######## block 1 ########
Block 1, placement density heat map:
12 x 12 tiles, from white (low) to dark blue (high), 0 to 100% covered.
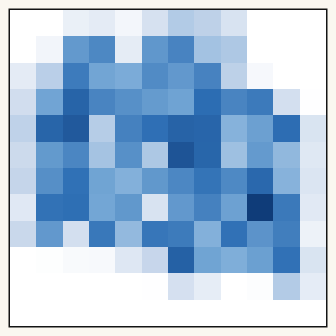

## config.mk

```make
export PLATFORM = sky130hd
export DESIGN_NAME = flash_loader
export DESIGN_NICKNAME = d
export VERILOG_FILES = /design/src/rtl/flash_loader.sv
export SDC_FILE = /design/constraint.sdc
export NUM_CORES = 1
export LEC_CHECK = 0
export CORE_MARGIN = 5
export CORE_UTILIZATION = 35
export DETAILED_ROUTE_END_ITERATION = 12
export GPL_TIMING_DRIVEN = 0
export PLACE_DENSITY = 0.63
export SKIP_LAST_GASP = 1
export SLEW_MARGIN = 10
export SYNTH_ARGS = -nofsm -noshare
export SYNTH_HDL_FRONTEND = slang
export SYNTH_SLANG_ARGS = --single-unit
```

## constraint.sdc

```tcl
create_clock -name clk -period 2.5 [get_ports clk]
set_clock_uncertainty 0.1 [all_clocks]
set_input_delay 0.5 -clock clk [delete_from_list [all_inputs] [get_ports clk]]
set_output_delay 0.5 -clock clk [all_outputs]
set_load 0.005 [all_outputs]
```

## src/rtl/flash_loader.sv

```systemverilog
// Boot-time loader: turns a byte stream (16-bit word count + little-endian words)
// into single-cycle instruction-memory writes, holding the core in reset until done.
module flash_loader #(
  parameter int WIDTH = 32
) (
  input  logic             clk,
  input  logic             rst,
  input  logic             in_valid,
  input  logic [7:0]       in_data,
  output logic             in_ready,
  output logic             flash_en,
  output logic [10:0]      flash_addr,
  output logic [WIDTH-1:0] flash_data,
  output logic             cpu_hold,
  output logic             done,
  output logic             error
);

  if (WIDTH != 32) begin : g_bad_width
    $error("flash_loader supports WIDTH = 32 only");
  end

  typedef enum logic [2:0] {CNT_LO, CNT_HI, DATA, WRITE, DONE, ERROR} state_t;

  state_t      state, state_nx;
  logic [15:0] n;
  logic [1:0]  bcnt;
  logic [11:0] idx;
  logic [23:0] lanes;
  logic        xfer;
  logic [15:0] n_full;
  logic        last_word;

  assign in_ready  = (state == CNT_LO) || (state == CNT_HI) || (state == DATA);
  assign flash_en  = (state == WRITE);
  assign xfer      = in_valid && in_ready;
  assign n_full    = {in_data, n[7:0]};
  assign last_word = (({4'd0, idx} + 16'd1) == n);

  always_ff @(posedge clk) begin
    if (rst) state <= CNT_LO;
    else     state <= state_nx;
  end

  always_comb begin
    state_nx = state;
    case (state)
      CNT_LO: if (xfer) state_nx = CNT_HI;
      CNT_HI: if (xfer) begin
        if (n_full == 16'd0)         state_nx = DONE;
        else if (n_full > 16'd2048)  state_nx = ERROR;
        else                         state_nx = DATA;
      end
      DATA:   if (xfer && bcnt == 2'd3) state_nx = WRITE;
      WRITE:  state_nx = last_word ? DONE : DATA;
      default: state_nx = state;
    endcase
  end

  // Status flags are registered off the next state so they assert on the first cycle in DONE/ERROR.
  always_ff @(posedge clk) begin
    if (rst) begin
      cpu_hold <= 1'b1;
      done     <= 1'b0;
      error    <= 1'b0;
    end else begin
      cpu_hold <= (state_nx != DONE);
      done     <= (state_nx == DONE);
      error    <= (state_nx == ERROR);
    end
  end

  // The 4th byte lands directly in flash_data, so the write fires the very next cycle.
  always_ff @(posedge clk) begin
    if (rst) begin
      n          <= '0;
      bcnt       <= '0;
      idx        <= '0;
      lanes      <= '0;
      flash_addr <= '0;
      flash_data <= '0;
    end else begin
      case (state)
        CNT_LO: if (xfer) n[7:0]  <= in_data;
        CNT_HI: if (xfer) n[15:8] <= in_data;
        DATA: if (xfer) begin
          bcnt <= bcnt + 2'd1;
          if (bcnt == 2'd3) begin
            flash_data <= {in_data, lanes};
            flash_addr <= idx[10:0];
          end else begin
            lanes[8*bcnt +: 8] <= in_data;
          end
        end
        WRITE: idx <= idx + 12'd1;
        default: ;
      endcase
    end
  end

endmodule
```

######## block 2 ########
$ cat src/rtl/fighter_state_ctrl.sv
// fighter_state_ctrl: per-player pose controller turning debounced buttons and hit pulses
// into position, facing, airborne flag, move_state and character_state for the renderer.
module fighter_state_ctrl #(
    parameter int unsigned TICK_DIV    = 2_500_000,
    parameter int unsigned X_INIT      = 24,
    parameter int unsigned X_MIN       = 8,
    parameter int unsigned X_MAX       = 88,
    parameter int unsigned Y_GROUND    = 32,
    parameter int unsigned JUMP_V      = 6,
    parameter int unsigned PUNCH_TICKS = 15,
    parameter int unsigned SP_TICKS    = 24,
    parameter int unsigned INJ_TICKS   = 20,
    parameter int unsigned COMBO_WIN   = 8,
    parameter bit          MIRROR_INIT = 1'b0
) (
    input  logic       clk,
    input  logic       reset,
    input  logic       btn_left,
    input  logic       btn_right,
    input  logic       btn_up,
    input  logic       btn_down,
    input  logic       btn_attack,
    input  logic       hit,
    input  logic [6:0] opp_x,
    output logic [6:0] x,
    output logic [6:0] y,
    output logic       in_air,
    output logic [1:0] move_state,
    output logic [2:0] character_state,
    output logic       mirror,
    output logic       attack_active
);

    localparam int unsigned DIV_W   = (TICK_DIV > 1) ? $clog2(TICK_DIV) : 1;
    localparam int unsigned TMR_MAX = (PUNCH_TICKS > SP_TICKS)
                                    ? ((PUNCH_TICKS > INJ_TICKS) ? PUNCH_TICKS : INJ_TICKS)
                                    : ((SP_TICKS > INJ_TICKS) ? SP_TICKS : INJ_TICKS);
    localparam int unsigned TMR_W   = $clog2(TMR_MAX + 1);
    localparam int unsigned WIN_W   = $clog2(COMBO_WIN + 1);

    localparam logic [DIV_W-1:0] DIV_LAST = DIV_W'(TICK_DIV - 1);
    localparam logic [DIV_W-1:0] DIV_ONE  = DIV_W'(1);
    localparam logic [TMR_W-1:0] TMR_ONE  = TMR_W'(1);
    localparam logic [TMR_W-1:0] PUNCH_T  = TMR_W'(PUNCH_TICKS);
    localparam logic [TMR_W-1:0] SP_T     = TMR_W'(SP_TICKS);
    localparam logic [TMR_W-1:0] INJ_T    = TMR_W'(INJ_TICKS);
    localparam logic [WIN_W-1:0] WIN_LOAD = WIN_W'(COMBO_WIN);
    localparam logic [WIN_W-1:0] WIN_ONE  = WIN_W'(1);
    localparam logic [6:0]       X_INIT_C = 7'(X_INIT);
    localparam logic [6:0]       X_MIN_C  = 7'(X_MIN);
    localparam logic [6:0]       X_MAX_C  = 7'(X_MAX);
    localparam logic [6:0]       Y_GND_C  = 7'(Y_GROUND);
    localparam logic signed [8:0] Y_GND_S = 9'(Y_GROUND);
    localparam logic signed [4:0] JUMP_VY = 5'(JUMP_V);
    localparam logic signed [4:0] VY_MIN  = 5'sb10000;

    localparam logic [1:0] MS_IDLE = 2'b00;
    localparam logic [1:0] MS_FWD  = 2'b01;
    localparam logic [1:0] MS_BACK = 2'b10;

    typedef enum logic [2:0] {
        ST_NORMAL = 3'b000,
        ST_PUNCH  = 3'b001,
        ST_SP0    = 3'b010,
        ST_INJ    = 3'b100
    } state_e;

    state_e             state_q, state_d;
    logic [TMR_W-1:0]   timer_q, timer_d;
    logic [DIV_W-1:0]   div_q, div_d;
    logic [4:0]         btn_prev_q;
    logic [1:0]         stage_q, stage_d;
    logic [WIN_W-1:0]   win_q, win_d;
    logic [6:0]         x_q, x_d;
    logic [6:0]         y_q, y_d;
    logic signed [4:0]  vy_q, vy_d;
    logic               in_air_q, in_air_d;
    logic [1:0]         move_q, move_d;
    logic               mirror_q, mirror_d;
    logic               attack_active_s;

    logic               tick_s;
    logic [4:0]         btn_now_s;
    logic [4:0]         edge_s;
    logic               fwd_edge_s, back_edge_s, down_edge_s, dir_edge_s;
    logic               is_normal_s, hit_go_s, atk_go_s, jump_go_s, move_ok_s;
    logic               advance_s;
    logic signed [8:0]  y_ext_s, vy_ext_s, y_next_s;

    // One pixel step toward inc/dec, held inside the horizontal clamp.
    function automatic logic [6:0] step_x(input logic [6:0] cur, input logic inc);
        logic [6:0] res;
        if (inc) begin
            res = (cur >= X_MAX_C) ? X_MAX_C : (cur + 7'd1);
        end else begin
            res = (cur <= X_MIN_C) ? X_MIN_C : (cur - 7'd1);
        end
        return res;
    endfunction

    assign tick_s      = (div_q == DIV_LAST);
    assign btn_now_s   = {btn_down, btn_up, btn_right, btn_left, btn_attack};
    assign edge_s      = btn_now_s & ~btn_prev_q;
    assign fwd_edge_s  = mirror_q ? edge_s[1] : edge_s[2];
    assign back_edge_s = mirror_q ? edge_s[2] : edge_s[1];
    assign down_edge_s = edge_s[4];
    assign dir_edge_s  = |edge_s[4:1];

    assign is_normal_s = (state_q == ST_NORMAL);
    assign hit_go_s    = hit && (state_q != ST_INJ);
    assign atk_go_s    = is_normal_s && !hit && edge_s[0] && !in_air_q;
    assign jump_go_s   = is_normal_s && !hit && !atk_go_s && edge_s[3] && !in_air_q;
    assign move_ok_s   = is_normal_s && !hit && !atk_go_s && !jump_go_s;
    assign advance_s   = ((stage_q == 2'd0) && back_edge_s) ||
                         ((stage_q == 2'd1) && down_edge_s) ||
                         ((stage_q == 2'd2) && fwd_edge_s);

    assign y_ext_s  = {2'b00, y_q};
    assign vy_ext_s = {{4{vy_q[4]}}, vy_q};
    assign y_next_s = y_ext_s - vy_ext_s;

    // State register: every flop of the controller.
    always_ff @(posedge clk) begin
        if (reset) begin
            state_q    <= ST_NORMAL;
            timer_q    <= {TMR_W{1'b0}};
            div_q      <= {DIV_W{1'b0}};
            btn_prev_q <= 5'b00000;
            stage_q    <= 2'd0;
            win_q      <= {WIN_W{1'b0}};
            x_q        <= X_INIT_C;
            y_q        <= Y_GND_C;
            vy_q       <= 5'sd0;
            in_air_q   <= 1'b0;
            move_q     <= MS_IDLE;
            mirror_q   <= MIRROR_INIT;
        end else begin
            state_q    <= state_d;
            timer_q    <= timer_d;
            div_q      <= div_d;
            btn_prev_q <= btn_now_s;
            stage_q    <= stage_d;
            win_q      <= win_d;
            x_q        <= x_d;
            y_q        <= y_d;
            vy_q       <= vy_d;
            in_air_q   <= in_air_d;
            move_q     <= move_d;
            mirror_q   <= mirror_d;
        end
    end

    // Game-tick divider.
    always_comb begin
        div_d = div_q;
        if (tick_s) begin
            div_d = {DIV_W{1'b0}};
        end else begin
            div_d = div_q + DIV_ONE;
        end
    end

    // Next-state logic: hit beats attack; timed states return to NORMAL on the tick seeing 1.
    always_comb begin
        state_d = state_q;
        timer_d = timer_q;
        if (hit_go_s) begin
            state_d = ST_INJ;
            timer_d = INJ_T;
        end else begin
            case (state_q)
                ST_NORMAL: begin
                    if (atk_go_s && (stage_q == 2'd3)) begin
                        state_d = ST_SP0;
                        timer_d = SP_T;
                    end else if (atk_go_s) begin
                        state_d = ST_PUNCH;
                        timer_d = PUNCH_T;
                    end else begin
                        state_d = ST_NORMAL;
                        timer_d = timer_q;
                    end
                end
                ST_PUNCH, ST_SP0, ST_INJ: begin
                    if (tick_s && (timer_q <= TMR_ONE)) begin
                        state_d = ST_NORMAL;
                        timer_d = {TMR_W{1'b0}};
                    end else if (tick_s) begin
                        timer_d = timer_q - TMR_ONE;
                    end else begin
                        timer_d = timer_q;
                    end
                end
                default: begin
                    state_d = ST_NORMAL;
                    timer_d = {TMR_W{1'b0}};
                end
            endcase
        end
    end

    // Combo tracker: back, down, forward within the window arms the special.
    always_comb begin
        stage_d = stage_q;
        win_d   = win_q;
        if (hit_go_s || (atk_go_s && (stage_q == 2'd3))) begin
            stage_d = 2'd0;
            win_d   = {WIN_W{1'b0}};
        end else if (is_normal_s) begin
            if (advance_s) begin
                stage_d = stage_q + 2'd1;
                win_d   = WIN_LOAD;
            end else if (dir_edge_s && back_edge_s) begin
                stage_d = 2'd1;
                win_d   = WIN_LOAD;
            end else if (dir_edge_s) begin
                stage_d = 2'd0;
                win_d   = {WIN_W{1'b0}};
            end else if (tick_s && (win_q != {WIN_W{1'b0}})) begin
                win_d   = win_q - WIN_ONE;
                stage_d = (win_q == WIN_ONE) ? 2'd0 : stage_q;
            end else begin
                stage_d = stage_q;
                win_d   = win_q;
            end
        end else begin
            stage_d = stage_q;
            win_d   = win_q;
        end
    end

    // Motion: jump launch, gravity, horizontal stepping, knock-back and facing.
    always_comb begin
        x_d      = x_q;
        y_d      = y_q;
        vy_d     = vy_q;
        in_air_d = in_air_q;
        move_d   = move_q;
        mirror_d = mirror_q;
        if (jump_go_s) begin
            in_air_d = 1'b1;
            vy_d     = JUMP_VY;
        end else if (tick_s && in_air_q) begin
            if (y_next_s >= Y_GND_S) begin
                y_d      = Y_GND_C;
                in_air_d = 1'b0;
                vy_d     = 5'sd0;
            end else if (y_next_s < 9'sd0) begin
                y_d  = 7'd0;
                vy_d = (vy_q == VY_MIN) ? vy_q : (vy_q - 5'sd1);
            end else begin
                y_d  = y_next_s[6:0];
                vy_d = (vy_q == VY_MIN) ? vy_q : (vy_q - 5'sd1);
            end
        end else begin
            in_air_d = in_air_q;
        end
        if (tick_s && move_ok_s) begin
            mirror_d = (opp_x < x_q);
            if (btn_left ^ btn_right) begin
                x_d    = step_x(x_q, btn_right);
                move_d = (btn_right ^ mirror_q) ? MS_FWD : MS_BACK;
            end else begin
                move_d = MS_IDLE;
            end
        end else if (tick_s && (state_q == ST_INJ)) begin
            move_d = MS_IDLE;
            x_d    = step_x(x_q, (opp_x < x_q) || ((opp_x == x_q) && mirror_q));
        end else if (tick_s) begin
            move_d = MS_IDLE;
        end else begin
            move_d = move_q;
        end
    end

    // Output decode: attack is live in either striking state.
    always_comb begin
        attack_active_s = 1'b0;
        case (state_q)
            ST_PUNCH, ST_SP0: attack_active_s = 1'b1;
            default:          attack_active_s = 1'b0;
        endcase
    end

    assign x               = x_q;
    assign y               = y_q;
    assign in_air          = in_air_q;
    assign move_state      = move_q;
    assign character_state = state_q;
    assign mirror          = mirror_q;
    assign attack_active   = attack_active_s;

endmodule

$ cat config.mk
export PLATFORM = sky130hd
export DESIGN_NAME = fighter_state_ctrl
export DESIGN_NICKNAME = d
export VERILOG_FILES = /design/src/rtl/fighter_state_ctrl.sv
export SDC_FILE = /design/constraint.sdc
export NUM_CORES = 1
export LEC_CHECK = 0
export ABC_AREA = 1
export CAP_MARGIN = 30
export CORE_ASPECT_RATIO = 0.5
export CORE_UTILIZATION = 40
export DETAILED_ROUTE_END_ITERATION = 8
export PLACE_DENSITY = 0.63
export SYNTH_ARGS = -nofsm -noshare
export SYNTH_HDL_FRONTEND = slang
export SYNTH_SLANG_ARGS = --single-unit
export TNS_END_PERCENT = 50
$ cat constraint.sdc
create_clock -name clk -period 2.3 [get_ports clk]
set_input_delay 0.575 -clock clk [delete_from_list [all_inputs] [get_ports clk]]
set_output_delay 0.575 -clock clk [all_outputs]
set_load 0.01 [all_outputs]
######## block 3 ########
==> src/rtl/video_pkg.sv <==
// Shared types and constants for the scanline effect.
package video_pkg;

  localparam logic [1:0] SL_OFF = 2'd0;
  localparam logic [1:0] SL_25  = 2'd1;
  localparam logic [1:0] SL_50  = 2'd2;
  localparam logic [1:0] SL_75  = 2'd3;

  // Widest channel carried internally; narrower builds use the low bits.
  localparam int CMAX = 6;

  typedef struct packed {
    logic [CMAX-1:0] r;
    logic [CMAX-1:0] g;
    logic [CMAX-1:0] b;
  } rgb_t;

  typedef struct packed {
    logic hs;
    logic vs;
    logic hb;
    logic vb;
  } sync_t;

  typedef struct packed {
    rgb_t       rgb;
    sync_t      sy;
    logic       dim_en;
    logic [1:0] mode;
  } s1_t;

  function automatic int dwidth(input bit half_depth);
    return half_depth ? 3 : 5;
  endfunction

endpackage

==> src/rtl/sl_dim_channel.sv <==
// Combinational per-channel scanline dim.
module sl_dim_channel
  import video_pkg::*;
#(
  parameter int W = 6
) (
  input  logic [W-1:0] c,
  input  logic [1:0]   mode,
  input  logic         en,
  output logic [W-1:0] y
);

  always_comb begin
    y = c;
    if (en) begin
      unique case (mode)
        SL_25:   y = c - (c >> 2);
        SL_50:   y = c >> 1;
        SL_75:   y = c >> 2;
        default: y = c;
      endcase
    end
  end

endmodule

==> src/rtl/video_scanlines.sv <==
// CRT scanline effect: dims odd doubled lines, 2-stage ce_pix pipeline.
module video_scanlines
  import video_pkg::*;
#(
  parameter bit HALF_DEPTH = 1'b0
) (
  input  logic                         clk_vid,
  input  logic                         reset,
  input  logic                         ce_pix,
  input  logic [1:0]                   mode,
  input  logic                         hs_in,
  input  logic                         vs_in,
  input  logic                         hb_in,
  input  logic                         vb_in,
  input  logic [dwidth(HALF_DEPTH):0]  r_in,
  input  logic [dwidth(HALF_DEPTH):0]  g_in,
  input  logic [dwidth(HALF_DEPTH):0]  b_in,
  output logic                         ce_pix_out,
  output logic                         hs_out,
  output logic                         vs_out,
  output logic                         hb_out,
  output logic                         vb_out,
  output logic [dwidth(HALF_DEPTH):0]  r_out,
  output logic [dwidth(HALF_DEPTH):0]  g_out,
  output logic [dwidth(HALF_DEPTH):0]  b_out
);

  localparam int DWIDTH = dwidth(HALF_DEPTH);
  localparam int W = DWIDTH + 1;

  s1_t        s1_q, s1_d;
  rgb_t       s2_rgb_q, s2_rgb_d;
  sync_t      s2_sy_q, s2_sy_d;
  logic       parity_q, parity_d;
  logic [1:0] mode_l_q, mode_l_d;
  logic       hs_prev_q, hs_prev_d;
  logic       vs_prev_q, vs_prev_d;
  logic       ce_out_q;

  logic       hs_rise, vs_rise, s1_blank;
  logic [W-1:0] r_dim, g_dim, b_dim;

  assign hs_rise  = hs_in & ~hs_prev_q;
  assign vs_rise  = vs_in & ~vs_prev_q;
  assign s1_blank = s1_q.sy.hb | s1_q.sy.vb;

  sl_dim_channel #(.W(W)) u_dim_r (
    .c(s1_q.rgb.r[W-1:0]), .mode(s1_q.mode),
    .en(s1_q.dim_en), .y(r_dim)
  );
  sl_dim_channel #(.W(W)) u_dim_g (
    .c(s1_q.rgb.g[W-1:0]), .mode(s1_q.mode),
    .en(s1_q.dim_en), .y(g_dim)
  );
  sl_dim_channel #(.W(W)) u_dim_b (
    .c(s1_q.rgb.b[W-1:0]), .mode(s1_q.mode),
    .en(s1_q.dim_en), .y(b_dim)
  );

  always_comb begin
    s1_d      = s1_q;
    s2_rgb_d  = s2_rgb_q;
    s2_sy_d   = s2_sy_q;
    parity_d  = parity_q;
    mode_l_d  = mode_l_q;
    hs_prev_d = hs_prev_q;
    vs_prev_d = vs_prev_q;
    if (ce_pix) begin
      hs_prev_d = hs_in;
      vs_prev_d = vs_in;
      // vs clear wins so the first line of a frame is even
      if (vs_rise) begin
        parity_d = 1'b0;
        mode_l_d = mode;
      end else if (hs_rise) begin
        parity_d = ~parity_q;
      end

      s1_d.rgb.r  = CMAX'(r_in);
      s1_d.rgb.g  = CMAX'(g_in);
      s1_d.rgb.b  = CMAX'(b_in);
      s1_d.sy     = '{hs: hs_in, vs: vs_in, hb: hb_in, vb: vb_in};
      s1_d.mode   = mode_l_q;
      s1_d.dim_en = parity_q & (|mode_l_q) & ~(hb_in | vb_in);

      s2_sy_d = s1_q.sy;
      if (s1_blank) begin
        s2_rgb_d = '0;
      end else begin
        s2_rgb_d.r = CMAX'(r_dim);
        s2_rgb_d.g = CMAX'(g_dim);
        s2_rgb_d.b = CMAX'(b_dim);
      end
    end
  end

  always_ff @(posedge clk_vid) begin
    if (reset) begin
      s1_q      <= '0;
      s2_rgb_q  <= '0;
      s2_sy_q   <= '0;
      parity_q  <= 1'b0;
      mode_l_q  <= SL_OFF;
      hs_prev_q <= 1'b0;
      vs_prev_q <= 1'b0;
      ce_out_q  <= 1'b0;
    end else begin
      s1_q      <= s1_d;
      s2_rgb_q  <= s2_rgb_d;
      s2_sy_q   <= s2_sy_d;
      parity_q  <= parity_d;
      mode_l_q  <= mode_l_d;
      hs_prev_q <= hs_prev_d;
      vs_prev_q <= vs_prev_d;
      ce_out_q  <= ce_pix;
    end
  end

  assign ce_pix_out = ce_out_q;
  assign hs_out     = s2_sy_q.hs;
  assign vs_out     = s2_sy_q.vs;
  assign hb_out     = s2_sy_q.hb;
  assign vb_out     = s2_sy_q.vb;
  assign r_out      = s2_rgb_q.r[W-1:0];
  assign g_out      = s2_rgb_q.g[W-1:0];
  assign b_out      = s2_rgb_q.b[W-1:0];

endmodule

==> config.mk <==
export PLATFORM = sky130hd
export DESIGN_NAME = video_scanlines
export DESIGN_NICKNAME = d
export VERILOG_FILES = /design/src/rtl/video_pkg.sv /design/src/rtl/sl_dim_channel.sv /design/src/rtl/video_scanlines.sv
export SDC_FILE = /design/constraint.sdc
export NUM_CORES = 1
export LEC_CHECK = 0
export CORE_UTILIZATION = 25
export CTS_CLUSTER_DIAMETER = 50
export DETAILED_ROUTE_END_ITERATION = 6
export GPL_ROUTABILITY_DRIVEN = 0
export PLACE_DENSITY_LB_ADDON = 0.05
export SYNTH_ARGS = -nofsm -noshare
export SYNTH_HDL_FRONTEND = slang
export SYNTH_SLANG_ARGS = --single-unit
==> constraint.sdc <==
create_clock -name clk_vid -period 2.4 [get_ports clk_vid]
set_input_delay 0.48 -clock clk_vid [delete_from_list [all_inputs] [get_ports clk_vid]]
set_output_delay 0.48 -clock clk_vid [all_outputs]
set_load 0.05 [all_outputs]
######## block 4 ########
<file path="src/rtl/samplerz_pkg.sv">
// rtl/samplerz_pkg.sv - shared state enum and default parameters for samplerz_accept
package samplerz_pkg;

  typedef enum logic [1:0] {
    ST_FLUSH = 2'd0,
    ST_RUN   = 2'd1,
    ST_HALT  = 2'd2
  } state_e;

  localparam int DEF_DEPTH        = 16;
  localparam int DEF_Z_W          = 16;
  localparam int DEF_CNT_W        = 32;
  localparam int DEF_FLUSH_CYCLES = 32;

endpackage

</file>
<file path="src/rtl/sync_fifo.sv">
// rtl/sync_fifo.sv - single-clock FIFO, power-of-2 depth, simultaneous push/pop at any occupancy
module sync_fifo #(
  parameter int WIDTH = 16,
  parameter int DEPTH = 16
) (
  input  logic                     clk,
  input  logic                     rst,
  input  logic                     push_i,
  input  logic [WIDTH-1:0]         din_i,
  input  logic                     pop_i,
  output logic [WIDTH-1:0]         dout_o,
  output logic                     empty_o,
  output logic                     full_o,
  output logic [$clog2(DEPTH):0]   count_o
);

  localparam int AW = $clog2(DEPTH);

  logic [WIDTH-1:0] mem_q [DEPTH];
  logic [AW-1:0]    wr_q, wr_d, rd_q, rd_d;
  logic [AW:0]      cnt_q, cnt_d;
  logic             do_push, do_pop;

  assign empty_o = (cnt_q == '0);
  assign full_o  = (cnt_q == (AW+1)'(DEPTH));
  assign count_o = cnt_q;
  // A pop in the same cycle frees the slot, so a full FIFO still takes a push.
  assign do_pop  = pop_i && !empty_o;
  assign do_push = push_i && (!full_o || do_pop);
  assign dout_o  = empty_o ? '0 : mem_q[rd_q];

  always_comb begin
    wr_d  = wr_q;
    rd_d  = rd_q;
    cnt_d = cnt_q;
    if (do_push) wr_d = wr_q + AW'(1);
    if (do_pop)  rd_d = rd_q + AW'(1);
    if (do_push && !do_pop)      cnt_d = cnt_q + (AW+1)'(1);
    else if (!do_push && do_pop) cnt_d = cnt_q - (AW+1)'(1);
  end

  always_ff @(posedge clk) begin
    if (rst) begin
      wr_q  <= '0;
      rd_q  <= '0;
      cnt_q <= '0;
    end else begin
      wr_q  <= wr_d;
      rd_q  <= rd_d;
      cnt_q <= cnt_d;
    end
  end

  always_ff @(posedge clk) begin
    if (do_push) mem_q[wr_q] <= din_i;
  end

endmodule

</file>
<file path="src/rtl/samplerz_accept.sv">
// rtl/samplerz_accept.sv - BerExp accept/reject stage: tags candidates, keeps accepted samples in order
module samplerz_accept
  import samplerz_pkg::*;
#(
  parameter int DEPTH        = DEF_DEPTH,
  parameter int Z_W          = DEF_Z_W,
  parameter int CNT_W        = DEF_CNT_W,
  parameter int FLUSH_CYCLES = DEF_FLUSH_CYCLES
) (
  input  logic             clk,
  input  logic             rst,
  input  logic             cand_val_i,
  output logic             cand_rdy_o,
  input  logic [Z_W-1:0]   cand_z_i,
  output logic             ber_val_o,
  input  logic             ber_dout_val_i,
  input  logic             ber_w_i,
  output logic             z_val_o,
  input  logic             z_rdy_i,
  output logic [Z_W-1:0]   z_o,
  output logic             retry_o,
  output logic [CNT_W-1:0] acc_cnt_o,
  output logic [CNT_W-1:0] rej_cnt_o,
  output logic             err_o
);

  localparam int              AW         = $clog2(DEPTH);
  localparam int              FC_W       = $clog2(FLUSH_CYCLES + 1);
  localparam logic [AW+1:0]   CREDIT_MAX = (AW+2)'(DEPTH);

  state_e           state_q, state_d;
  logic [FC_W-1:0]  flush_q, flush_d;
  logic             err_q, err_d;
  logic             retry_q, retry_d;
  logic [CNT_W-1:0] acc_q, acc_d, rej_q, rej_d;

  logic             tag_pop, tag_empty, tag_full;
  logic             out_push, out_pop, out_empty, out_full;
  logic [AW:0]      tag_cnt, out_cnt;
  logic [Z_W-1:0]   tag_head;
  logic [AW+1:0]    occ;
  logic             cand_rdy;

  // Credit covers in-flight tags plus undrained outputs, so every accept has a slot waiting.
  assign occ        = {1'b0, tag_cnt} + {1'b0, out_cnt};
  assign cand_rdy   = (state_q == ST_RUN) && (occ < CREDIT_MAX) && !tag_full && !out_full;
  assign cand_rdy_o = cand_rdy;
  assign ber_val_o  = cand_val_i && cand_rdy;
  assign z_val_o    = !out_empty;
  assign out_pop    = !out_empty && z_rdy_i;
  assign retry_o    = retry_q;
  assign acc_cnt_o  = acc_q;
  assign rej_cnt_o  = rej_q;
  assign err_o      = err_q;

  always_comb begin
    state_d  = state_q;
    flush_d  = flush_q;
    err_d    = err_q;
    retry_d  = 1'b0;
    acc_d    = acc_q;
    rej_d    = rej_q;
    tag_pop  = 1'b0;
    out_push = 1'b0;
    case (state_q)
      ST_FLUSH: begin
        if (flush_q == '0) state_d = ST_RUN;
        else               flush_d = flush_q - FC_W'(1);
      end
      ST_RUN: begin
        if (ber_dout_val_i) begin
          if (tag_empty) begin
            err_d   = 1'b1;
            state_d = ST_HALT;
          end else begin
            tag_pop = 1'b1;
            if (ber_w_i) begin
              out_push = 1'b1;
              if (acc_q != '1) acc_d = acc_q + CNT_W'(1);
            end else begin
              retry_d = 1'b1;
              if (rej_q != '1) rej_d = rej_q + CNT_W'(1);
            end
          end
        end
      end
      ST_HALT: state_d = ST_HALT;
      default: state_d = ST_FLUSH;
    endcase
  end

  always_ff @(posedge clk) begin
    if (rst) begin
      state_q <= ST_FLUSH;
      flush_q <= FC_W'(FLUSH_CYCLES - 1);
      err_q   <= 1'b0;
      retry_q <= 1'b0;
      acc_q   <= '0;
      rej_q   <= '0;
    end else begin
      state_q <= state_d;
      flush_q <= flush_d;
      err_q   <= err_d;
      retry_q <= retry_d;
      acc_q   <= acc_d;
      rej_q   <= rej_d;
    end
  end

  sync_fifo #(.WIDTH(Z_W), .DEPTH(DEPTH)) u_tag_fifo (
    .clk     (clk),
    .rst     (rst),
    .push_i  (ber_val_o),
    .din_i   (cand_z_i),
    .pop_i   (tag_pop),
    .dout_o  (tag_head),
    .empty_o (tag_empty),
    .full_o  (tag_full),
    .count_o (tag_cnt)
  );

  sync_fifo #(.WIDTH(Z_W), .DEPTH(DEPTH)) u_out_fifo (
    .clk     (clk),
    .rst     (rst),
    .push_i  (out_push),
    .din_i   (tag_head),
    .pop_i   (out_pop),
    .dout_o  (z_o),
    .empty_o (out_empty),
    .full_o  (out_full),
    .count_o (out_cnt)
  );

endmodule

</file>
<file path="config.mk">
export PLATFORM = sky130hd
export DESIGN_NAME = samplerz_accept
export DESIGN_NICKNAME = d
export VERILOG_FILES = /design/src/rtl/samplerz_pkg.sv /design/src/rtl/sync_fifo.sv /design/src/rtl/samplerz_accept.sv
export SDC_FILE = /design/constraint.sdc
export NUM_CORES = 1
export LEC_CHECK = 0
export ABC_AREA = 1
export CORE_ASPECT_RATIO = 2
export CORE_MARGIN = 5
export CORE_UTILIZATION = 55
export CTS_BUF_LIST = sky130_fd_sc_hd__clkbuf_4 sky130_fd_sc_hd__clkbuf_8
export DETAILED_ROUTE_END_ITERATION = 16
export PLACE_DENSITY_LB_ADDON = 0.2
export SLEW_MARGIN = 20
export SYNTH_ARGS = -nofsm -noshare
export SYNTH_HDL_FRONTEND = slang
export SYNTH_SLANG_ARGS = --single-unit
</file>
<file path="constraint.sdc">
create_clock -name clk -period 3.75 [get_ports clk]
set_clock_uncertainty 0.05 [all_clocks]
set_input_delay 0.75 -clock clk [delete_from_list [all_inputs] [get_ports clk]]
set_output_delay 0.75 -clock clk [all_outputs]
set_load 0.03 [all_outputs]
</file>
Block 2, cell outlines without signal wires:
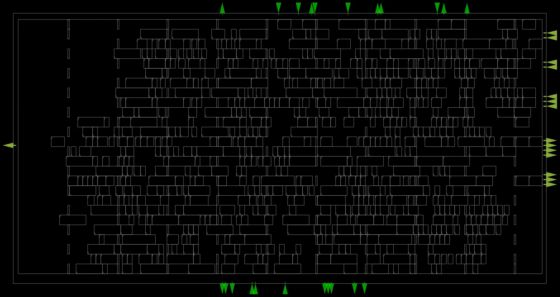
Seq/total area: 24.15%
Well Taps: 140
flip-flops: 64
Final Non-Filler Cells: 865

==> impl_metrics.ini, block 2 <==
; generated from flow reports
[final_timing]
timing.hold.ws_ns = 0.4539
fin_ws_ns = 0.1943
slew_violations = 0
fin_setup_tns_ns = 0
hold_viol = 0
fin_crit_sh_pct = 91.55
rsz0062_at_grt = no

[synth]
ys_async_sr_fraction_pct = 0
flop_cell = dfxtp_1
area_leaders = dfxtp_1, nand2_1, ha_1
syn_inst = 652
synthMuxAreaShare_pct = 0
synth.cellmix.compoundShare_pct = 12.18
synth_warnings = 0
yosysTopAreaCell = dfxtp_1
synth-seq-cells = 64
ys_top_logic_family = simple AND/OR/NAND/NOR gates
synth-edff-count = 0
ys_types = 43
synth_area_mm2 = 0.004283
simple_gate_share_pct = 34.91
yosys-stat-area_mm2 = 0.004283

[routing]
remaining_drc_errors = 0
drt-met1-wl_mm = 5.096
antenna_left = 0
routedWlPerCell_um = 11.57
routed_wl_mm = 10.00
dr_wl_met2_mm = 4.320
route.met3.wl_um = 449
drtPass1Iterations = 5

[placement]
io_buffers = 36
place_congestion = 0.8893
dpl.hpwl_mm = 7.647

[global_routing]
grt_use_met3_pct = 4.242
use_met1_pct = 25.14
grt_max_degree = 23
gr-usage-met2_pct = 31.56
grt_use_total_pct = 19.23
gr-total-overflow = 0

[setup_path]
cp-start-kind = flop
critPathArrivalTime_ns = 1.53
worstSetupPathType = flop to output pin

[outcome]
status = completed

[flow_run]
cap_violations = 0

[hold_path]
hold_class = flop to flop
block 2: worst paths after layout:
check                     start       endpoint  slack [ns]
min reg2reg            div_q[0]       div_q[0]        0.45
max reg2reg                y[0]        vy_q[3]        0.26
min                    div_q[0]       div_q[0]        0.45
max          character_state[1]  attack_active        0.19
block 2: flip-flops by register name, summed over array words and instances, names as in the netlist:
signal,count
btn_prev_q,5
y,7
mirror,1
div_q,22
stage_q,2
win_q,4
character_state,3
x,7
move_state,2
timer_q,5
vy_q,5
in_air,1
block 2: cell type report:
class | count | area share (%)
sequential | 64 | 24.15
clock buffer | 13 | 5.088
tap | 140 | 3.298
timing repair buffer | 69 | 11.45
inverter | 99 | 6.996
clock inverter | 2 | 0.2591
multi-input combinational | 478 | 48.76
block 2: where the power goes:
group,internal [mW],switching [mW]
Clock,0.811,0.487
Sequential,1.15,0.0403
Combinational,0.210,0.271
block 2: critical path, stage by stage (launching register included):
cell,delay [ns]
dfxtp_1,0.38
a21o_1,0.20
nor2_1,0.08
clkdlybuf4s50_1,0.54
block 2: repair_timing:
action | in CTS | in global routing
gates resized | 0 | 5
endpoints found under the setup margin | 0 | 4
setup buffers | 0 | 1
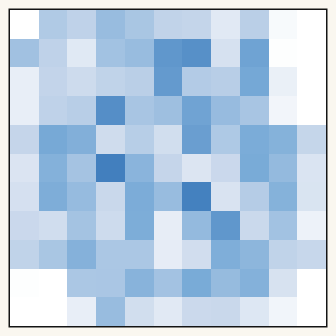
Block 3: placement density heat map
11 x 11 tiles, from white (low) to dark blue (high), 0 to 100% covered.
9.9% of the tiles are nearly empty. The emptiest ninth of the die: north-east. The fullest tile reaches 68%. The mean over all tiles is 29%.

Block 3, cell outlines without signal wires:
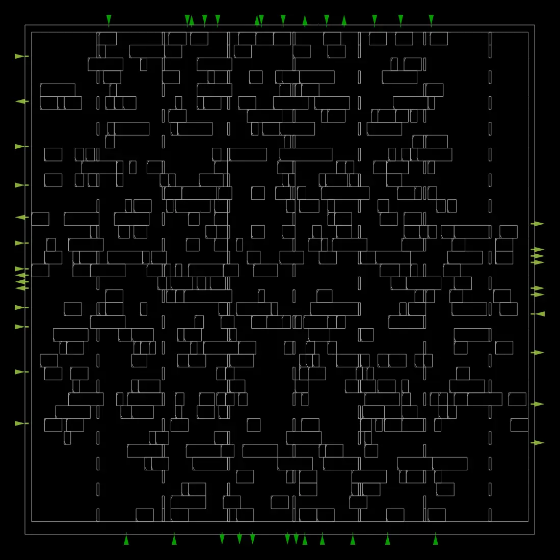
Core Region: 0.01084 mm2
Finished Core Util: 32.94%

==> impl_metrics.ini, block 3 <==
; generated from flow reports
[outcome]
status = completed

[power]
ir_worst_vdd_v = 0.0001967
clock_power_share_pct = 32.5

[synth]
flop_cell = dfxtp_1
yosys-stat-area_mm2 = 0.002788
synth_seq_share_pct = 36.62

[placement]
io_buffers = 49

[setup_path]
worstSetupPathType = flop to flop
path_buffers = 1
cp-start-kind = flop
endpoint_kind = flop

[final_layout]
final_nets = 401
regMostFlops = s1_q

[routing]
viasPerCell = 4.644
drtPass1Iterations = 4

[cts]
cts_tree = done
clkTransAtPathRegs_ns = 0.10

[final_timing]
finalSetupViolCount = 0

[die]
io_pins = 50

[hold_path]
hp-start = g_out[2]
[block 3: cell type report]
cell class | count | area, um2 | area share (%)
Multi-Input combinational cell | 221 | 1605 | 44.95
Sequential cell | 51 | 1021 | 28.59
Timing Repair Buffer | 63 | 590.6 | 16.54
Tap cell | 140 | 175.2 | 4.905
Clock buffer | 5 | 68.82 | 1.927
Inverter | 17 | 66.31 | 1.857
Clock inverter | 3 | 43.79 | 1.226
[block 3: cell families after synthesis]
logic type / count (synthesis) / share of synthesized area, %
flops: 51 / 36.62
buf+inv: 35 / 5.790
mux: 37 / 13.29
simple gates: 76 / 12.34
compound gates: 87 / 22.53
xor+xnor: 6 / 1.885
fa+ha+maj: 15 / 7.540
[block 3: power by group through the flow]
stage	Clock (mW)	Combinational [mW]	Sequential, mW
2_1_floorplan	0	0.212	0.981
3_3_place_gp	0	0.384	0.945
3_5_place_dp	0	0.386	0.945
4_1_cts	0.651	0.388	0.925
5_1_grt	0.680	0.419	0.931
6_report	0.627	0.381	0.924
[block 3: per-layer routing]
layer	up-vias	GRT usage [%]	part of all wire [%]
li1	1191	-	-
met5	-	0	0
met3	5	2.240	3.0
met1	1095	18.13	50
met2	31	21.84	46
met4	0	3.229	0.89
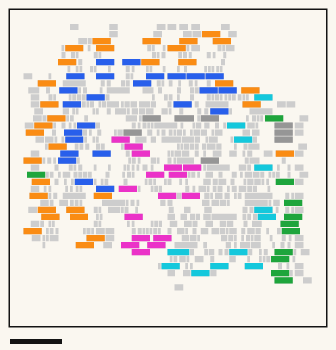
Block 1: register map, names as in the netlist
Bar = 20 um. Other sequential cells in the stronger gray, the rest of the logic in the fainter gray.
Key: cyan = `idx` [placed flops 12]; magenta = `n` [placed flops 16, where center]; blue = `lanes` [placed flops 24]; orange = `flash_data` [placed flops 32]; green = `flash_addr` [placed flops 11]
flip-flop and latch power: 1.69 mW
Finished Core Util: 44.77%
Reg area: 0.002067 mm2

## Picture notes: 'placement density heat map' of block 1
The densest ninth of the die: center. The emptiest ninth of the die: south-west. The mean over all tiles is 36%. 24% of the tiles are nearly empty. 8.3% of the tiles are over 75% full. The fullest tile reaches 95%.

==> impl_metrics.ini, block 1 <==
; generated from flow reports
[setup_path]
r2r_cells = 7
critPathArrivalTime_ns = 2.55
endpoint = cpu_hold

[synth]
top_cells_by_count = nand2_1, dfxtp_1, a21oi_1, nand3_1, clkbuf_1
yosysTopAreaCell = dfxtp_1

[final_timing]
finalSetupViolCount = 0

[outcome]
status = completed

[cts]
clockBufferDepth = 2
htreeDepth = 3
hold_buffers = 0

[final_layout]
final_nets = 646
final_cell_mix = nand2_1, dfxtp_1, a21oi_1, clkdlybuf4s50_1, nand3_1
drive_above_1_share_pct = 7.571
nFillCells = 1269

[flow_run]
cap_violations = 0
warnings = 32

[power]
switching_share_pct = 23.67
power.total_mw = 3.379

[global_routing]
grt_use_met3_pct = 4.225
gr-total-overflow = 0

[routing]
maxUsedRoutingLayer = met4
via_count = 4011
antenna_left = 0
==> block 1: worst reg2reg max path, stage by stage, from the launching register on <==
cell,delay [ns]
dfxtp_1,0.39
ha_4,0.19
nand3_2,0.15
or3_1,0.34
o22a_1,0.20
a2111oi_4,0.39
nand3_2,0.14
o32a_1,0.38
==> block 1: power groups by stage <==
stage / clock network (mW) / logic (mW) / registers (mW)
5_1_grt: 1.58 / 0.226 / 1.69
3_3_place_gp: 0 / 0.190 / 1.72
4_1_cts: 1.51 / 0.199 / 1.68
6_report: 1.49 / 0.206 / 1.69
2_1_floorplan: 0 / 0.118 / 1.72
3_5_place_dp: 0 / 0.194 / 1.72
==> block 1: layout make-up <==
| type | instances | area (um2) | share of cell area (%) |
|---|---|---|---|
| tap | 172 | 215.2 | 3.856 |
| inverter | 10 | 37.54 | 0.6726 |
| clock inverter | 5 | 63.81 | 1.143 |
| clock buffer | 11 | 252.7 | 4.529 |
| timing repair buffer | 59 | 588.1 | 10.54 |
| multi-input combinational | 411 | 2195 | 39.33 |
| buffer | 35 | 161.4 | 2.892 |
| sequential | 103 | 2067 | 37.04 |
Block 4, placement density heat map:
17 x 32 tiles, from white (low) to dark blue (high), 0 to 100% covered.
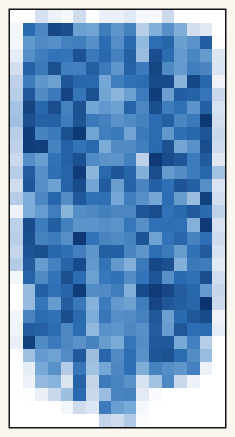
29% of the tiles are over 75% full. The fullest tile reaches 99%. 9.0% of the tiles are nearly empty. The mean over all tiles is 56%.
Core Region: 0.04850 mm2
Initial Utilization: 55.61%
Finished Core Util: 63.54%

Block 4, cell outlines without signal wires:
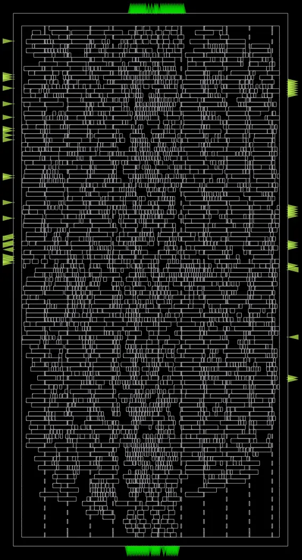
Well Taps: 638
flip-flops: 620
final-layout fill cell count: 3875
Seq/total area: 56.94%
num rows: 114

==> impl_metrics.ini, block 4 <==
; generated from flow reports
[outcome]
status = completed

[power]
switching_share_pct = 33.99
pg_seq_mw = 8.59
power.group.top = sequential cells

[global_routing]
grt_use_total_pct = 25.45
grt_use_met3_pct = 3.033
gr-total-overflow = 0
gr-usage-met2_pct = 49.19

[synth]
synthMuxAreaShare_pct = 0
yosysTopAreaCell = edfxtp_1
area_leaders = edfxtp_1, nand2_1, dfxtp_1
simple_gate_share_pct = 23.13
top_cells_by_count = nand2_1, edfxtp_1, nand3_1, nor2_1, a21oi_1

[final_layout]
comb_area_mm2 = 0.008466
clock_area_share_pct = 5.571
comb_area_share_pct = 27.47
area_growth_pct = 14.25

[final_timing]
hold_viol = 0
max_freq_ghz = 0.2895

[cts]
hold_buffers = 0

[setup_path]
crit_required_ns = 2.95

[hold_path]
hold_class = flop to flop
-- block 4: critical path: stages, from the launching register on --
cell	delay (ns)
dfxtp_4	0.36
inv_4	0.29
buf_4	0.35
nand2_1	0.09
nand3_1	0.08
nand2_1	0.06
a21oi_1	0.12
o31ai_1	0.10
a21oi_1	0.31
buf_4	0.23
-- block 4: registers in the layout, summed over array words and instances (netlist names), 5 cells and up, named ones only --
name,cells
acc_cnt_o,32
flush_q,6
rej_cnt_o,32
u_out_fifo.count_o,5
u_out_fifo.mem_q,256
u_tag_fifo.count_o,5
u_tag_fifo.mem_q,256
-- block 4: stage by stage --
step	cell area (um2)	total power, mW	hold slack, ns	instances	setup WS, ns
after floorplan	26970	11.97	0.3953	2698	0.7212
after global placement	29090	14.21	0.4046	3410	0.5399
after detailed placement	29090	14.33	0.4298	3410	0.5464
after CTS	30810	19.53	0.4280	3560	0.1130
after global routing	30810	20.38	0.4566	3561	0.06431
final	30810	19.45	0.4325	3561	0.2958
-- block 4: final timing paths --
check	end	slack (ns)	cells past startpoint
worst max-delay path	z_o[15]	0.30	9
worst min register to register	flush_q[5]	0.43	2
worst max register to register	u_tag_fifo.count_o[4]	0.72	17
worst min-delay path	flush_q[5]	0.43	2

==> notes/layouts.md <==
Pictures saved along the way, in no particular order.

M3 wires.
panel A
Bar = 20 um.
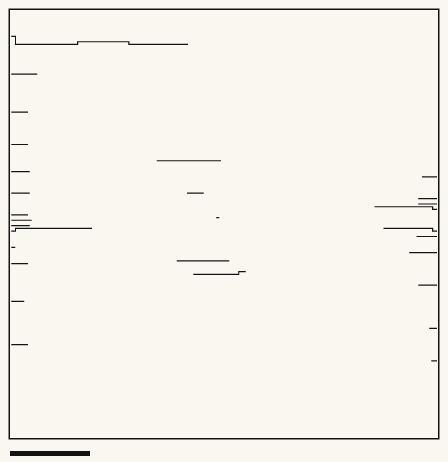
panel B
Bar = 50 um.
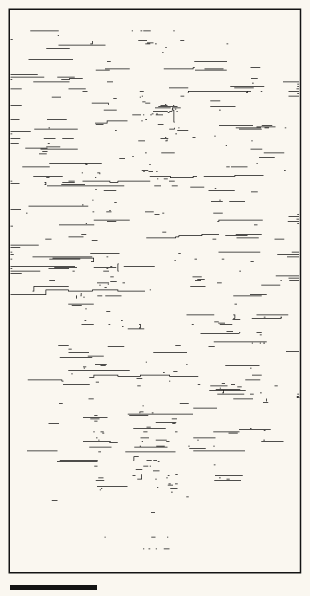
panel C
Bar = 50 um.
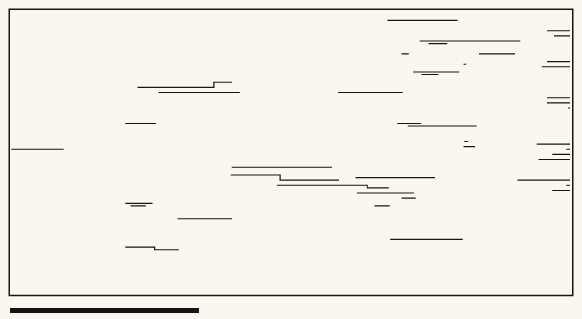
panel D
Bar = 20 um.
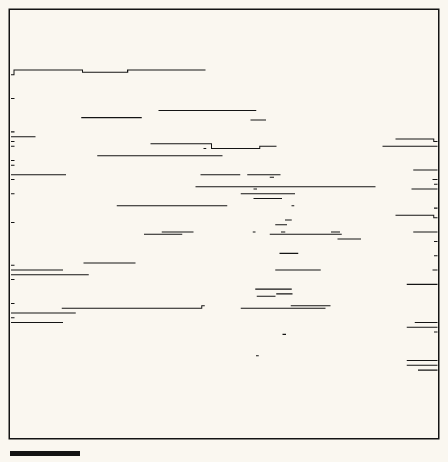
Block 2 is panel C.
Block 1 is panel D.
Block 4 is panel B.
Block 3 is panel A.
The one with the largest die is panel B.


######## block 5 ########
[src/rtl/seq_mod_reduce_p25519_if.sv]
// Handshake/data bundle between the upstream multiplier, the p25519 reducer
// and its consumer.
interface seq_mod_reduce_p25519_if #(
  parameter int unsigned B  = 256,
  parameter int unsigned B2 = 512
);
  logic          start;
  logic [B2-1:0] product_in;
  logic [B-1:0]  result;
  logic          busy;
  logic          done;

  modport master (
    output start,
    output product_in,
    input  result,
    input  busy,
    input  done
  );

  modport slave (
    input  start,
    input  product_in,
    output result,
    output busy,
    output done
  );
endinterface

[src/rtl/seq_mod_reduce_p25519.sv]
// Fixed-latency reducer: folds a 512-bit product mod 2^255-19 using
// 2^255 == 19, then applies one conditional subtract of q.
module seq_mod_reduce_p25519 #(
  parameter int unsigned B     = 256,
  parameter int unsigned B2    = 512,
  parameter int unsigned FOLDS = 4
) (
  input  logic                   clk,
  input  logic                   rst,
  seq_mod_reduce_p25519_if.slave s_bus
);

  localparam logic [1:0] S_IDLE = 2'd0;
  localparam logic [1:0] S_FOLD = 2'd1;
  localparam logic [1:0] S_SUB  = 2'd2;

  localparam int unsigned   CW       = (FOLDS > 1) ? $clog2(FOLDS) : 1;
  localparam logic [CW-1:0] CNT_LAST = CW'(FOLDS - 1);
  localparam logic [B-1:0]  Q        = {1'b0, {(B-1){1'b1}}} - B'(18);

  logic [1:0]    r_state;
  logic [CW-1:0] r_cnt;
  logic [B2-1:0] r_acc;
  logic [B-1:0]  r_result;
  logic          r_busy;
  logic          r_done;

  logic [B2-1:0] w_lo;
  logic [B2-1:0] w_hi;
  logic [B2-1:0] w_fold;
  logic [B-1:0]  w_acc_lo;
  logic [B-1:0]  w_diff;
  logic          w_ge_q;

  // lo + 19*hi, with 19*hi built as hi*16 + hi*2 + hi; cannot overflow B2 bits
  always_comb begin
    w_lo     = {{(B2-B+1){1'b0}}, r_acc[B-2:0]};
    w_hi     = {{(B-1){1'b0}}, r_acc[B2-1:B-1]};
    w_fold   = w_lo + (w_hi << 4) + (w_hi << 1) + w_hi;
    w_acc_lo = r_acc[B-1:0];
    w_ge_q   = (r_acc[B2-1:B] != '0) || (w_acc_lo >= Q);
    w_diff   = w_acc_lo - Q;
  end

  always_ff @(posedge clk or posedge rst) begin
    if (rst) begin
      r_state  <= S_IDLE;
      r_cnt    <= '0;
      r_acc    <= '0;
      r_result <= '0;
      r_busy   <= 1'b0;
      r_done   <= 1'b0;
    end else begin
      r_done <= 1'b0;
      case (r_state)
        S_IDLE: begin
          if (s_bus.start) begin
            r_acc   <= s_bus.product_in;
            r_cnt   <= '0;
            r_busy  <= 1'b1;
            r_state <= S_FOLD;
          end
        end
        S_FOLD: begin
          r_acc <= w_fold;
          if (r_cnt == CNT_LAST) begin
            r_state <= S_SUB;
          end else begin
            r_cnt <= r_cnt + 1'b1;
          end
        end
        S_SUB: begin
          r_result <= w_ge_q ? w_diff : w_acc_lo;
          r_done   <= 1'b1;
          r_busy   <= 1'b0;
          r_state  <= S_IDLE;
        end
        default: begin
          r_state <= S_IDLE;
          r_busy  <= 1'b0;
        end
      endcase
    end
  end

  assign s_bus.result = r_result;
  assign s_bus.busy   = r_busy;
  assign s_bus.done   = r_done;

endmodule

[src/flat_wrapper.sv]
// flat-port wrapper written by rule: the top's interface ports become plain ports
module seq_mod_reduce_p25519_flat 
#(
  parameter int unsigned B     = 256,
  parameter int unsigned B2    = 512,
  parameter int unsigned FOLDS = 4
)
  (clk, rst, s_bus_start, s_bus_product_in, s_bus_result, s_bus_busy, s_bus_done);
  seq_mod_reduce_p25519_if #(.B(B), .B2(B2)) s_bus_i ();
  input  logic clk;
  input  logic rst;
  input wire logic [$bits(s_bus_i.start)-1:0] s_bus_start;
  input wire logic [$bits(s_bus_i.product_in)-1:0] s_bus_product_in;
  output wire logic [$bits(s_bus_i.result)-1:0] s_bus_result;
  output wire logic [$bits(s_bus_i.busy)-1:0] s_bus_busy;
  output wire logic [$bits(s_bus_i.done)-1:0] s_bus_done;
  assign s_bus_i.start = s_bus_start;
  assign s_bus_i.product_in = s_bus_product_in;
  assign s_bus_result = s_bus_i.result;
  assign s_bus_busy = s_bus_i.busy;
  assign s_bus_done = s_bus_i.done;
  seq_mod_reduce_p25519 #(.B(B), .B2(B2), .FOLDS(FOLDS)) u_core (.clk(clk), .rst(rst), .s_bus(s_bus_i));
endmodule
[config.mk]
export PLATFORM = sky130hd
export DESIGN_NAME = seq_mod_reduce_p25519_flat
export DESIGN_NICKNAME = d
export VERILOG_FILES = /design/src/rtl/seq_mod_reduce_p25519_if.sv /design/src/rtl/seq_mod_reduce_p25519.sv /design/src/flat_wrapper.sv
export SDC_FILE = /design/constraint.sdc
export NUM_CORES = 2
export LEC_CHECK = 0
export ABC_AREA = 0
export CORE_MARGIN = 2
export CORE_UTILIZATION = 54
export DETAILED_ROUTE_END_ITERATION = 8
export PLACE_DENSITY_LB_ADDON = 0.08
export SLEW_MARGIN = 15
export SYNTH_ARGS = -nofsm -noshare
export SYNTH_HDL_FRONTEND = slang
export SYNTH_SLANG_ARGS = --single-unit
export TNS_END_PERCENT = 50
[constraint.sdc]
create_clock -name clk -period 29.9 [get_ports clk]
set_input_delay 7.475 -clock clk [delete_from_list [all_inputs] [get_ports clk]]
set_output_delay 7.475 -clock clk [all_outputs]
set_load 0.02 [all_outputs]
######## block 6 ########
## src/rtl/writeback_stage_if.sv

```systemverilog
// MEM->WB handshake/bus bundle for writeback_stage.
// retire_count is only present when RETIRE_CNT_EN is defined.
interface writeback_stage_if;
    logic        stall;
    logic        flush;
    logic        valid_in;
    logic [12:0] PC;
    logic [31:0] ALURes;
    logic [31:0] ReadData;
    logic        Mem_Read;
    logic        Reg_Write;
    logic [4:0]  WriteReg;
    logic        halt_in;
    logic [12:0] PCOut;
    logic [31:0] WriteData;
    logic [4:0]  WriteRegOut;
    logic        RegWriteOut;
    logic        valid_out;
    logic        halted;
`ifdef RETIRE_CNT_EN
    logic [31:0] retire_count;

    modport master (
        output stall, flush, valid_in, PC, ALURes, ReadData, Mem_Read,
               Reg_Write, WriteReg, halt_in,
        input  PCOut, WriteData, WriteRegOut, RegWriteOut, valid_out,
               halted, retire_count
    );
    modport slave (
        input  stall, flush, valid_in, PC, ALURes, ReadData, Mem_Read,
               Reg_Write, WriteReg, halt_in,
        output PCOut, WriteData, WriteRegOut, RegWriteOut, valid_out,
               halted, retire_count
    );
`else
    modport master (
        output stall, flush, valid_in, PC, ALURes, ReadData, Mem_Read,
               Reg_Write, WriteReg, halt_in,
        input  PCOut, WriteData, WriteRegOut, RegWriteOut, valid_out,
               halted
    );
    modport slave (
        input  stall, flush, valid_in, PC, ALURes, ReadData, Mem_Read,
               Reg_Write, WriteReg, halt_in,
        output PCOut, WriteData, WriteRegOut, RegWriteOut, valid_out,
               halted
    );
`endif
endinterface

```

## src/rtl/writeback_stage.sv

```systemverilog
// WB stage: MEM/WB register, write-back select, r0 guard, halt FSM.
// Optional retired-instruction counter enabled by RETIRE_CNT_EN.
module writeback_stage (
    input  logic              clk,
    input  logic              rst,
    writeback_stage_if.slave  wb
);
    typedef enum logic {RUN, HALTED} state_t;

    typedef struct packed {
        logic [12:0] pc;
        logic [31:0] wdata;
        logic [4:0]  wreg;
        logic        regwr;
        logic        vld;
    } wb_entry_t;

    state_t    state_q, state_d;
    wb_entry_t entry_q, entry_d;
    logic      capture;

    always_ff @(posedge clk or negedge rst) begin
        if (!rst) begin
            state_q <= RUN;
            entry_q <= '0;
        end else begin
            state_q <= state_d;
            entry_q <= entry_d;
        end
    end

    always_comb begin
        state_d = state_q;
        entry_d = entry_q;
        capture = 1'b0;
        case (state_q)
            RUN: begin
                if (wb.flush) begin
                    entry_d = '0;
                end else if (!wb.stall) begin
                    capture       = 1'b1;
                    entry_d.pc    = wb.PC;
                    entry_d.wdata = wb.Mem_Read ? wb.ReadData : wb.ALURes;
                    entry_d.wreg  = wb.WriteReg;
                    entry_d.vld   = wb.valid_in;
                    // r0 is hardwired zero and HALT never writes back
                    entry_d.regwr = wb.valid_in & wb.Reg_Write &
                                    (wb.WriteReg != 5'd0) & ~wb.halt_in;
                    if (wb.valid_in && wb.halt_in)
                        state_d = HALTED;
                end
            end
            HALTED: begin
                entry_d.vld   = 1'b0;
                entry_d.regwr = 1'b0;
            end
            default: begin
                state_d = RUN;
                entry_d = '0;
            end
        endcase
    end

    assign wb.PCOut       = entry_q.pc;
    assign wb.WriteData   = entry_q.wdata;
    assign wb.WriteRegOut = entry_q.wreg;
    assign wb.RegWriteOut = entry_q.regwr;
    assign wb.valid_out   = entry_q.vld;
    assign wb.halted      = (state_q == HALTED);

`ifdef RETIRE_CNT_EN
    logic [31:0] retire_cnt_q;

    always_ff @(posedge clk or negedge rst) begin
        if (!rst)
            retire_cnt_q <= '0;
        else if (capture && wb.valid_in && (retire_cnt_q != 32'hFFFF_FFFF))
            retire_cnt_q <= retire_cnt_q + 32'd1;
    end

    assign wb.retire_count = retire_cnt_q;
`endif
endmodule

```

## src/flat_wrapper.sv

```systemverilog
// flat-port wrapper written by rule: the top's interface ports become plain ports
module writeback_stage_flat 
  (clk, rst, wb_stall, wb_flush, wb_valid_in, wb_PC, wb_ALURes, wb_ReadData, wb_Mem_Read, wb_Reg_Write, wb_WriteReg, wb_halt_in, wb_PCOut, wb_WriteData, wb_WriteRegOut, wb_RegWriteOut, wb_valid_out, wb_halted);
  writeback_stage_if wb_i ();
  input  logic clk;
  input  logic rst;
  input wire logic [$bits(wb_i.stall)-1:0] wb_stall;
  input wire logic [$bits(wb_i.flush)-1:0] wb_flush;
  input wire logic [$bits(wb_i.valid_in)-1:0] wb_valid_in;
  input wire logic [$bits(wb_i.PC)-1:0] wb_PC;
  input wire logic [$bits(wb_i.ALURes)-1:0] wb_ALURes;
  input wire logic [$bits(wb_i.ReadData)-1:0] wb_ReadData;
  input wire logic [$bits(wb_i.Mem_Read)-1:0] wb_Mem_Read;
  input wire logic [$bits(wb_i.Reg_Write)-1:0] wb_Reg_Write;
  input wire logic [$bits(wb_i.WriteReg)-1:0] wb_WriteReg;
  input wire logic [$bits(wb_i.halt_in)-1:0] wb_halt_in;
  output wire logic [$bits(wb_i.PCOut)-1:0] wb_PCOut;
  output wire logic [$bits(wb_i.WriteData)-1:0] wb_WriteData;
  output wire logic [$bits(wb_i.WriteRegOut)-1:0] wb_WriteRegOut;
  output wire logic [$bits(wb_i.RegWriteOut)-1:0] wb_RegWriteOut;
  output wire logic [$bits(wb_i.valid_out)-1:0] wb_valid_out;
  output wire logic [$bits(wb_i.halted)-1:0] wb_halted;
  assign wb_i.stall = wb_stall;
  assign wb_i.flush = wb_flush;
  assign wb_i.valid_in = wb_valid_in;
  assign wb_i.PC = wb_PC;
  assign wb_i.ALURes = wb_ALURes;
  assign wb_i.ReadData = wb_ReadData;
  assign wb_i.Mem_Read = wb_Mem_Read;
  assign wb_i.Reg_Write = wb_Reg_Write;
  assign wb_i.WriteReg = wb_WriteReg;
  assign wb_i.halt_in = wb_halt_in;
  assign wb_PCOut = wb_i.PCOut;
  assign wb_WriteData = wb_i.WriteData;
  assign wb_WriteRegOut = wb_i.WriteRegOut;
  assign wb_RegWriteOut = wb_i.RegWriteOut;
  assign wb_valid_out = wb_i.valid_out;
  assign wb_halted = wb_i.halted;
  writeback_stage u_core (.clk(clk), .rst(rst), .wb(wb_i));
endmodule
```

## config.mk

```make
export PLATFORM = sky130hd
export DESIGN_NAME = writeback_stage_flat
export DESIGN_NICKNAME = d
export VERILOG_FILES = /design/src/rtl/writeback_stage_if.sv /design/src/rtl/writeback_stage.sv /design/src/flat_wrapper.sv
export SDC_FILE = /design/constraint.sdc
export NUM_CORES = 1
export LEC_CHECK = 0
export CAP_MARGIN = 20
export CORE_MARGIN = 3
export CORE_UTILIZATION = 41
export DETAILED_ROUTE_END_ITERATION = 16
export GPL_TIMING_DRIVEN = 0
export PLACE_DENSITY = 0.88
export SKIP_CTS_REPAIR_TIMING = 1
export SYNTH_ARGS = -nofsm -noshare
export SYNTH_HDL_FRONTEND = slang
export SYNTH_SLANG_ARGS = --single-unit
```

## constraint.sdc

```tcl
create_clock -name clk -period 2.53 [get_ports clk]
set_clock_uncertainty 0.05 [all_clocks]
set_input_delay 0.253 -clock clk [delete_from_list [all_inputs] [get_ports clk]]
set_output_delay 0.253 -clock clk [all_outputs]
set_load 0.005 [all_outputs]
```


==> gallery <==
Cell outlines without signal wires.
(a)
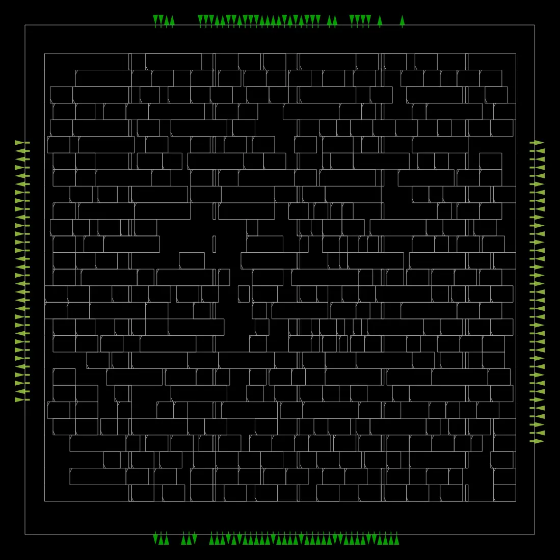
(b)
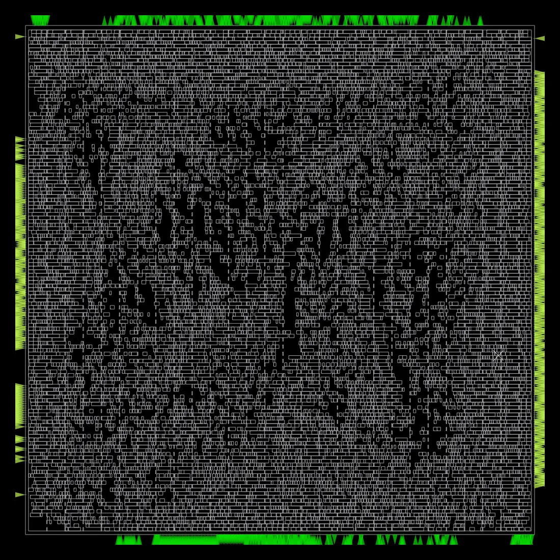
(a) is block 6.
(b) is block 5.
- most sequential cells: (b)

Block 6, M3 wires:
Bar = 20 um.
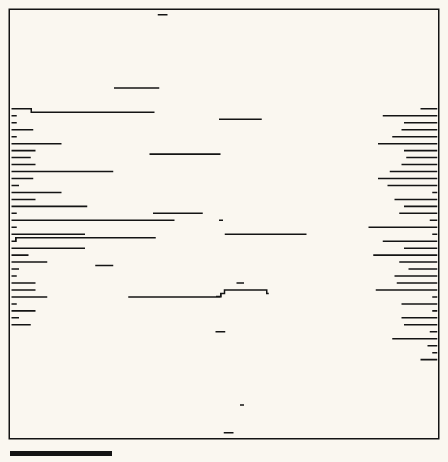
The longest straight run is 31.5 um. The layer holds 7.7% of the routed length. The wires run mostly horizontal.

==> impl_metrics.ini, block 6 <==
; generated from flow reports
[global_routing]
grt_pass1_wl_mm = 12.04
grt.busiest_layer = met2
grt_max_degree = 40
use_met1_pct = 25.93

[cts]
insertion_delay_ns = 0.30
htreeDepth = 2

[outcome]
status = completed

[placement]
place_congestion = 0.7063

[setup_path]
critPathArrivalTime_ns = 1.22
path_buffers = 1
reg2reg_from = u_core.wb.halted
slowest_delay_ns = 0.54

[synth]
synth-seq-cells = 53
synth-edff-count = 0

[die]
dieWidth_um = 83.56

[routing]
drtPass1Iterations = 4
routedWlPerCell_um = 17.27

[final_timing]
timing.hold.ws_ns = 0.2695

[final_layout]
final_cell_area_mm2 = 0.004089
[block 6: logic make-up after synthesis]
logic type	count (synthesis)	share of synthesized area (%)
flip-flops	53	53.78
AND-OR/OR-AND	54	17.20
buffers and inverters	23	5.632
AND/OR/NAND/NOR	40	10.40
multiplexers	32	12.99
[block 6: layout make-up]
| class | count | area, um2 | area share (%) |
|---|---|---|---|
| Clock inverter | 1 | 30.03 | 0.7344 |
| Clock buffer | 7 | 86.33 | 2.111 |
| Buffer | 22 | 135.1 | 3.305 |
| Sequential cell | 53 | 1326 | 32.44 |
| Timing Repair Buffer | 141 | 1416 | 34.64 |
| Multi-Input combinational cell | 126 | 1001 | 24.48 |
| Tap cell | 72 | 90.09 | 2.203 |
| Inverter | 1 | 3.754 | 0.09180 |
[block 6: worst min-delay path, cell delays in order]
cell and delay (ns):
buf_4 0.15, inv_2 0.06, a31o_2 0.13
Block 5, M3 wires:
Bar = 100 um.
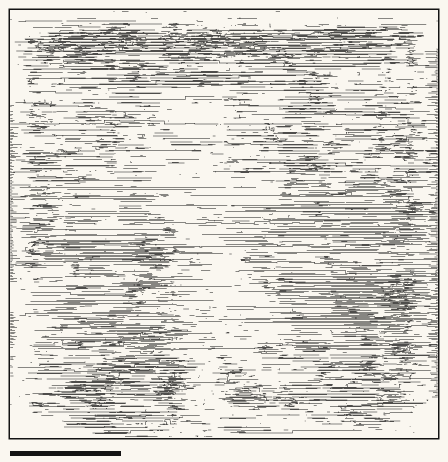
2652 nets have wire on it. The wires run mostly horizontal. The layer holds 14% of the routed length.

==> impl_metrics.ini, block 5 <==
; generated from flow reports
[outcome]
status = finished with violations
violations = DRC

[final_layout]
comb_area_share_pct = 59.50
area_growth_pct = 15.38
signal_buffers = 839
regMostFlops = u_core.r_acc
diodes = 7
seq_share_pct = 21.20

[die]
fp.dieH_um = 386.9
chipArea_mm2 = 0.1497

[final_timing]
worst_clock_skew_ns = 0.03365
worst_slew_pin_slew_ns = 1.438
fin_ws_ns = 18.29
fin_crit_sh_pct = 38.84

[cts]
numCtsBuffers = 89
cts_sinks = 774
cts_root_buf = clkbuf_16

[synth]
synth_warnings = 0
ys_cells = 10810
yosys-stat-area_mm2 = 0.07918
syn_avg_cell_area_um2 = 7.327
ys_types = 96
top_cells_by_count = nand2_1, o21ai_0, a21oi_1, inv_1, nor2_1

[global_routing]
grt_max_degree = 191

[routing]
remaining_drc_errors = 1
routed_wl_mm = 381.1
drtPass1Iterations = 9
dr_wl_met2_mm = 154.6

[setup_path]
crit_fanout = 7
endpoint = u_core.r_acc[160]
reg2reg_setup_slack_ns = 18.29

[placement]
io_buffers = 772

[flow_run]
cap_violations = 0
-- block 5: how the worst min path moves through the flow --
stage | from | end | cells after the start
6_report | u_core.s_bus.result[209] | u_core.s_bus.result[209] | 2
3_5_place_dp | u_core.s_bus.result[1] | u_core.s_bus.result[1] | 2
3_3_place_gp | u_core.s_bus.result[102] | u_core.s_bus.result[102] | 2
4_1_cts | u_core.s_bus.result[209] | u_core.s_bus.result[209] | 2
2_1_floorplan | u_core.r_cnt[1] | u_core.r_cnt[1] | 1
5_1_grt | u_core.s_bus.result[37] | u_core.s_bus.result[37] | 2
-- block 5: cells by family after synthesis --
| group | share of synthesized area, % |
|---|---|
| and+or+nand+nor | 22.14 |
| AOI/OAI and AO/OA | 22.98 |
| adders and majority gates | 14.65 |
| DFF | 24.46 |
| xor gates and xnor gates | 8.363 |
| muxes | 0.3682 |
| buffers and inverters | 7.042 |

######## block 7 ########
Block 7, M3 wires:
Bar = 10 um.
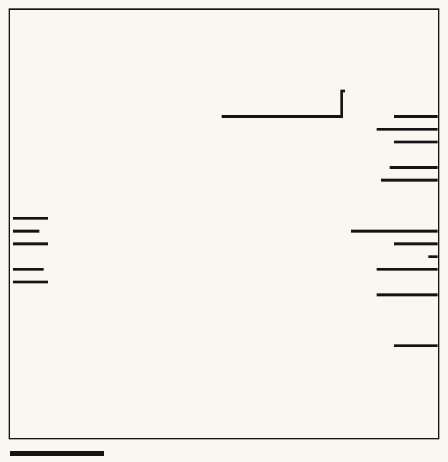

==> src/rtl/ctrl_sync_multi.sv <==
// rtl/ctrl_sync_multi.sv - multi-channel async control synchroniser with debounce, edge detect and sticky flags
module ctrl_sync_multi #(
    parameter int              CH          = 4,
    parameter int              SYNC_STAGES = 2,
    parameter int              FILT_CYC    = 0,
    parameter logic [2*CH-1:0] MODE        = {CH{2'b01}},
    parameter logic            RST_VAL     = 1'b0
) (
    input  logic          clk,
    input  logic          rst,
    input  logic [CH-1:0] async_i,
    input  logic [CH-1:0] ack_i,
    output logic [CH-1:0] lvl_o,
    output logic [CH-1:0] pulse_o,
    output logic [CH-1:0] flag_o,
    output logic [CH-1:0] ovf_o
);

    // Fewer than two flops cannot resolve metastability, so clamp upward.
    localparam int SS = (SYNC_STAGES < 2) ? 2 : SYNC_STAGES;
    // Counter must hold FILT_CYC; keep at least one bit so the bypass case still elaborates.
    localparam int CW = (FILT_CYC < 1) ? 1 : $clog2(FILT_CYC + 1);
    localparam logic [CW-1:0] FILT_MAX = CW'(FILT_CYC);

    logic [CH-1:0] sync_q [SS];
    logic [CW-1:0] cnt_q  [CH];
    logic [CW-1:0] cnt_d  [CH];
    logic [CH-1:0] sync_s;
    logic [CH-1:0] lvl_d;
    logic [CH-1:0] mode_rise;
    logic [CH-1:0] mode_fall;
    logic [CH-1:0] event_d;
    logic [CH-1:0] flag_d;
    logic [CH-1:0] ovf_d;

    assign sync_s = sync_q[SS-1];

    // Synchroniser chain: async inputs only ever reach logic through SS flops.
    always_ff @(posedge clk) begin
        if (rst) begin
            for (int k = 0; k < SS; k++) begin
                sync_q[k] <= {CH{RST_VAL}};
            end
        end else begin
            sync_q[0] <= async_i;
            for (int k = 1; k < SS; k++) begin
                sync_q[k] <= sync_q[k-1];
            end
        end
    end

    // Debounce: level flips once the synchronised value has disagreed for FILT_CYC+1 samples.
    always_comb begin
        lvl_d = lvl_o;
        for (int i = 0; i < CH; i++) begin
            cnt_d[i] = '0;
            if (sync_s[i] != lvl_o[i]) begin
                if (cnt_q[i] == FILT_MAX) begin
                    lvl_d[i] = ~lvl_o[i];
                end else begin
                    cnt_d[i] = cnt_q[i] + 1'b1;
                end
            end
        end
    end

    // Per-channel edge selection from the packed MODE vector.
    always_comb begin
        mode_rise = '0;
        mode_fall = '0;
        for (int i = 0; i < CH; i++) begin
            mode_rise[i] = MODE[2*i];
            mode_fall[i] = MODE[2*i+1];
        end
    end

    assign event_d = (lvl_d & ~lvl_o & mode_rise) | (~lvl_d & lvl_o & mode_fall);

    // Sticky flag/overflow: an ack coincident with an event retires the old event and keeps the new one.
    always_comb begin
        flag_d = flag_o;
        ovf_d  = ovf_o;
        for (int i = 0; i < CH; i++) begin
            if (event_d[i] && ack_i[i]) begin
                flag_d[i] = 1'b1;
                ovf_d[i]  = 1'b0;
            end else if (event_d[i] && flag_o[i]) begin
                ovf_d[i]  = 1'b1;
            end else if (event_d[i]) begin
                flag_d[i] = 1'b1;
            end else if (ack_i[i]) begin
                flag_d[i] = 1'b0;
                ovf_d[i]  = 1'b0;
            end
        end
    end

    // Output and filter state registers; reset discards pending counts and flags.
    always_ff @(posedge clk) begin
        if (rst) begin
            for (int i = 0; i < CH; i++) begin
                cnt_q[i] <= '0;
            end
            lvl_o   <= {CH{RST_VAL}};
            pulse_o <= '0;
            flag_o  <= '0;
            ovf_o   <= '0;
        end else begin
            for (int i = 0; i < CH; i++) begin
                cnt_q[i] <= cnt_d[i];
            end
            lvl_o   <= lvl_d;
            pulse_o <= event_d;
            flag_o  <= flag_d;
            ovf_o   <= ovf_d;
        end
    end

endmodule

==> config.mk <==
export PLATFORM = sky130hd
export DESIGN_NAME = ctrl_sync_multi
export DESIGN_NICKNAME = d
export VERILOG_FILES = /design/src/rtl/ctrl_sync_multi.sv
export SDC_FILE = /design/constraint.sdc
export NUM_CORES = 1
export LEC_CHECK = 0
export CAP_MARGIN = 20
export CORE_MARGIN = 2
export CORE_UTILIZATION = 46
export CTS_BUF_LIST = sky130_fd_sc_hd__clkbuf_2 sky130_fd_sc_hd__clkbuf_4 sky130_fd_sc_hd__clkbuf_8
export DETAILED_ROUTE_END_ITERATION = 8
export GPL_TIMING_DRIVEN = 0
export MAX_ROUTING_LAYER = met4
export PLACE_DENSITY = 0.8
export RECOVER_POWER = 100
export SYNTH_ARGS = -nofsm -noshare
export SYNTH_HDL_FRONTEND = slang
export SYNTH_SLANG_ARGS = --single-unit
==> constraint.sdc <==
create_clock -name clk -period 1.2 [get_ports clk]
set_clock_uncertainty 0.15 [all_clocks]
set_input_delay 0.24 -clock clk [delete_from_list [all_inputs] [get_ports clk]]
set_output_delay 0.24 -clock clk [all_outputs]
set_load 0.005 [all_outputs]
######## block 8 ########
===== src/rtl/fir_decimator.sv =====
// fir_decimator: drops FIR warm-up samples, keeps 1 of every DECIM, and
// buffers kept samples in a small FIFO with a valid/ready output.
// Ports:
//   clk, rst         clock, async active-high reset
//   filtered_signal  signed FIR output, one sample per clk
//   dec_data         FIFO head sample
//   dec_valid        FIFO non-empty
//   dec_ready        consumer accepts dec_data on this edge
//   fifo_level       FIFO occupancy
//   overflow         sticky, a kept sample was dropped
module fir_decimator #(
  parameter int DECIM      = 4,
  parameter int WARMUP     = 13,
  parameter int FIFO_DEPTH = 4
) (
  input  logic                            clk,
  input  logic                            rst,
  input  logic [15:0]                     filtered_signal,
  output logic [15:0]                     dec_data,
  output logic                            dec_valid,
  input  logic                            dec_ready,
  output logic [$clog2(FIFO_DEPTH+1)-1:0] fifo_level,
  output logic                            overflow
);

  localparam int WW = (WARMUP > 0) ? $clog2(WARMUP + 1) : 1;
  localparam int PW = (DECIM > 1) ? $clog2(DECIM) : 1;
  localparam int AW = $clog2(FIFO_DEPTH);
  localparam int LW = $clog2(FIFO_DEPTH + 1);

  logic [WW-1:0] warm_q, warm_d;
  logic [PW-1:0] phase_q, phase_d;
  logic [AW-1:0] wr_ptr_q, wr_ptr_d;
  logic [AW-1:0] rd_ptr_q, rd_ptr_d;
  logic [LW-1:0] level_q, level_d;
  logic          ovf_q, ovf_d;
  logic [15:0]   mem_q [FIFO_DEPTH];
  logic [15:0]   mem_d [FIFO_DEPTH];

  logic active;
  logic keep;
  logic full;
  logic pop;
  logic wr;

  assign active = (warm_q == WW'(WARMUP));
  assign keep   = active && (phase_q == '0);
  assign full   = (level_q == LW'(FIFO_DEPTH));
  assign pop    = dec_valid && dec_ready;
  // a pop on a full edge frees the slot the keep needs
  assign wr     = keep && (!full || pop);

  always_comb begin
    warm_d   = warm_q;
    phase_d  = phase_q;
    wr_ptr_d = wr_ptr_q;
    rd_ptr_d = rd_ptr_q;
    level_d  = level_q;
    ovf_d    = ovf_q;
    mem_d    = mem_q;

    if (!active) begin
      warm_d = warm_q + WW'(1);
    end else if (phase_q == PW'(DECIM - 1)) begin
      phase_d = '0;
    end else begin
      phase_d = phase_q + PW'(1);
    end

    if (wr) begin
      mem_d[wr_ptr_q] = filtered_signal;
      wr_ptr_d        = wr_ptr_q + AW'(1);
    end
    if (pop) begin
      rd_ptr_d = rd_ptr_q + AW'(1);
    end

    unique case ({wr, pop})
      2'b10:   level_d = level_q + LW'(1);
      2'b01:   level_d = level_q - LW'(1);
      default: level_d = level_q;
    endcase

    if (keep && !wr) begin
      ovf_d = 1'b1;
    end
  end

  always_ff @(posedge clk or posedge rst) begin
    if (rst) begin
      warm_q   <= '0;
      phase_q  <= '0;
      wr_ptr_q <= '0;
      rd_ptr_q <= '0;
      level_q  <= '0;
      ovf_q    <= 1'b0;
      mem_q    <= '{default: '0};
    end else begin
      warm_q   <= warm_d;
      phase_q  <= phase_d;
      wr_ptr_q <= wr_ptr_d;
      rd_ptr_q <= rd_ptr_d;
      level_q  <= level_d;
      ovf_q    <= ovf_d;
      mem_q    <= mem_d;
    end
  end

  assign dec_data   = mem_q[rd_ptr_q];
  assign dec_valid  = (level_q != '0);
  assign fifo_level = level_q;
  assign overflow   = ovf_q;

endmodule


===== config.mk =====
export PLATFORM = sky130hd
export DESIGN_NAME = fir_decimator
export DESIGN_NICKNAME = d
export VERILOG_FILES = /design/src/rtl/fir_decimator.sv
export SDC_FILE = /design/constraint.sdc
export NUM_CORES = 1
export LEC_CHECK = 0
export ABC_CLOCK_PERIOD_IN_PS = 5100
export CAP_MARGIN = 20
export CORE_UTILIZATION = 60
export DETAILED_ROUTE_END_ITERATION = 8
export PLACE_DENSITY = 0.9
export SLEW_MARGIN = 30
export SYNTH_ARGS = -nofsm -noshare
export SYNTH_HDL_FRONTEND = slang
export SYNTH_SLANG_ARGS = --single-unit

===== constraint.sdc =====
create_clock -name clk -period 5.1 [get_ports clk]
set_input_delay 1.02 -clock clk [delete_from_list [all_inputs] [get_ports clk]]
set_output_delay 1.02 -clock clk [all_outputs]
set_load 0.02 [all_outputs]

######## block 9 ########
File: src/rtl/hazard_fwd_unit.sv
// hazard_fwd_unit
// Hazard detection and operand-forwarding control for a 5-stage pipeline.
// Tracks the destination tags of the instructions in EX, MEM and WB and
// produces the EX operand-mux selects. A load in EX whose result is needed
// by the ID instruction stalls ID for one cycle and puts a bubble into EX.
//
// Optional feature: define HAZARD_STATS_EN to add the stall_count_o port
// (a saturating count of stall cycles).
//
// Ports:
//   clk_i           rising-edge clock
//   rst_n_i         synchronous reset, active low
//   id_valid_i      ID holds a real instruction
//   id_rs_i/id_rt_i ID source register indices
//   id_rd_i         ID destination register index
//   id_regwrite_i   ID instruction writes the register file
//   id_memread_i    ID instruction is a load
//   flush_i         squash the ID instruction
//   stall_o         hold PC and IF/ID this cycle
//   ex_valid_o      EX holds a real instruction
//   fwd_a_o/fwd_b_o EX operand select: 00 regfile, 01 MEM/WB, 10 EX/MEM
//   stall_count_o   stall-cycle counter (HAZARD_STATS_EN only)
module hazard_fwd_unit (
  input  logic        clk_i,
  input  logic        rst_n_i,
  input  logic        id_valid_i,
  input  logic [4:0]  id_rs_i,
  input  logic [4:0]  id_rt_i,
  input  logic [4:0]  id_rd_i,
  input  logic        id_regwrite_i,
  input  logic        id_memread_i,
  input  logic        flush_i,
  output logic        stall_o,
  output logic        ex_valid_o,
`ifdef HAZARD_STATS_EN
  output logic [31:0] stall_count_o,
`endif
  output logic [1:0]  fwd_a_o,
  output logic [1:0]  fwd_b_o
);

  typedef struct packed {
    logic       vld;
    logic [4:0] rs;
    logic [4:0] rt;
    logic [4:0] rd;
    logic       rw;
    logic       mr;
  } ex_tag_t;

  // Later stages only need to know who writes what.
  typedef struct packed {
    logic       vld;
    logic [4:0] rd;
    logic       rw;
  } wr_tag_t;

  localparam logic [1:0] SEL_RF  = 2'b00;
  localparam logic [1:0] SEL_WB  = 2'b01;
  localparam logic [1:0] SEL_MEM = 2'b10;

  ex_tag_t ex_q, ex_d;
  wr_tag_t mem_q, wb_q;

  logic mem_wr, wb_wr, stall;

  // Writers to r0 never forward: r0 reads as zero from the register file.
  assign mem_wr = mem_q.vld & mem_q.rw & (mem_q.rd != 5'd0);
  assign wb_wr  = wb_q.vld  & wb_q.rw  & (wb_q.rd  != 5'd0);

  // Load-use: the load's data is not available until it leaves MEM, so the
  // dependent instruction waits one cycle and then takes the MEM/WB path.
  // A flushed ID instruction is dead, so it never stalls.
  always_comb begin
    stall = 1'b0;
    if (id_valid_i && !flush_i && ex_q.vld && ex_q.mr && ex_q.rw &&
        (ex_q.rd != 5'd0) && ((ex_q.rd == id_rs_i) || (ex_q.rd == id_rt_i)))
      stall = 1'b1;
  end

  assign stall_o    = stall;
  assign ex_valid_o = ex_q.vld;

  // MEM checked first: it holds the younger, more recent write.
  always_comb begin
    fwd_a_o = SEL_RF;
    fwd_b_o = SEL_RF;
    if (ex_q.vld) begin
      if (mem_wr && mem_q.rd == ex_q.rs)     fwd_a_o = SEL_MEM;
      else if (wb_wr && wb_q.rd == ex_q.rs)  fwd_a_o = SEL_WB;
      if (mem_wr && mem_q.rd == ex_q.rt)     fwd_b_o = SEL_MEM;
      else if (wb_wr && wb_q.rd == ex_q.rt)  fwd_b_o = SEL_WB;
    end
  end

  always_comb begin
    ex_d = '0;  // bubble
    if (id_valid_i && !stall && !flush_i) begin
      ex_d.vld = 1'b1;
      ex_d.rs  = id_rs_i;
      ex_d.rt  = id_rt_i;
      ex_d.rd  = id_rd_i;
      ex_d.rw  = id_regwrite_i;
      ex_d.mr  = id_memread_i;
    end
  end

  always_ff @(posedge clk_i) begin
    if (!rst_n_i) begin
      ex_q  <= '0;
      mem_q <= '0;
      wb_q  <= '0;
    end else begin
      ex_q  <= ex_d;
      mem_q <= '{vld: ex_q.vld, rd: ex_q.rd, rw: ex_q.rw};
      wb_q  <= mem_q;
    end
  end

`ifdef HAZARD_STATS_EN
  logic [31:0] stall_cnt_q, stall_cnt_d;

  always_comb begin
    stall_cnt_d = stall_cnt_q;
    if (stall && stall_cnt_q != 32'hFFFF_FFFF) stall_cnt_d = stall_cnt_q + 32'd1;
  end

  always_ff @(posedge clk_i) begin
    if (!rst_n_i) stall_cnt_q <= '0;
    else          stall_cnt_q <= stall_cnt_d;
  end

  assign stall_count_o = stall_cnt_q;
`endif

endmodule

File: config.mk
export PLATFORM = sky130hd
export DESIGN_NAME = hazard_fwd_unit
export DESIGN_NICKNAME = d
export VERILOG_FILES = /design/src/rtl/hazard_fwd_unit.sv
export SDC_FILE = /design/constraint.sdc
export NUM_CORES = 1
export LEC_CHECK = 0
export CORE_MARGIN = 10
export CORE_UTILIZATION = 44
export DETAILED_ROUTE_END_ITERATION = 6
export PLACE_DENSITY = 0.7
export SYNTH_ARGS = -nofsm -noshare
export SYNTH_HDL_FRONTEND = slang
export SYNTH_SLANG_ARGS = --single-unit
File: constraint.sdc
create_clock -name clk_i -period 5 [get_ports clk_i]
set_input_delay 1.25 -clock clk_i [delete_from_list [all_inputs] [get_ports clk_i]]
set_output_delay 1.25 -clock clk_i [all_outputs]
set_load 0.02 [all_outputs]
######## block 10 ########
===== config.mk =====
export PLATFORM = sky130hd
export DESIGN_NAME = pfd_sampled
export DESIGN_NICKNAME = d
export VERILOG_FILES = /design/src/rtl/pfd_sampled.sv
export SDC_FILE = /design/constraint.sdc
export NUM_CORES = 1
export LEC_CHECK = 0
export ABC_AREA = 0
export CORE_MARGIN = 1.5
export CORE_UTILIZATION = 56
export CTS_BUF_LIST = sky130_fd_sc_hd__clkbuf_16
export DETAILED_ROUTE_END_ITERATION = 12
export PLACE_DENSITY = 0.87
export SLEW_MARGIN = 20
export SYNTH_ARGS = -nofsm -noshare
export SYNTH_HDL_FRONTEND = slang
export SYNTH_SLANG_ARGS = --single-unit

===== constraint.sdc =====
create_clock -name clk -period 2.3 [get_ports clk]
set_clock_uncertainty 0.15 [all_clocks]
set_input_delay 0.46 -clock clk [delete_from_list [all_inputs] [get_ports clk]]
set_output_delay 0.46 -clock clk [all_outputs]
set_load 0.005 [all_outputs]

===== src/rtl/pfd_sampled.sv =====
// Sampled tri-state phase-frequency detector: synchronises ref/fb, detects
// rising edges, produces mutually exclusive up/dn pulses and a lock flag.
module pfd_sampled #(
    parameter int unsigned SYNC_STAGES = 2,
    parameter int unsigned LOCK_WIN    = 4,
    parameter int unsigned LOCK_CNT    = 16
) (
    input  logic clk,
    input  logic rst,
    input  logic ref_in,
    input  logic fb_in,
    output logic up,
    output logic dn,
    output logic ref_edge,
    output logic fb_edge,
    output logic lock
);

    localparam int unsigned SETTLE_W = $clog2(SYNC_STAGES + 2);
    localparam int unsigned WCNT_W   = $clog2(LOCK_WIN + 2);
    localparam int unsigned LCNT_W   = $clog2(LOCK_CNT + 1);

    localparam logic [SETTLE_W-1:0] SETTLE_DONE = SETTLE_W'(SYNC_STAGES + 1);
    localparam logic [WCNT_W-1:0]   WCNT_MAX    = WCNT_W'(LOCK_WIN + 1);
    localparam logic [WCNT_W-1:0]   WCNT_WIN    = WCNT_W'(LOCK_WIN);
    localparam logic [LCNT_W-1:0]   LCNT_MAX    = LCNT_W'(LOCK_CNT);

    localparam logic [1:0] ST_IDLE = 2'd0;
    localparam logic [1:0] ST_LEAD = 2'd1;
    localparam logic [1:0] ST_LAG  = 2'd2;

    logic [SYNC_STAGES-1:0] ref_sync;
    logic [SYNC_STAGES-1:0] fb_sync;
    logic                   ref_last_d;
    logic                   fb_last_d;
    logic [SETTLE_W-1:0]    settle_cnt;
    logic                   settled_c;

    logic [1:0]             state;
    logic [1:0]             state_nx;
    logic [WCNT_W-1:0]      wcnt;
    logic [WCNT_W-1:0]      wcnt_nx;
    logic [WCNT_W-1:0]      wcnt_inc_c;
    logic [LCNT_W-1:0]      lcnt;
    logic [LCNT_W-1:0]      lcnt_nx;
    logic                   lock_nx;
    logic                   evt_c;
    logic                   good_c;

    // Edge pulses stay masked until the synchronisers have flushed after reset
    assign settled_c = (settle_cnt == SETTLE_DONE);

    // Synchronisers, edge-delay flops, settle counter and registered edge pulses
    always_ff @(posedge clk) begin
        if (rst) begin
            ref_sync   <= '0;
            fb_sync    <= '0;
            ref_last_d <= 1'b0;
            fb_last_d  <= 1'b0;
            settle_cnt <= '0;
            ref_edge   <= 1'b0;
            fb_edge    <= 1'b0;
        end else begin
            ref_sync   <= {ref_sync[SYNC_STAGES-2:0], ref_in};
            fb_sync    <= {fb_sync[SYNC_STAGES-2:0], fb_in};
            ref_last_d <= ref_sync[SYNC_STAGES-1];
            fb_last_d  <= fb_sync[SYNC_STAGES-1];
            ref_edge   <= settled_c & ref_sync[SYNC_STAGES-1] & ~ref_last_d;
            fb_edge    <= settled_c & fb_sync[SYNC_STAGES-1] & ~fb_last_d;
            if (!settled_c) begin
                settle_cnt <= settle_cnt + 1'b1;
            end
        end
    end

    // Next-state, pulse-width tracking and lock qualification
    always_comb begin
        state_nx   = state;
        wcnt_nx    = wcnt;
        lcnt_nx    = lcnt;
        lock_nx    = lock;
        evt_c      = 1'b0;
        good_c     = 1'b0;
        wcnt_inc_c = (wcnt == WCNT_MAX) ? wcnt : wcnt + 1'b1;

        case (state)
            ST_IDLE: begin
                if (ref_edge && !fb_edge) begin
                    state_nx = ST_LEAD;
                    wcnt_nx  = '0;
                end else if (fb_edge && !ref_edge) begin
                    state_nx = ST_LAG;
                    wcnt_nx  = '0;
                end else if (ref_edge && fb_edge) begin
                    evt_c  = 1'b1;
                    good_c = 1'b1;
                end
            end
            ST_LEAD: begin
                if (fb_edge) begin
                    // wcnt holds width-1 at the closing edge
                    evt_c  = 1'b1;
                    good_c = (wcnt < WCNT_WIN);
                    if (ref_edge) begin
                        wcnt_nx = '0;
                    end else begin
                        state_nx = ST_IDLE;
                    end
                end else begin
                    wcnt_nx = wcnt_inc_c;
                end
            end
            ST_LAG: begin
                if (ref_edge) begin
                    evt_c  = 1'b1;
                    good_c = (wcnt < WCNT_WIN);
                    if (fb_edge) begin
                        wcnt_nx = '0;
                    end else begin
                        state_nx = ST_IDLE;
                    end
                end else begin
                    wcnt_nx = wcnt_inc_c;
                end
            end
            default: begin
                state_nx = ST_IDLE;
                wcnt_nx  = '0;
            end
        endcase

        if (evt_c) begin
            if (good_c) begin
                if (lcnt != LCNT_MAX) begin
                    lcnt_nx = lcnt + 1'b1;
                end
                lock_nx = lock | (lcnt_nx == LCNT_MAX);
            end else begin
                lcnt_nx = '0;
                lock_nx = 1'b0;
            end
        end
    end

    // State, counters and registered up/dn/lock outputs
    always_ff @(posedge clk) begin
        if (rst) begin
            state <= ST_IDLE;
            wcnt  <= '0;
            lcnt  <= '0;
            lock  <= 1'b0;
            up    <= 1'b0;
            dn    <= 1'b0;
        end else begin
            state <= state_nx;
            wcnt  <= wcnt_nx;
            lcnt  <= lcnt_nx;
            lock  <= lock_nx;
            up    <= (state_nx == ST_LEAD);
            dn    <= (state_nx == ST_LAG);
        end
    end

endmodule


Block 7, placement density heat map:
9 x 9 tiles, from white (low) to dark blue (high), 0 to 100% covered.
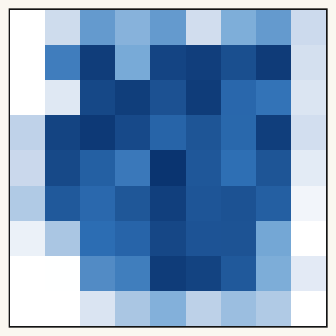
46% of the tiles are over 75% full. 11% of the tiles are nearly empty. The emptiest ninth of the die: south-west.
Core Region: 0.001689 mm2
Finished Core Util: 71.04%
Initial Utilization: 47.41%

About 'M3 wires' of block 7:
17 nets have wire on it. The longest straight run is 12.6 um. The layer holds 6.0% of the routed length. The wires run mostly horizontal. The layer carries 87.8 um of wire.

==> impl_metrics.ini, block 7 <==
; generated from flow reports
[final_layout]
final_nets = 128
inverters = 8
drive_above_1_share_pct = 46.90
diodes = 0
signal_buffers = 37
buffer_area_share_pct = 23.46

[synth]
ys_cells = 74
synth_top_area_share_pct = 60.00
synth-seq-cells = 24
syn_inst = 74
fp_nets = 88
ys_top_logic_family = simple AND/OR/NAND/NOR gates
synthMuxAreaShare_pct = 0
synth.cellmix.compoundShare_pct = 5.000
area_leaders = dfxtp_1, ha_1, nor2b_1

[global_routing]
grt.busiest_layer = met2
gr-total-overflow = 0
grt_use_met3_pct = 3.571
gr-usage-met2_pct = 24.51

[routing]
maxUsedRoutingLayer = met3
routed_wl_mm = 1.460
dr_wl_met2_um = 753
viasPerCell = 4.631

[flow_run]
cap_violations = 0
warnings = 28

[setup_path]
r2r_end = lvl_o[2]
cp.depth = 1
crit_required_ns = 0.81

[hold_path]
hold_class = flop to flop

[power]
p_int_mw = 1.516

[cts]
hold_buffers = 0
clockBufferDepth = 2
insertion_delay_ns = 0.31

[die]
nWellTaps = 17
fp.dieH_um = 45.72

[final_timing]
fin_ws_ns = 0.01786
finalSetupViolCount = 0

[placement]
place_congestion = 0.7054

[outcome]
status = completed
[block 7: cells in the mapped netlist (all sizes together)]
cell     n
and2b    1
xor2     4
buf      2
nor2b    7
nor2     8
nand2b   4
ha       4
nor3     4
dfxtp   24
a21oi    8
inv      8
[block 7: flip-flops by register name (all words and copies together) (netlist names)]
signal and flops:
flag_o 4, pulse_o 4, ovf_o 4, lvl_o 4
sync_q 8
[block 7: through the flow]
stage | hold WS [ns] | utilization [%] | TNS, ns | cells
after floorplan | 0.1597 | - | 0 | 74
after global placement | 0.2672 | 63.48 | -2.872 | 116
after detailed placement | 0.2806 | 63.48 | -3.152 | 116
after CTS | 0.3088 | 66.07 | -0.01260 | 127
after global routing | 0.2999 | 71.04 | -0.1142 | 130
final | 0.3014 | 71.04 | 0 | 130
[block 7: repair_timing]
| item | in CTS | in global routing |
|---|---|---|
| setup endpoints to repair | 17 | 9 |
| pin swaps | 7 | 11 |
| gates resized | 76 | 13 |
| buffers inserted | 8 | 3 |
Block 8, M3 wires:
Bar = 20 um.
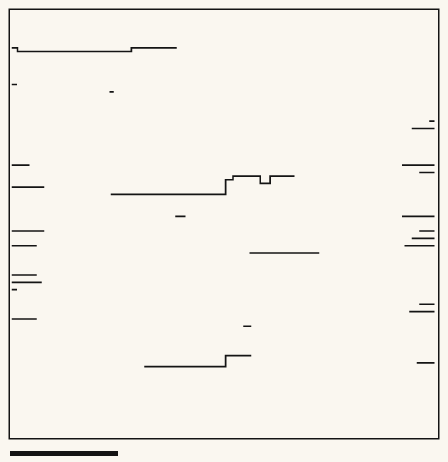
22 nets have wire on it. The layer holds 3.0% of the routed length.
WL final: 6.199 mm
via count: 1951
met3 Use GR: 5.143%

==> impl_metrics.ini, block 8 <==
; generated from flow reports
[synth]
synthMuxAreaShare_pct = 31.63
area_leaders = dfrtp_1, mux2_2, mux4_2
simple_gate_share_pct = 5.040

[power]
ir_worst_vdd_v = 0.0004554
power.total_mw = 3.053
seqPwrFrac_pct = 37.5

[final_layout]
final_nets = 294
flops = 78
largest_class = sequential cells
comb_area_share_pct = 36.44
area_growth_pct = 17.90

[placement]
io_buffers = 39

[final_timing]
slew_violations = 0
timing.hold.ws_ns = 0.4669
fin_ws_ns = 1.880

[cts]
cts_tree = done
cts_setup_buffers = 0
insertion_delay_ns = 0.34
htreeDepth = 3
hold_buffers = 0

[global_routing]
grt_use_total_pct = 22.84
grt_pass1_vias = 2132

[die]
core-area_mm2 = 0.005642

[setup_path]
crit_required_ns = 4.08

[flow_run]
cap_violations = 0

[outcome]
status = completed
## block 8: power by group through the flow
stage | clock, mW | combinational, mW | sequential (mW)
finish | 0.505 | 1.40 | 1.15
global route | 0.536 | 1.50 | 1.20
CTS | 0.513 | 1.42 | 1.15
detailed placement | 0 | 1.42 | 1.16
global placement | 0 | 1.39 | 1.13
floorplan | 0 | 1.07 | 1.05
## block 8: routing by layer
metal,up-vias,part of all wire [%]
met2,29,51
met4,0,1.3
met1,1019,44
li1,895,-
met5,-,0
met3,8,3.0
## block 8: path summary, 6_finish.rpt
path,slack (ns),cells after the start,endpoint
worst max-delay path,1.88,2,dec_data[5]
worst min-delay path,0.47,1,overflow
worst max register to register,2.86,6,fifo_level[2]
worst min register to register,0.47,1,overflow
max in group asynchronous,3.21,3,mem_q[55]
min in group asynchronous,1.10,2,mem_q[18]
## block 8: state kept, by name, summed over array words and instances, names as in the netlist
signal	flops
wr_ptr_q	2
phase_q	2
overflow	1
mem_q	64
rd_ptr_q	2
fifo_level	3
warm_q	4
## block 8: worst max-delay path, delay by kind of cell (launching register included)
kind                   cells  cell delay [ns]
multiplexers               1             0.59
buffers and inverters      1             0.55
flip-flops                 1             0.72
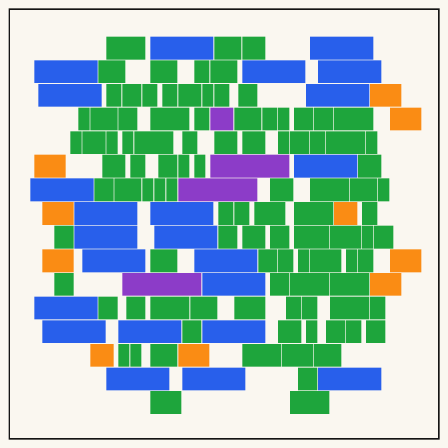
Block 10: cell classes on the final placement
Key: orange = remaining buffers and delay cells [cells 10]; purple = clock drivers and dummy loads [cells 4]; blue = sequential cells [cells 23]; green = remaining logic cells [cells 102]

Block 10, placement density heat map:
10 x 10 tiles, from white (low) to dark blue (high), 0 to 100% covered.
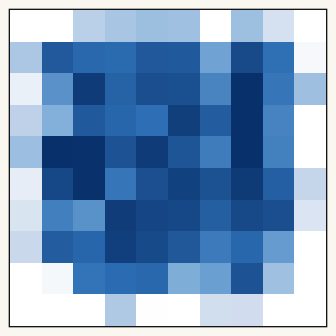
The fullest tile reaches 100%. 16% of the tiles are nearly empty. The densest ninth of the die: center.

==> impl_metrics.ini, block 10 <==
; generated from flow reports
[routing]
route.met3.wl_um = 80
viasPerCell = 5.970
first_iter_violations = 32
remaining_drc_errors = 0

[final_timing]
finalSetupViolCount = 0
maxSlewHeadroom_pct = 66.78
fin_crit_sh_pct = 88.52

[global_routing]
grt_pass1_wl_mm = 4.098
grt_use_total_pct = 21.09

[power]
power.group.top = sequential cells
clock_power_share_pct = 44.2
power_density_mw_per_mm2 = 613.1
clk-power_mw = 0.376
share_comb_of_total_power_pct = 6.2

[final_layout]
largest_class = logic gates
final_cells = 166

[synth]
ys_async_sr_fraction_pct = 0
area_leaders = dfxtp_1, ha_1, nor2b_1
ys_sh_xor_pct = 2.923

[die]
fp_util_pct = 60.48
rows = 16

[hold_path]
hp-start = ref_sync[0]

[setup_path]
crit_required_ns = 2.33
cp-start-kind = flop
reg2reg_from = state[0]
cp-startpoint = state[0]
critPathArrivalTime_ns = 2.06
crit_slowest_cell = a221oi_1

[cts]
cts_root_buf = clkbuf_16

[outcome]
status = completed

[flow_run]
warnings = 33
block 10: worst max-delay path, delay by kind of cell (launching register included):
family          cells  cell delay (ns)
buf+inv             1             0.10
flops               1             0.39
compound gates      2             0.68
simple gates        2             0.33
fa+ha+maj           1             0.30
block 10: sequential cells by signal (all words and copies together) (netlist names):
signal / cells
lcnt: 5
wcnt: 3
up: 1
state: 2
settle_cnt: 2
ref_last_d: 1
fb_last_d: 1
fb_sync: 2
ref_sync: 2
dn: 1
fb_edge: 1
ref_edge: 1
lock: 1
block 10: placed cells by master (no fill, tap or decap), types with 3 or more instances in the layout:
master           count
o21ai_0              5
nand3_1              6
nor2_1               8
clkdlybuf4s50_1      8
a21oi_1              4
nor3_1               4
nand2_1              4
clkbuf_16            3
dfxtp_1             23
a22oi_1              5
inv_1                8
ha_1                12
nor2b_1             10
nand3b_1             3
block 10: logic make-up after synthesis:
kind of cell / count (synthesis)
AND-OR/OR-AND: 25
XOR/XNOR: 4
adder cells (fa/ha/maj): 12
buffers and inverters: 12
flip-flops: 23
multiplexers: 2
AND/OR/NAND/NOR: 51
Block 9, M3 wires:
Bar = 20 um.
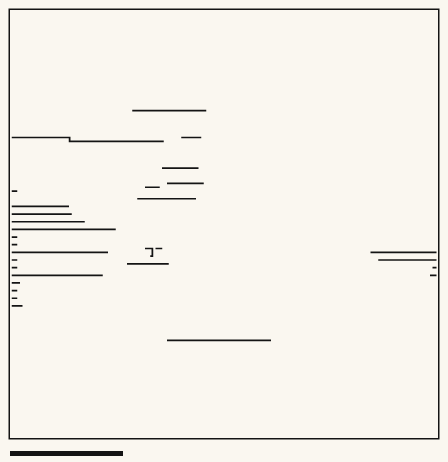
The wires run mostly horizontal. The layer carries 211 um of wire.

==> impl_metrics.ini, block 9 <==
; generated from flow reports
[outcome]
status = completed

[setup_path]
critPathArrivalTime_ns = 2.94
worstPathCellList = clkdlybuf4s50_1 > xnor2_1 > nand3_1 > o22ai_2 > and2_1 > clkdlybuf4s50_1
cpMostUsedCell = clkdlybuf4s50_1
crit_required_ns = 3.75

[final_layout]
regMostFlops = ex_q
final_cell_area_mm2 = 0.001753
largest_reg_flops = 17
area_growth_pct = 26.90
drive_above_1_share_pct = 9.659
diodes = 0
reg_top3 = ex_q x17, mem_q x7, wb_q x7
nFillCells = 290

[cts]
htreeDepth = 2
post_cts_resize_count = 0
insertion_delay_ns = 0.35
hold_buffers = 0
cts_setup_buffers = 0
cts_sinks = 32
cts_root_buf = clkbuf_4

[synth]
synth-seq-cells = 32
yosys-stat-area_mm2 = 0.001381
synthMuxAreaShare_pct = 0
ys_cells = 146
yosysMostFrequentCell = dfxtp_1
synth_seq_share_pct = 46.38
synth.cellmix.compoundShare_pct = 9.601
syn_avg_cell_area_um2 = 9.461
synth_warnings = 0

[global_routing]
gr-total-overflow = 0
grt_max_degree = 33
grt_use_total_pct = 10.14
grt.busiest_layer = met2
antenna_found_initial = 0

[power]
power_density_mw_per_mm2 = 271.6

[routing]
routed_wl_mm = 2.989
antenna_left = 0
routedWlPerCell_um = 13.59

[final_timing]
finalSetupViolCount = 0
maxSlewHeadroom_pct = 36.09

[flow_run]
cap_violations = 0

[die]
fp.dieH_um = 76.03
rows = 20

[placement]
placed_cell_area_mm2 = 0.001687
==> block 9: where the power goes <==
group / total, mW / leakage (nW) / internal, mW / switching, mW
Combinational: 0.0500 / 0.400 / 0.0287 / 0.0213
Clock: 0.160 / 0.0305 / 0.0681 / 0.0917
Sequential: 0.266 / 0.260 / 0.260 / 0.00573
==> block 9: metrics by stage <==
stage	std cells	setup WS, ns	power (mW)
5_1_grt	220	0.7365	0.4951
2_1_floorplan	146	1.556	0.2975
4_1_cts	220	0.8112	0.4801
3_3_place_gp	212	0.8096	0.3211
3_5_place_dp	212	0.8266	0.3223
6_report	220	0.8121	0.4760
==> block 9: cell type report <==
class	instances	area, um2	area share (%)
clock buffer	6	51.30	2.926
multi-input combinational	107	708.2	40.40
timing repair buffer	29	282.8	16.13
sequential	32	640.6	36.55
tap	44	55.05	3.141
clock inverter	2	15.01	0.8565
==> block 9: path summary, 6_finish.rpt <==
| path | start | end | slack, ns | cells after the start |
|---|---|---|---|---|
| max | id_rs_i[0] | stall_o | 0.81 | 6 |
| min | mem_q[6] | wb_q[6] | 0.49 | 1 |
| max reg2reg | ex_q[2] | ex_q[9] | 3.67 | 5 |
| min reg2reg | mem_q[6] | wb_q[6] | 0.49 | 1 |

######## block 11 ########
<file path="src/rtl/cpu_pkg.sv">
`default_nettype none
// +----------------------------------------------------------------------------+
// | Module      : cpu_pkg                                                      |
// | Description : Shared pipeline-control types and constants.                 |
// | Revision    : 1.0 - initial release                                        |
// +----------------------------------------------------------------------------+
package cpu_pkg;

    typedef logic [1:0] stall_st_t;

    localparam stall_st_t ST_RUN    = 2'd0;
    localparam stall_st_t ST_DCWAIT = 2'd1;
    localparam stall_st_t ST_FLUSH  = 2'd2;

    localparam int FLUSH_CNT_W = 3;

endpackage
`default_nettype wire

</file>
<file path="src/rtl/sat_counter.sv">
`default_nettype none
// +----------------------------------------------------------------------------+
// | Module      : sat_counter                                                  |
// | Description : Up-counter that sticks at all-ones; cleared only by reset.   |
// | Revision    : 1.0 - initial release                                        |
// +----------------------------------------------------------------------------+
module sat_counter #(
    parameter int WIDTH = 32
) (
    input  logic             clk,
    input  logic             rst_n,
    input  logic             inc,
    output logic [WIDTH-1:0] count
);

    logic [WIDTH-1:0] r_count;

    always_ff @(posedge clk or negedge rst_n) begin
        if (!rst_n) begin
            r_count <= '0;
        end else if (inc && (r_count != {WIDTH{1'b1}})) begin
            r_count <= r_count + WIDTH'(1);
        end
    end

    assign count = r_count;

endmodule
`default_nettype wire

</file>
<file path="src/rtl/pipeline_stall_ctrl.sv">
`default_nettype none
// +----------------------------------------------------------------------------+
// | Module      : pipeline_stall_ctrl                                          |
// | Description : Stall/flush sequencer for the 5-stage pipeline. Optional     |
// |               performance counters with STALL_PERF_CNT_EN.                 |
// | Revision    : 1.0 - initial release                                        |
// +----------------------------------------------------------------------------+
module pipeline_stall_ctrl
    import cpu_pkg::*;
#(
    parameter int FLUSH_CYCLES = 2,
    parameter int CNT_W        = 32
) (
    input  logic             clk,
    input  logic             rst_n,
    input  logic             stall_ld,
    input  logic             use_collision_add,
    input  logic             dc_stall,
    input  logic             flush_req,
    output logic             stall,
    output logic             stall_dly,
    output logic             stall_ex,
    output logic             stall_ma,
    output logic             stall_wb,
    output logic             stall_fin2,
    output logic             rst_pipe
`ifdef STALL_PERF_CNT_EN
    ,
    output logic [CNT_W-1:0] ld_stall_cnt,
    output logic [CNT_W-1:0] dc_stall_cnt
`endif
);

    localparam logic [FLUSH_CNT_W-1:0] c_fl_load = FLUSH_CNT_W'(FLUSH_CYCLES - 1);
    localparam logic [FLUSH_CNT_W-1:0] c_fl_one  = FLUSH_CNT_W'(1);

    stall_st_t              r_state;
    stall_st_t              w_state_nxt;
    logic [FLUSH_CNT_W-1:0] r_fl_cnt;
    logic [FLUSH_CNT_W-1:0] w_fl_cnt_nxt;
    logic                   r_flush_pend;
    logic                   w_flush_pend_nxt;
    logic                   w_flushing;
    logic                   w_id_req;
    logic                   w_bub_id;
    logic                   r_stall_dly;
    logic                   r_stall_ex;
    logic                   r_stall_ma;
    logic                   r_stall_wb;
    logic                   r_stall_fin2;

    assign w_flushing = (r_state == ST_FLUSH);
    assign w_id_req   = stall_ld | use_collision_add;
    assign w_bub_id   = w_id_req & ~dc_stall;

    // ID-side requests are masked while flushing: the slots are being killed anyway.
    assign stall    = dc_stall | (w_id_req & ~w_flushing);
    assign rst_pipe = w_flushing;

    always_comb begin
        w_state_nxt      = r_state;
        w_fl_cnt_nxt     = r_fl_cnt;
        w_flush_pend_nxt = r_flush_pend;
        case (r_state)
            ST_RUN: begin
                if (dc_stall) begin
                    w_state_nxt      = ST_DCWAIT;
                    w_flush_pend_nxt = r_flush_pend | flush_req;
                end else if (flush_req || r_flush_pend) begin
                    w_state_nxt      = ST_FLUSH;
                    w_fl_cnt_nxt     = c_fl_load;
                    w_flush_pend_nxt = 1'b0;
                end
            end
            ST_DCWAIT: begin
                if (dc_stall) begin
                    w_flush_pend_nxt = r_flush_pend | flush_req;
                end else if (flush_req || r_flush_pend) begin
                    w_state_nxt      = ST_FLUSH;
                    w_fl_cnt_nxt     = c_fl_load;
                    w_flush_pend_nxt = 1'b0;
                end else begin
                    w_state_nxt = ST_RUN;
                end
            end
            ST_FLUSH: begin
                if (r_fl_cnt == '0) begin
                    w_state_nxt = ST_RUN;
                end else begin
                    w_fl_cnt_nxt = r_fl_cnt - c_fl_one;
                end
            end
            default: begin
                w_state_nxt      = ST_RUN;
                w_fl_cnt_nxt     = '0;
                w_flush_pend_nxt = 1'b0;
            end
        endcase
    end

    always_ff @(posedge clk or negedge rst_n) begin
        if (!rst_n) begin
            r_state      <= ST_RUN;
            r_fl_cnt     <= '0;
            r_flush_pend <= 1'b0;
        end else begin
            r_state      <= w_state_nxt;
            r_fl_cnt     <= w_fl_cnt_nxt;
            r_flush_pend <= w_flush_pend_nxt;
        end
    end

    // A flush takes priority over a miss freeze when both would shape the bubbles.
    always_ff @(posedge clk or negedge rst_n) begin
        if (!rst_n) begin
            r_stall_dly  <= 1'b0;
            r_stall_ex   <= 1'b0;
            r_stall_ma   <= 1'b0;
            r_stall_wb   <= 1'b0;
            r_stall_fin2 <= 1'b0;
        end else begin
            r_stall_dly  <= stall;
            r_stall_fin2 <= r_stall_wb;
            if (w_flushing) begin
                r_stall_ex <= 1'b1;
                r_stall_ma <= 1'b1;
                r_stall_wb <= r_stall_ma;
            end else if (dc_stall) begin
                r_stall_wb <= 1'b1;
            end else begin
                r_stall_ex <= w_bub_id;
                r_stall_ma <= r_stall_ex;
                r_stall_wb <= r_stall_ma;
            end
        end
    end

    assign stall_dly  = r_stall_dly;
    assign stall_ex   = r_stall_ex;
    assign stall_ma   = r_stall_ma;
    assign stall_wb   = r_stall_wb;
    assign stall_fin2 = r_stall_fin2;

`ifdef STALL_PERF_CNT_EN
    sat_counter #(
        .WIDTH (CNT_W)
    ) u_ld_cnt (
        .clk   (clk),
        .rst_n (rst_n),
        .inc   (w_bub_id),
        .count (ld_stall_cnt)
    );

    sat_counter #(
        .WIDTH (CNT_W)
    ) u_dc_cnt (
        .clk   (clk),
        .rst_n (rst_n),
        .inc   (dc_stall),
        .count (dc_stall_cnt)
    );
`else
    // CNT_W only sizes the counters; keep it referenced when they are compiled out.
    if (CNT_W < 1) begin : g_no_perf_cnt
    end
`endif

endmodule
`default_nettype wire

</file>
<file path="config.mk">
export PLATFORM = sky130hd
export DESIGN_NAME = pipeline_stall_ctrl
export DESIGN_NICKNAME = d
export VERILOG_FILES = /design/src/rtl/cpu_pkg.sv /design/src/rtl/sat_counter.sv /design/src/rtl/pipeline_stall_ctrl.sv
export SDC_FILE = /design/constraint.sdc
export NUM_CORES = 1
export LEC_CHECK = 0
export ABC_AREA = 1
export CAP_MARGIN = 40
export CORE_AREA = 4 4 41 43
export DETAILED_ROUTE_END_ITERATION = 8
export DIE_AREA = 0 0 45 47
export PLACE_DENSITY = 0.62
export SYNTH_ARGS = -nofsm -noshare
export SYNTH_HDL_FRONTEND = slang
export SYNTH_SLANG_ARGS = --single-unit
</file>
<file path="constraint.sdc">
create_clock -name clk -period 1.45 [get_ports clk]
set_clock_uncertainty 0.15 [all_clocks]
set_input_delay 0.2175 -clock clk [delete_from_list [all_inputs] [get_ports clk]]
set_output_delay 0.2175 -clock clk [all_outputs]
set_load 0.05 [all_outputs]
</file>
######## block 12 ########
===== config.mk =====
export PLATFORM = sky130hd
export DESIGN_NAME = dmem_arbiter
export DESIGN_NICKNAME = d
export VERILOG_FILES = /design/src/rtl/dmem_arbiter_pkg.sv /design/src/rtl/dmem_rsp_tracker.sv /design/src/rtl/dmem_arbiter.sv
export SDC_FILE = /design/constraint.sdc
export NUM_CORES = 1
export LEC_CHECK = 0
export ABC_AREA = 1
export CAP_MARGIN = 0
export CORE_AREA = 2 2 122 124
export DETAILED_ROUTE_END_ITERATION = 12
export DIE_AREA = 0 0 124 126
export DONT_BUFFER_PORTS = 1
export PLACE_DENSITY = 0.3
export SLEW_MARGIN = 25
export SYNTH_ARGS = -nofsm -noshare
export SYNTH_HDL_FRONTEND = slang
export SYNTH_SLANG_ARGS = --single-unit

===== constraint.sdc =====
create_clock -name clk -period 2.35 [get_ports clk]
set_input_delay 0.235 -clock clk [delete_from_list [all_inputs] [get_ports clk]]
set_output_delay 0.235 -clock clk [all_outputs]
set_load 0.1 [all_outputs]

===== src/rtl/dmem_arbiter_pkg.sv =====
// Shared data-memory package: arbiter FSM states, the memory request record
// and the requester port indices used by the arbiter and its response tracker.
package dmem_arbiter_pkg;

  localparam int MEM_ADDR_W = 32;
  localparam int MEM_DATA_W = 32;
  localparam int MEM_BE_W   = MEM_DATA_W / 8;

  localparam logic PORT_C = 1'b0;
  localparam logic PORT_L = 1'b1;

  typedef enum logic {
    ARB  = 1'b0,
    LOCK = 1'b1
  } arb_state_t;

  // Sized by the package widths; the arbiter's ADDR_W/DATA_W must match them.
  typedef struct packed {
    logic                  we;
    logic [MEM_ADDR_W-1:0] addr;
    logic [MEM_DATA_W-1:0] wdata;
    logic [MEM_BE_W-1:0]   be;
  } mem_req_t;

endpackage


===== src/rtl/dmem_rsp_tracker.sv =====
// Read response tracker for the data-memory arbiter.
// Remembers that a read was accepted and which port owns it, then steers the
// memory read data (valid one cycle after the strobe) to that port only.
// Ports:
//   clk, reset          clock, synchronous active-high reset
//   rd_accept_i         a read was accepted this cycle
//   rd_owner_i          owner of that read (PORT_C / PORT_L)
//   mem_rdata_i         memory read data
//   c_rsp_valid_o/_rdata_o, l_rsp_valid_o/_rdata_o   per-port responses
module dmem_rsp_tracker
  import dmem_arbiter_pkg::*;
#(
  parameter int DATA_W = 32
) (
  input  logic              clk,
  input  logic              reset,
  input  logic              rd_accept_i,
  input  logic              rd_owner_i,
  input  logic [DATA_W-1:0] mem_rdata_i,
  output logic              c_rsp_valid_o,
  output logic [DATA_W-1:0] c_rsp_rdata_o,
  output logic              l_rsp_valid_o,
  output logic [DATA_W-1:0] l_rsp_rdata_o
);

  logic rsp_pending_q, rsp_pending_d;
  logic owner_q, owner_d;

  always_comb begin
    rsp_pending_d = rd_accept_i;
    owner_d       = rd_accept_i ? rd_owner_i : owner_q;
  end

  always_ff @(posedge clk) begin
    if (reset) begin
      rsp_pending_q <= 1'b0;
      owner_q       <= PORT_C;
    end else begin
      rsp_pending_q <= rsp_pending_d;
      owner_q       <= owner_d;
    end
  end

  // Masking with reset drops a response that would otherwise land in the
  // very cycle reset is being applied.
  assign c_rsp_valid_o = rsp_pending_q && !reset && (owner_q == PORT_C);
  assign l_rsp_valid_o = rsp_pending_q && !reset && (owner_q == PORT_L);
  assign c_rsp_rdata_o = c_rsp_valid_o ? mem_rdata_i : '0;
  assign l_rsp_rdata_o = l_rsp_valid_o ? mem_rdata_i : '0;

endmodule


===== src/rtl/dmem_arbiter.sv =====
// Data-memory arbiter: shares one single-port synchronous data memory between
// the core MEM stage (port C) and a loader/debug port (port L).
// Core has fixed priority; a starvation counter forces a loader grant after
// STARVE_MAX lost contended cycles, and the loader may lock the memory for
// back-to-back bursts, bounded by LOCK_MAX cycles.
// Ports:
//   clk, reset                      clock, synchronous active-high reset
//   c_req_* / c_rsp_*               core request / read response
//   l_req_* / l_rsp_*, l_req_lock   loader request / response / lock hold
//   mem_en, mem_we, mem_addr (word), mem_wdata, mem_be, mem_rdata   memory macro
module dmem_arbiter
  import dmem_arbiter_pkg::*;
#(
  parameter int ADDR_W     = 32,
  parameter int DATA_W     = 32,
  parameter int STARVE_MAX = 4,
  parameter int LOCK_MAX   = 16
) (
  input  logic                clk,
  input  logic                reset,
  input  logic                c_req_valid,
  input  logic                c_req_we,
  input  logic [ADDR_W-1:0]   c_req_addr,
  input  logic [DATA_W-1:0]   c_req_wdata,
  input  logic [DATA_W/8-1:0] c_req_be,
  output logic                c_req_ready,
  output logic                c_rsp_valid,
  output logic [DATA_W-1:0]   c_rsp_rdata,
  input  logic                l_req_valid,
  input  logic                l_req_we,
  input  logic [ADDR_W-1:0]   l_req_addr,
  input  logic [DATA_W-1:0]   l_req_wdata,
  input  logic [DATA_W/8-1:0] l_req_be,
  input  logic                l_req_lock,
  output logic                l_req_ready,
  output logic                l_rsp_valid,
  output logic [DATA_W-1:0]   l_rsp_rdata,
  output logic                mem_en,
  output logic                mem_we,
  output logic [ADDR_W-3:0]   mem_addr,
  output logic [DATA_W-1:0]   mem_wdata,
  output logic [DATA_W/8-1:0] mem_be,
  input  logic [DATA_W-1:0]   mem_rdata
);

  localparam int SC_W = $clog2(STARVE_MAX + 1);
  localparam int LC_W = $clog2(LOCK_MAX + 1);

  arb_state_t      state_q, state_d;
  logic [SC_W-1:0] starve_cnt_q, starve_cnt_d;
  logic [LC_W-1:0] lock_cnt_q, lock_cnt_d;

  logic     gnt_c, gnt_l;
  logic     starved, lock_expire;
  mem_req_t c_req, l_req, g_req;

  // Memory is word addressed; the byte offset of each request is not needed.
  logic unused_addr_lsbs;
  assign unused_addr_lsbs = ^{c_req_addr[1:0], l_req_addr[1:0]};

  assign starved     = (starve_cnt_q == SC_W'(STARVE_MAX));
  assign lock_expire = (lock_cnt_q == LC_W'(LOCK_MAX - 1));

  // Grant: loader owns the memory while locked; otherwise core wins
  // contention unless the loader has been starved long enough.
  always_comb begin
    gnt_c = 1'b0;
    gnt_l = 1'b0;
    if (!reset) begin
      if (state_q == LOCK) begin
        gnt_l = l_req_valid;
      end else if (l_req_valid && (!c_req_valid || starved)) begin
        gnt_l = 1'b1;
      end else begin
        gnt_c = c_req_valid;
      end
    end
  end

  assign c_req_ready = gnt_c;
  assign l_req_ready = gnt_l;

  assign c_req = '{we: c_req_we, addr: c_req_addr, wdata: c_req_wdata, be: c_req_be};
  assign l_req = '{we: l_req_we, addr: l_req_addr, wdata: l_req_wdata, be: l_req_be};
  assign g_req = gnt_l ? l_req : c_req;

  assign mem_en    = gnt_c | gnt_l;
  assign mem_we    = mem_en & g_req.we;
  assign mem_addr  = g_req.addr[ADDR_W-1:2];
  assign mem_wdata = g_req.wdata;
  assign mem_be    = g_req.we ? g_req.be : '1;

  always_comb begin
    state_d      = state_q;
    starve_cnt_d = starve_cnt_q;
    lock_cnt_d   = lock_cnt_q;

    if (!l_req_valid || gnt_l) begin
      starve_cnt_d = '0;
    end else if (!starved) begin
      starve_cnt_d = starve_cnt_q + SC_W'(1);
    end

    case (state_q)
      ARB: begin
        if (gnt_l && l_req_lock) begin
          state_d    = LOCK;
          lock_cnt_d = '0;
        end
      end
      LOCK: begin
        lock_cnt_d = lock_cnt_q + LC_W'(1);
        // Timeout also clears starvation so the core wins the next contest.
        if (lock_expire) begin
          state_d      = ARB;
          starve_cnt_d = '0;
        end else if (gnt_l && !l_req_lock) begin
          state_d = ARB;
        end
      end
      default: state_d = ARB;
    endcase
  end

  always_ff @(posedge clk) begin
    if (reset) begin
      state_q      <= ARB;
      starve_cnt_q <= '0;
      lock_cnt_q   <= '0;
    end else begin
      state_q      <= state_d;
      starve_cnt_q <= starve_cnt_d;
      lock_cnt_q   <= lock_cnt_d;
    end
  end

  dmem_rsp_tracker #(
    .DATA_W (DATA_W)
  ) u_rsp_tracker (
    .clk           (clk),
    .reset         (reset),
    .rd_accept_i   (mem_en & ~mem_we),
    .rd_owner_i    (gnt_l ? PORT_L : PORT_C),
    .mem_rdata_i   (mem_rdata),
    .c_rsp_valid_o (c_rsp_valid),
    .c_rsp_rdata_o (c_rsp_rdata),
    .l_rsp_valid_o (l_rsp_valid),
    .l_rsp_rdata_o (l_rsp_rdata)
  );

endmodule



==> notes/layouts.md <==
Pictures saved along the way, in no particular order.

Register map, names as in the netlist.
shot_01.png
Bar = 20 um. Other sequential cells in the stronger gray, the rest of the logic in the fainter gray.
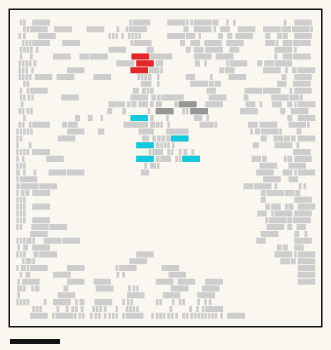
shot_02.png
Bar = 10 um. Other sequential cells in the stronger gray, the rest of the logic in the fainter gray.
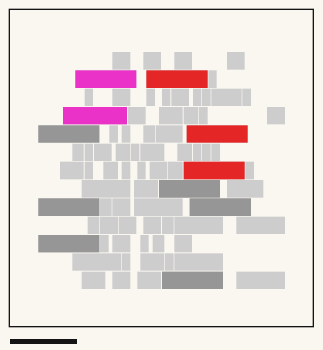
block 11: shot_02.png
block 12: shot_01.png
Of these, most cells: shot_01.png
Of these, largest die: shot_01.png

Block 12, placement density heat map:
12 x 13 tiles, from white (low) to dark blue (high), 0 to 100% covered.
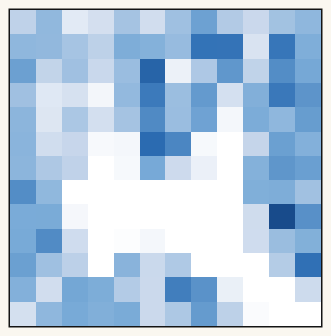
1.9% of the tiles are over 75% full. The fullest tile reaches 89%. The mean over all tiles is 32%. 19% of the tiles are nearly empty.

==> impl_metrics.ini, block 12 <==
; generated from flow reports
[synth]
synth-edff-count = 0
synth_warnings = 0
flop_cell = dfxtp_1
syn_inst = 396
ys_top_logic_family = simple AND/OR/NAND/NOR gates

[setup_path]
crit_slowest_cell = dfxtp_1
crit_fanout = 48
cpMostUsedCell = nand2_1

[cts]
clkTransAtPathRegs_ns = 0.04
numCtsBuffers = 3

[die]
fp_util_pct = 13.04
fp.dieH_um = 126

[power]
p_leak_nw = 2.398

[outcome]
status = completed

[final_layout]
final_nets = 702

[final_timing]
maxSlewHeadroom_pct = 71.43
fin_crit_sh_pct = 93.04
worst_clock_skew_ns = 0.003714
block 12: cell families after synthesis:
family / after synthesis
buffers and inverters: 69
XOR/XNOR: 2
AND-OR/OR-AND: 12
AND/OR/NAND/NOR: 298
adder cells (fa/ha/maj): 4
flip-flops: 11
block 12: through the flow:
step	std cells	TNS [ns]	hold WS (ns)	power (mW)	setup WS, ns
final	706	0	0.06071	2.150	0.1635
after global routing	706	0	0.05705	2.221	0.03084
after CTS	705	0	0.05663	2.168	0.05662
after detailed placement	701	0	0.3101	1.843	0.2230
after global placement	701	0	0.3087	1.837	0.3193
after floorplan	396	-1.249	0.4138	1.260	-0.06895
block 12: area by class of cell:
| cell class | instances | area [um2] |
|---|---|---|
| inverters | 47 | 183.9 |
| fillers | 1431 | 9138 |
| well taps | 184 | 230.2 |
| clock buffers | 4 | 78.83 |
| repair buffers | 143 | 2761 |
| multi-input cells | 317 | 1702 |
| flip-flops and latches | 11 | 220.2 |
block 12: power breakdown:
group	internal [mW]	switching (mW)	leakage [nW]
registers	0.192	0.00461	0.0892
clock network	0.228	0.0872	0.0382
logic	0.505	1.13	2.27
total	0.925	1.23	2.40
Block 11, cell classes on the final placement:
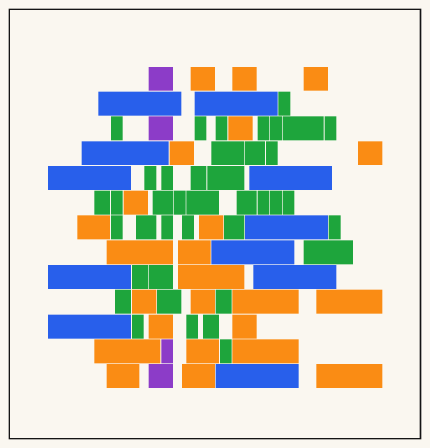
Key: blue = sequential cells [cells 11]; green = remaining logic cells [cells 40]; orange = remaining buffers and delay cells [cells 24]; purple = clock drivers and dummy loads [cells 4]
Finished Core Util: 62.98%
Design Area, Final: 819.5 um2
num rows: 13
Seq/total area: 33.74%
Core Region: 0.001301 mm2

Block 11, placement density heat map:
9 x 9 tiles, from white (low) to dark blue (high), 0 to 100% covered.
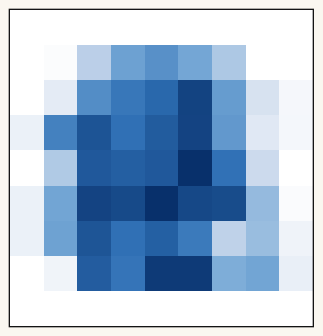
32% of the tiles are nearly empty. The mean over all tiles is 38%. The densest ninth of the die: center. 24% of the tiles are over 75% full. The fullest tile reaches 100%.
Initial Utilization: 36.73%

==> impl_metrics.ini, block 11 <==
; generated from flow reports
[die]
dieWidth_um = 45
fp.dieH_um = 47
chipArea_mm2 = 0.002115

[global_routing]
gr-usage-met2_pct = 18.93
grt.busiest_layer = met2
grt_use_met3_pct = 2.299

[synth]
synth_top_area_share_pct = 57.59
yosys-stat-area_um2 = 478.0
top_cells_by_count = dfrtp_1, nand2_1, inv_1, o21ai_0
ys_types = 15
yosysTopAreaCell = dfrtp_1
area_leaders = dfrtp_1, nand2_1, inv_1
ys_async_sr_fraction_pct = 100.0
synth-seq-cells = 11

[outcome]
status = finished with violations
violations = setup timing

[setup_path]
reg2reg_setup_slack_ns = 0.10
worstPathCellList = inv_2 > nand2_4 > o21ai_1 > nand2_1 > buf_12
reg2reg_from = r_fl_cnt[0]
worstSetupPathType = flop to output pin

[routing]
routed_wl_mm = 1.054
via_count = 439
antenna_left = 0
route.met3.wl_um = 29

[power]
switching_share_pct = 40.61
power.total_mw = 1.625
share_comb_of_total_power_pct = 57.0
p_leak_nw = 0.4094
clk-power_mw = 0.211
power.group.top = combinational cells

[cts]
hold_buffers = 0
post_cts_resize_count = 4
numCtsBuffers = 3
htreeDepth = 1

[final_layout]
comb_area_um2 = 183.9
flops = 11
nFillCells = 110

[hold_path]
hold_class = input pin to asynchronous set/reset pin

[final_timing]
slew_violations = 0
fin_ws_ns = -0.07366
worst_slew_pin_slew_ns = 0.1579
finalSetupViolCount = 1

[placement]
place_congestion = 0.7493
==> block 11: registers in the layout, summed over array words and instances, names as in the netlist <==
register      count
stall_ex          1
r_state           2
r_fl_cnt          3
stall_wb          1
r_flush_pend      1
stall_ma          1
stall_fin2        1
stall_dly         1
==> block 11: cells in the final DEF, fill, tap and decap left out, types with 2 or more instances in the layout <==
cell             count
nand3_2              2
buf_4               12
clkbuf_4             3
buf_12               7
inv_1                7
o21ai_0              3
a21oi_1              2
dfrtp_1             10
nand4_1              3
nand2_1             10
clkdlybuf4s50_1      5
inv_2                2
nor2_1               3
==> block 11: logic make-up after synthesis <==
group	count (synthesis)	share of synthesized area [%]
AND-OR/OR-AND	9	10.74
adder cells (fa/ha/maj)	2	5.235
buffers and inverters	9	7.068
flip-flops	11	57.59
AND/OR/NAND/NOR	20	19.37
==> block 11: how the worst max path moves through the flow <==
stage,to,slack (ns),cells after the start
2_1_floorplan,stall,0.09,3
3_3_place_gp,r_fl_cnt[0],0.01,7
3_5_place_dp,r_fl_cnt[1],0.004,7
4_1_cts,stall,-0.07,5
5_1_grt,stall,-0.11,5
6_report,stall,-0.07,5


==> layout pictures side by side <==
Cell classes on the final placement.
Plate I
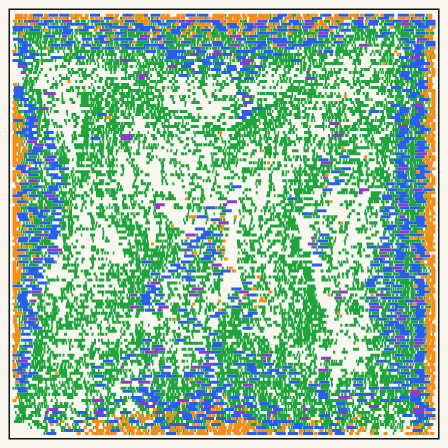
Plate II
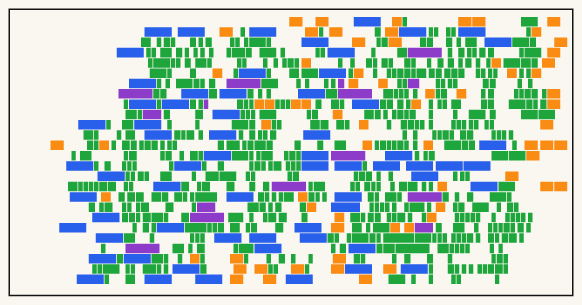
Plate III
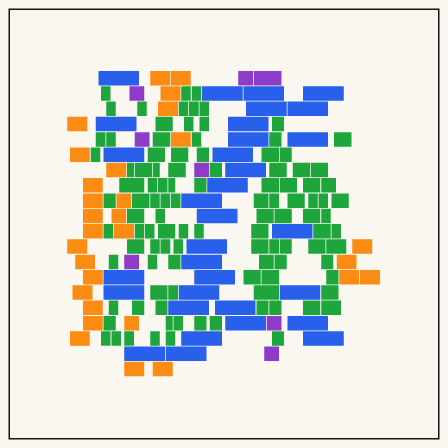
Plate IV
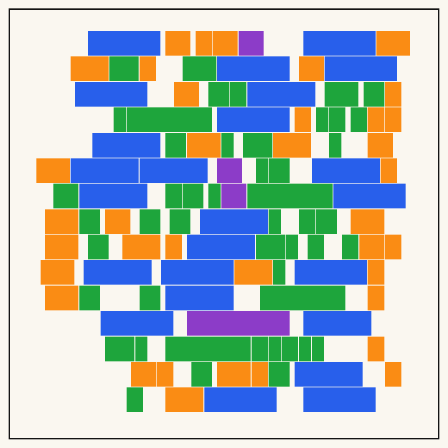
Plate V
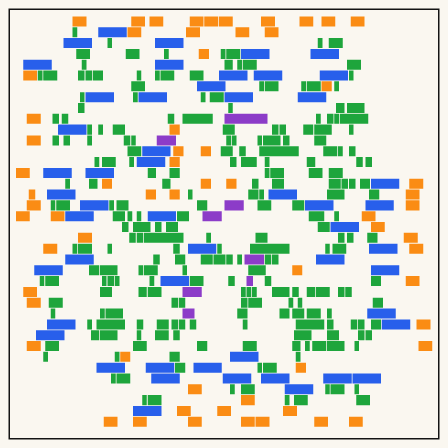
Plate VI
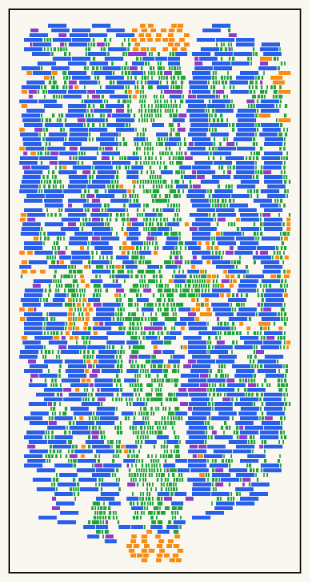
Of these, fewest cells: Plate IV
Of these, lowest utilization: Plate V
Plate V comes from block 3.
Plate VI comes from block 4.
Plate IV comes from block 7.
Plate III comes from block 9.
Plate II comes from block 2.
Plate I comes from block 5.

Key to Plate IV:
Key: blue = sequential cells [cells 24]; green = remaining logic cells [cells 48]; purple = clock drivers and dummy loads [cells 4]; orange = remaining buffers and delay cells [cells 37]


==> notes/layouts.md <==
Pictures saved along the way, in no particular order.

Cell outlines without signal wires.
picture 1
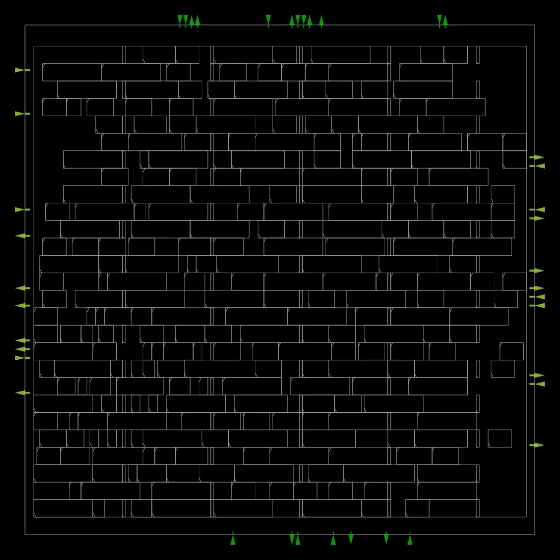
picture 2
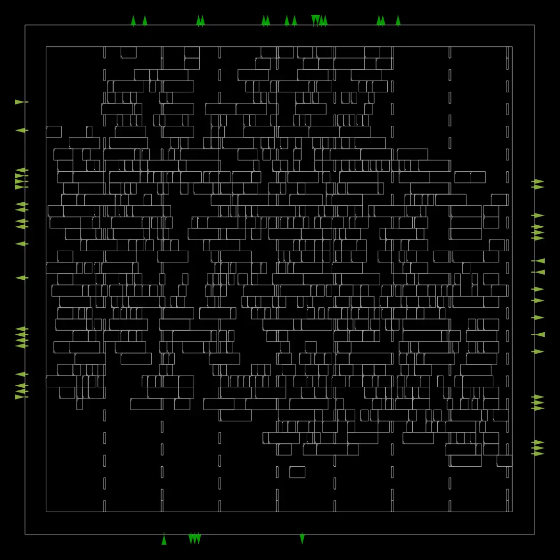
picture 3
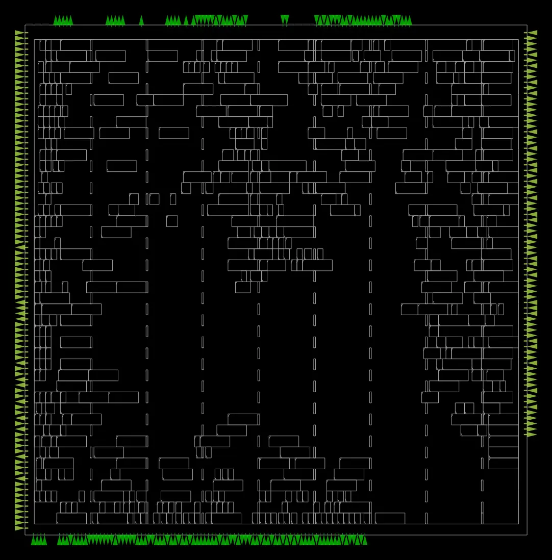
picture 4
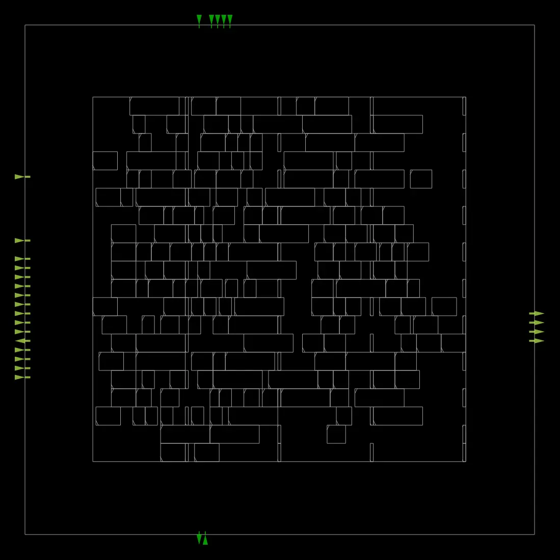
picture 5
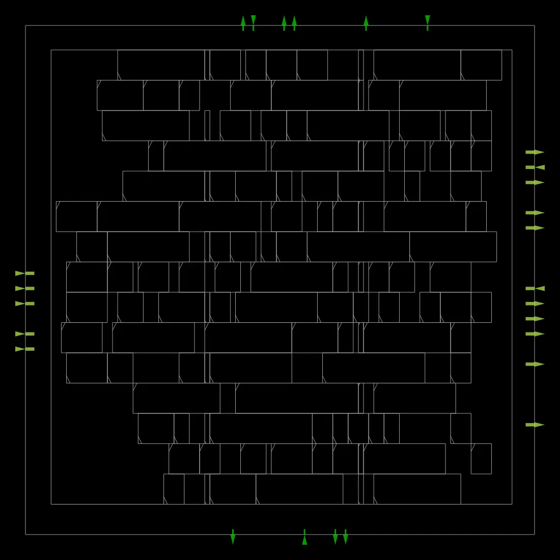
For block 7, see picture 5.
For block 8, see picture 1.
For block 12, see picture 3.
For block 1, see picture 2.
For block 9, see picture 4.
- fewest sequential cells: picture 3
- lowest utilization: picture 3

Power and IR drop assume default switching activity.
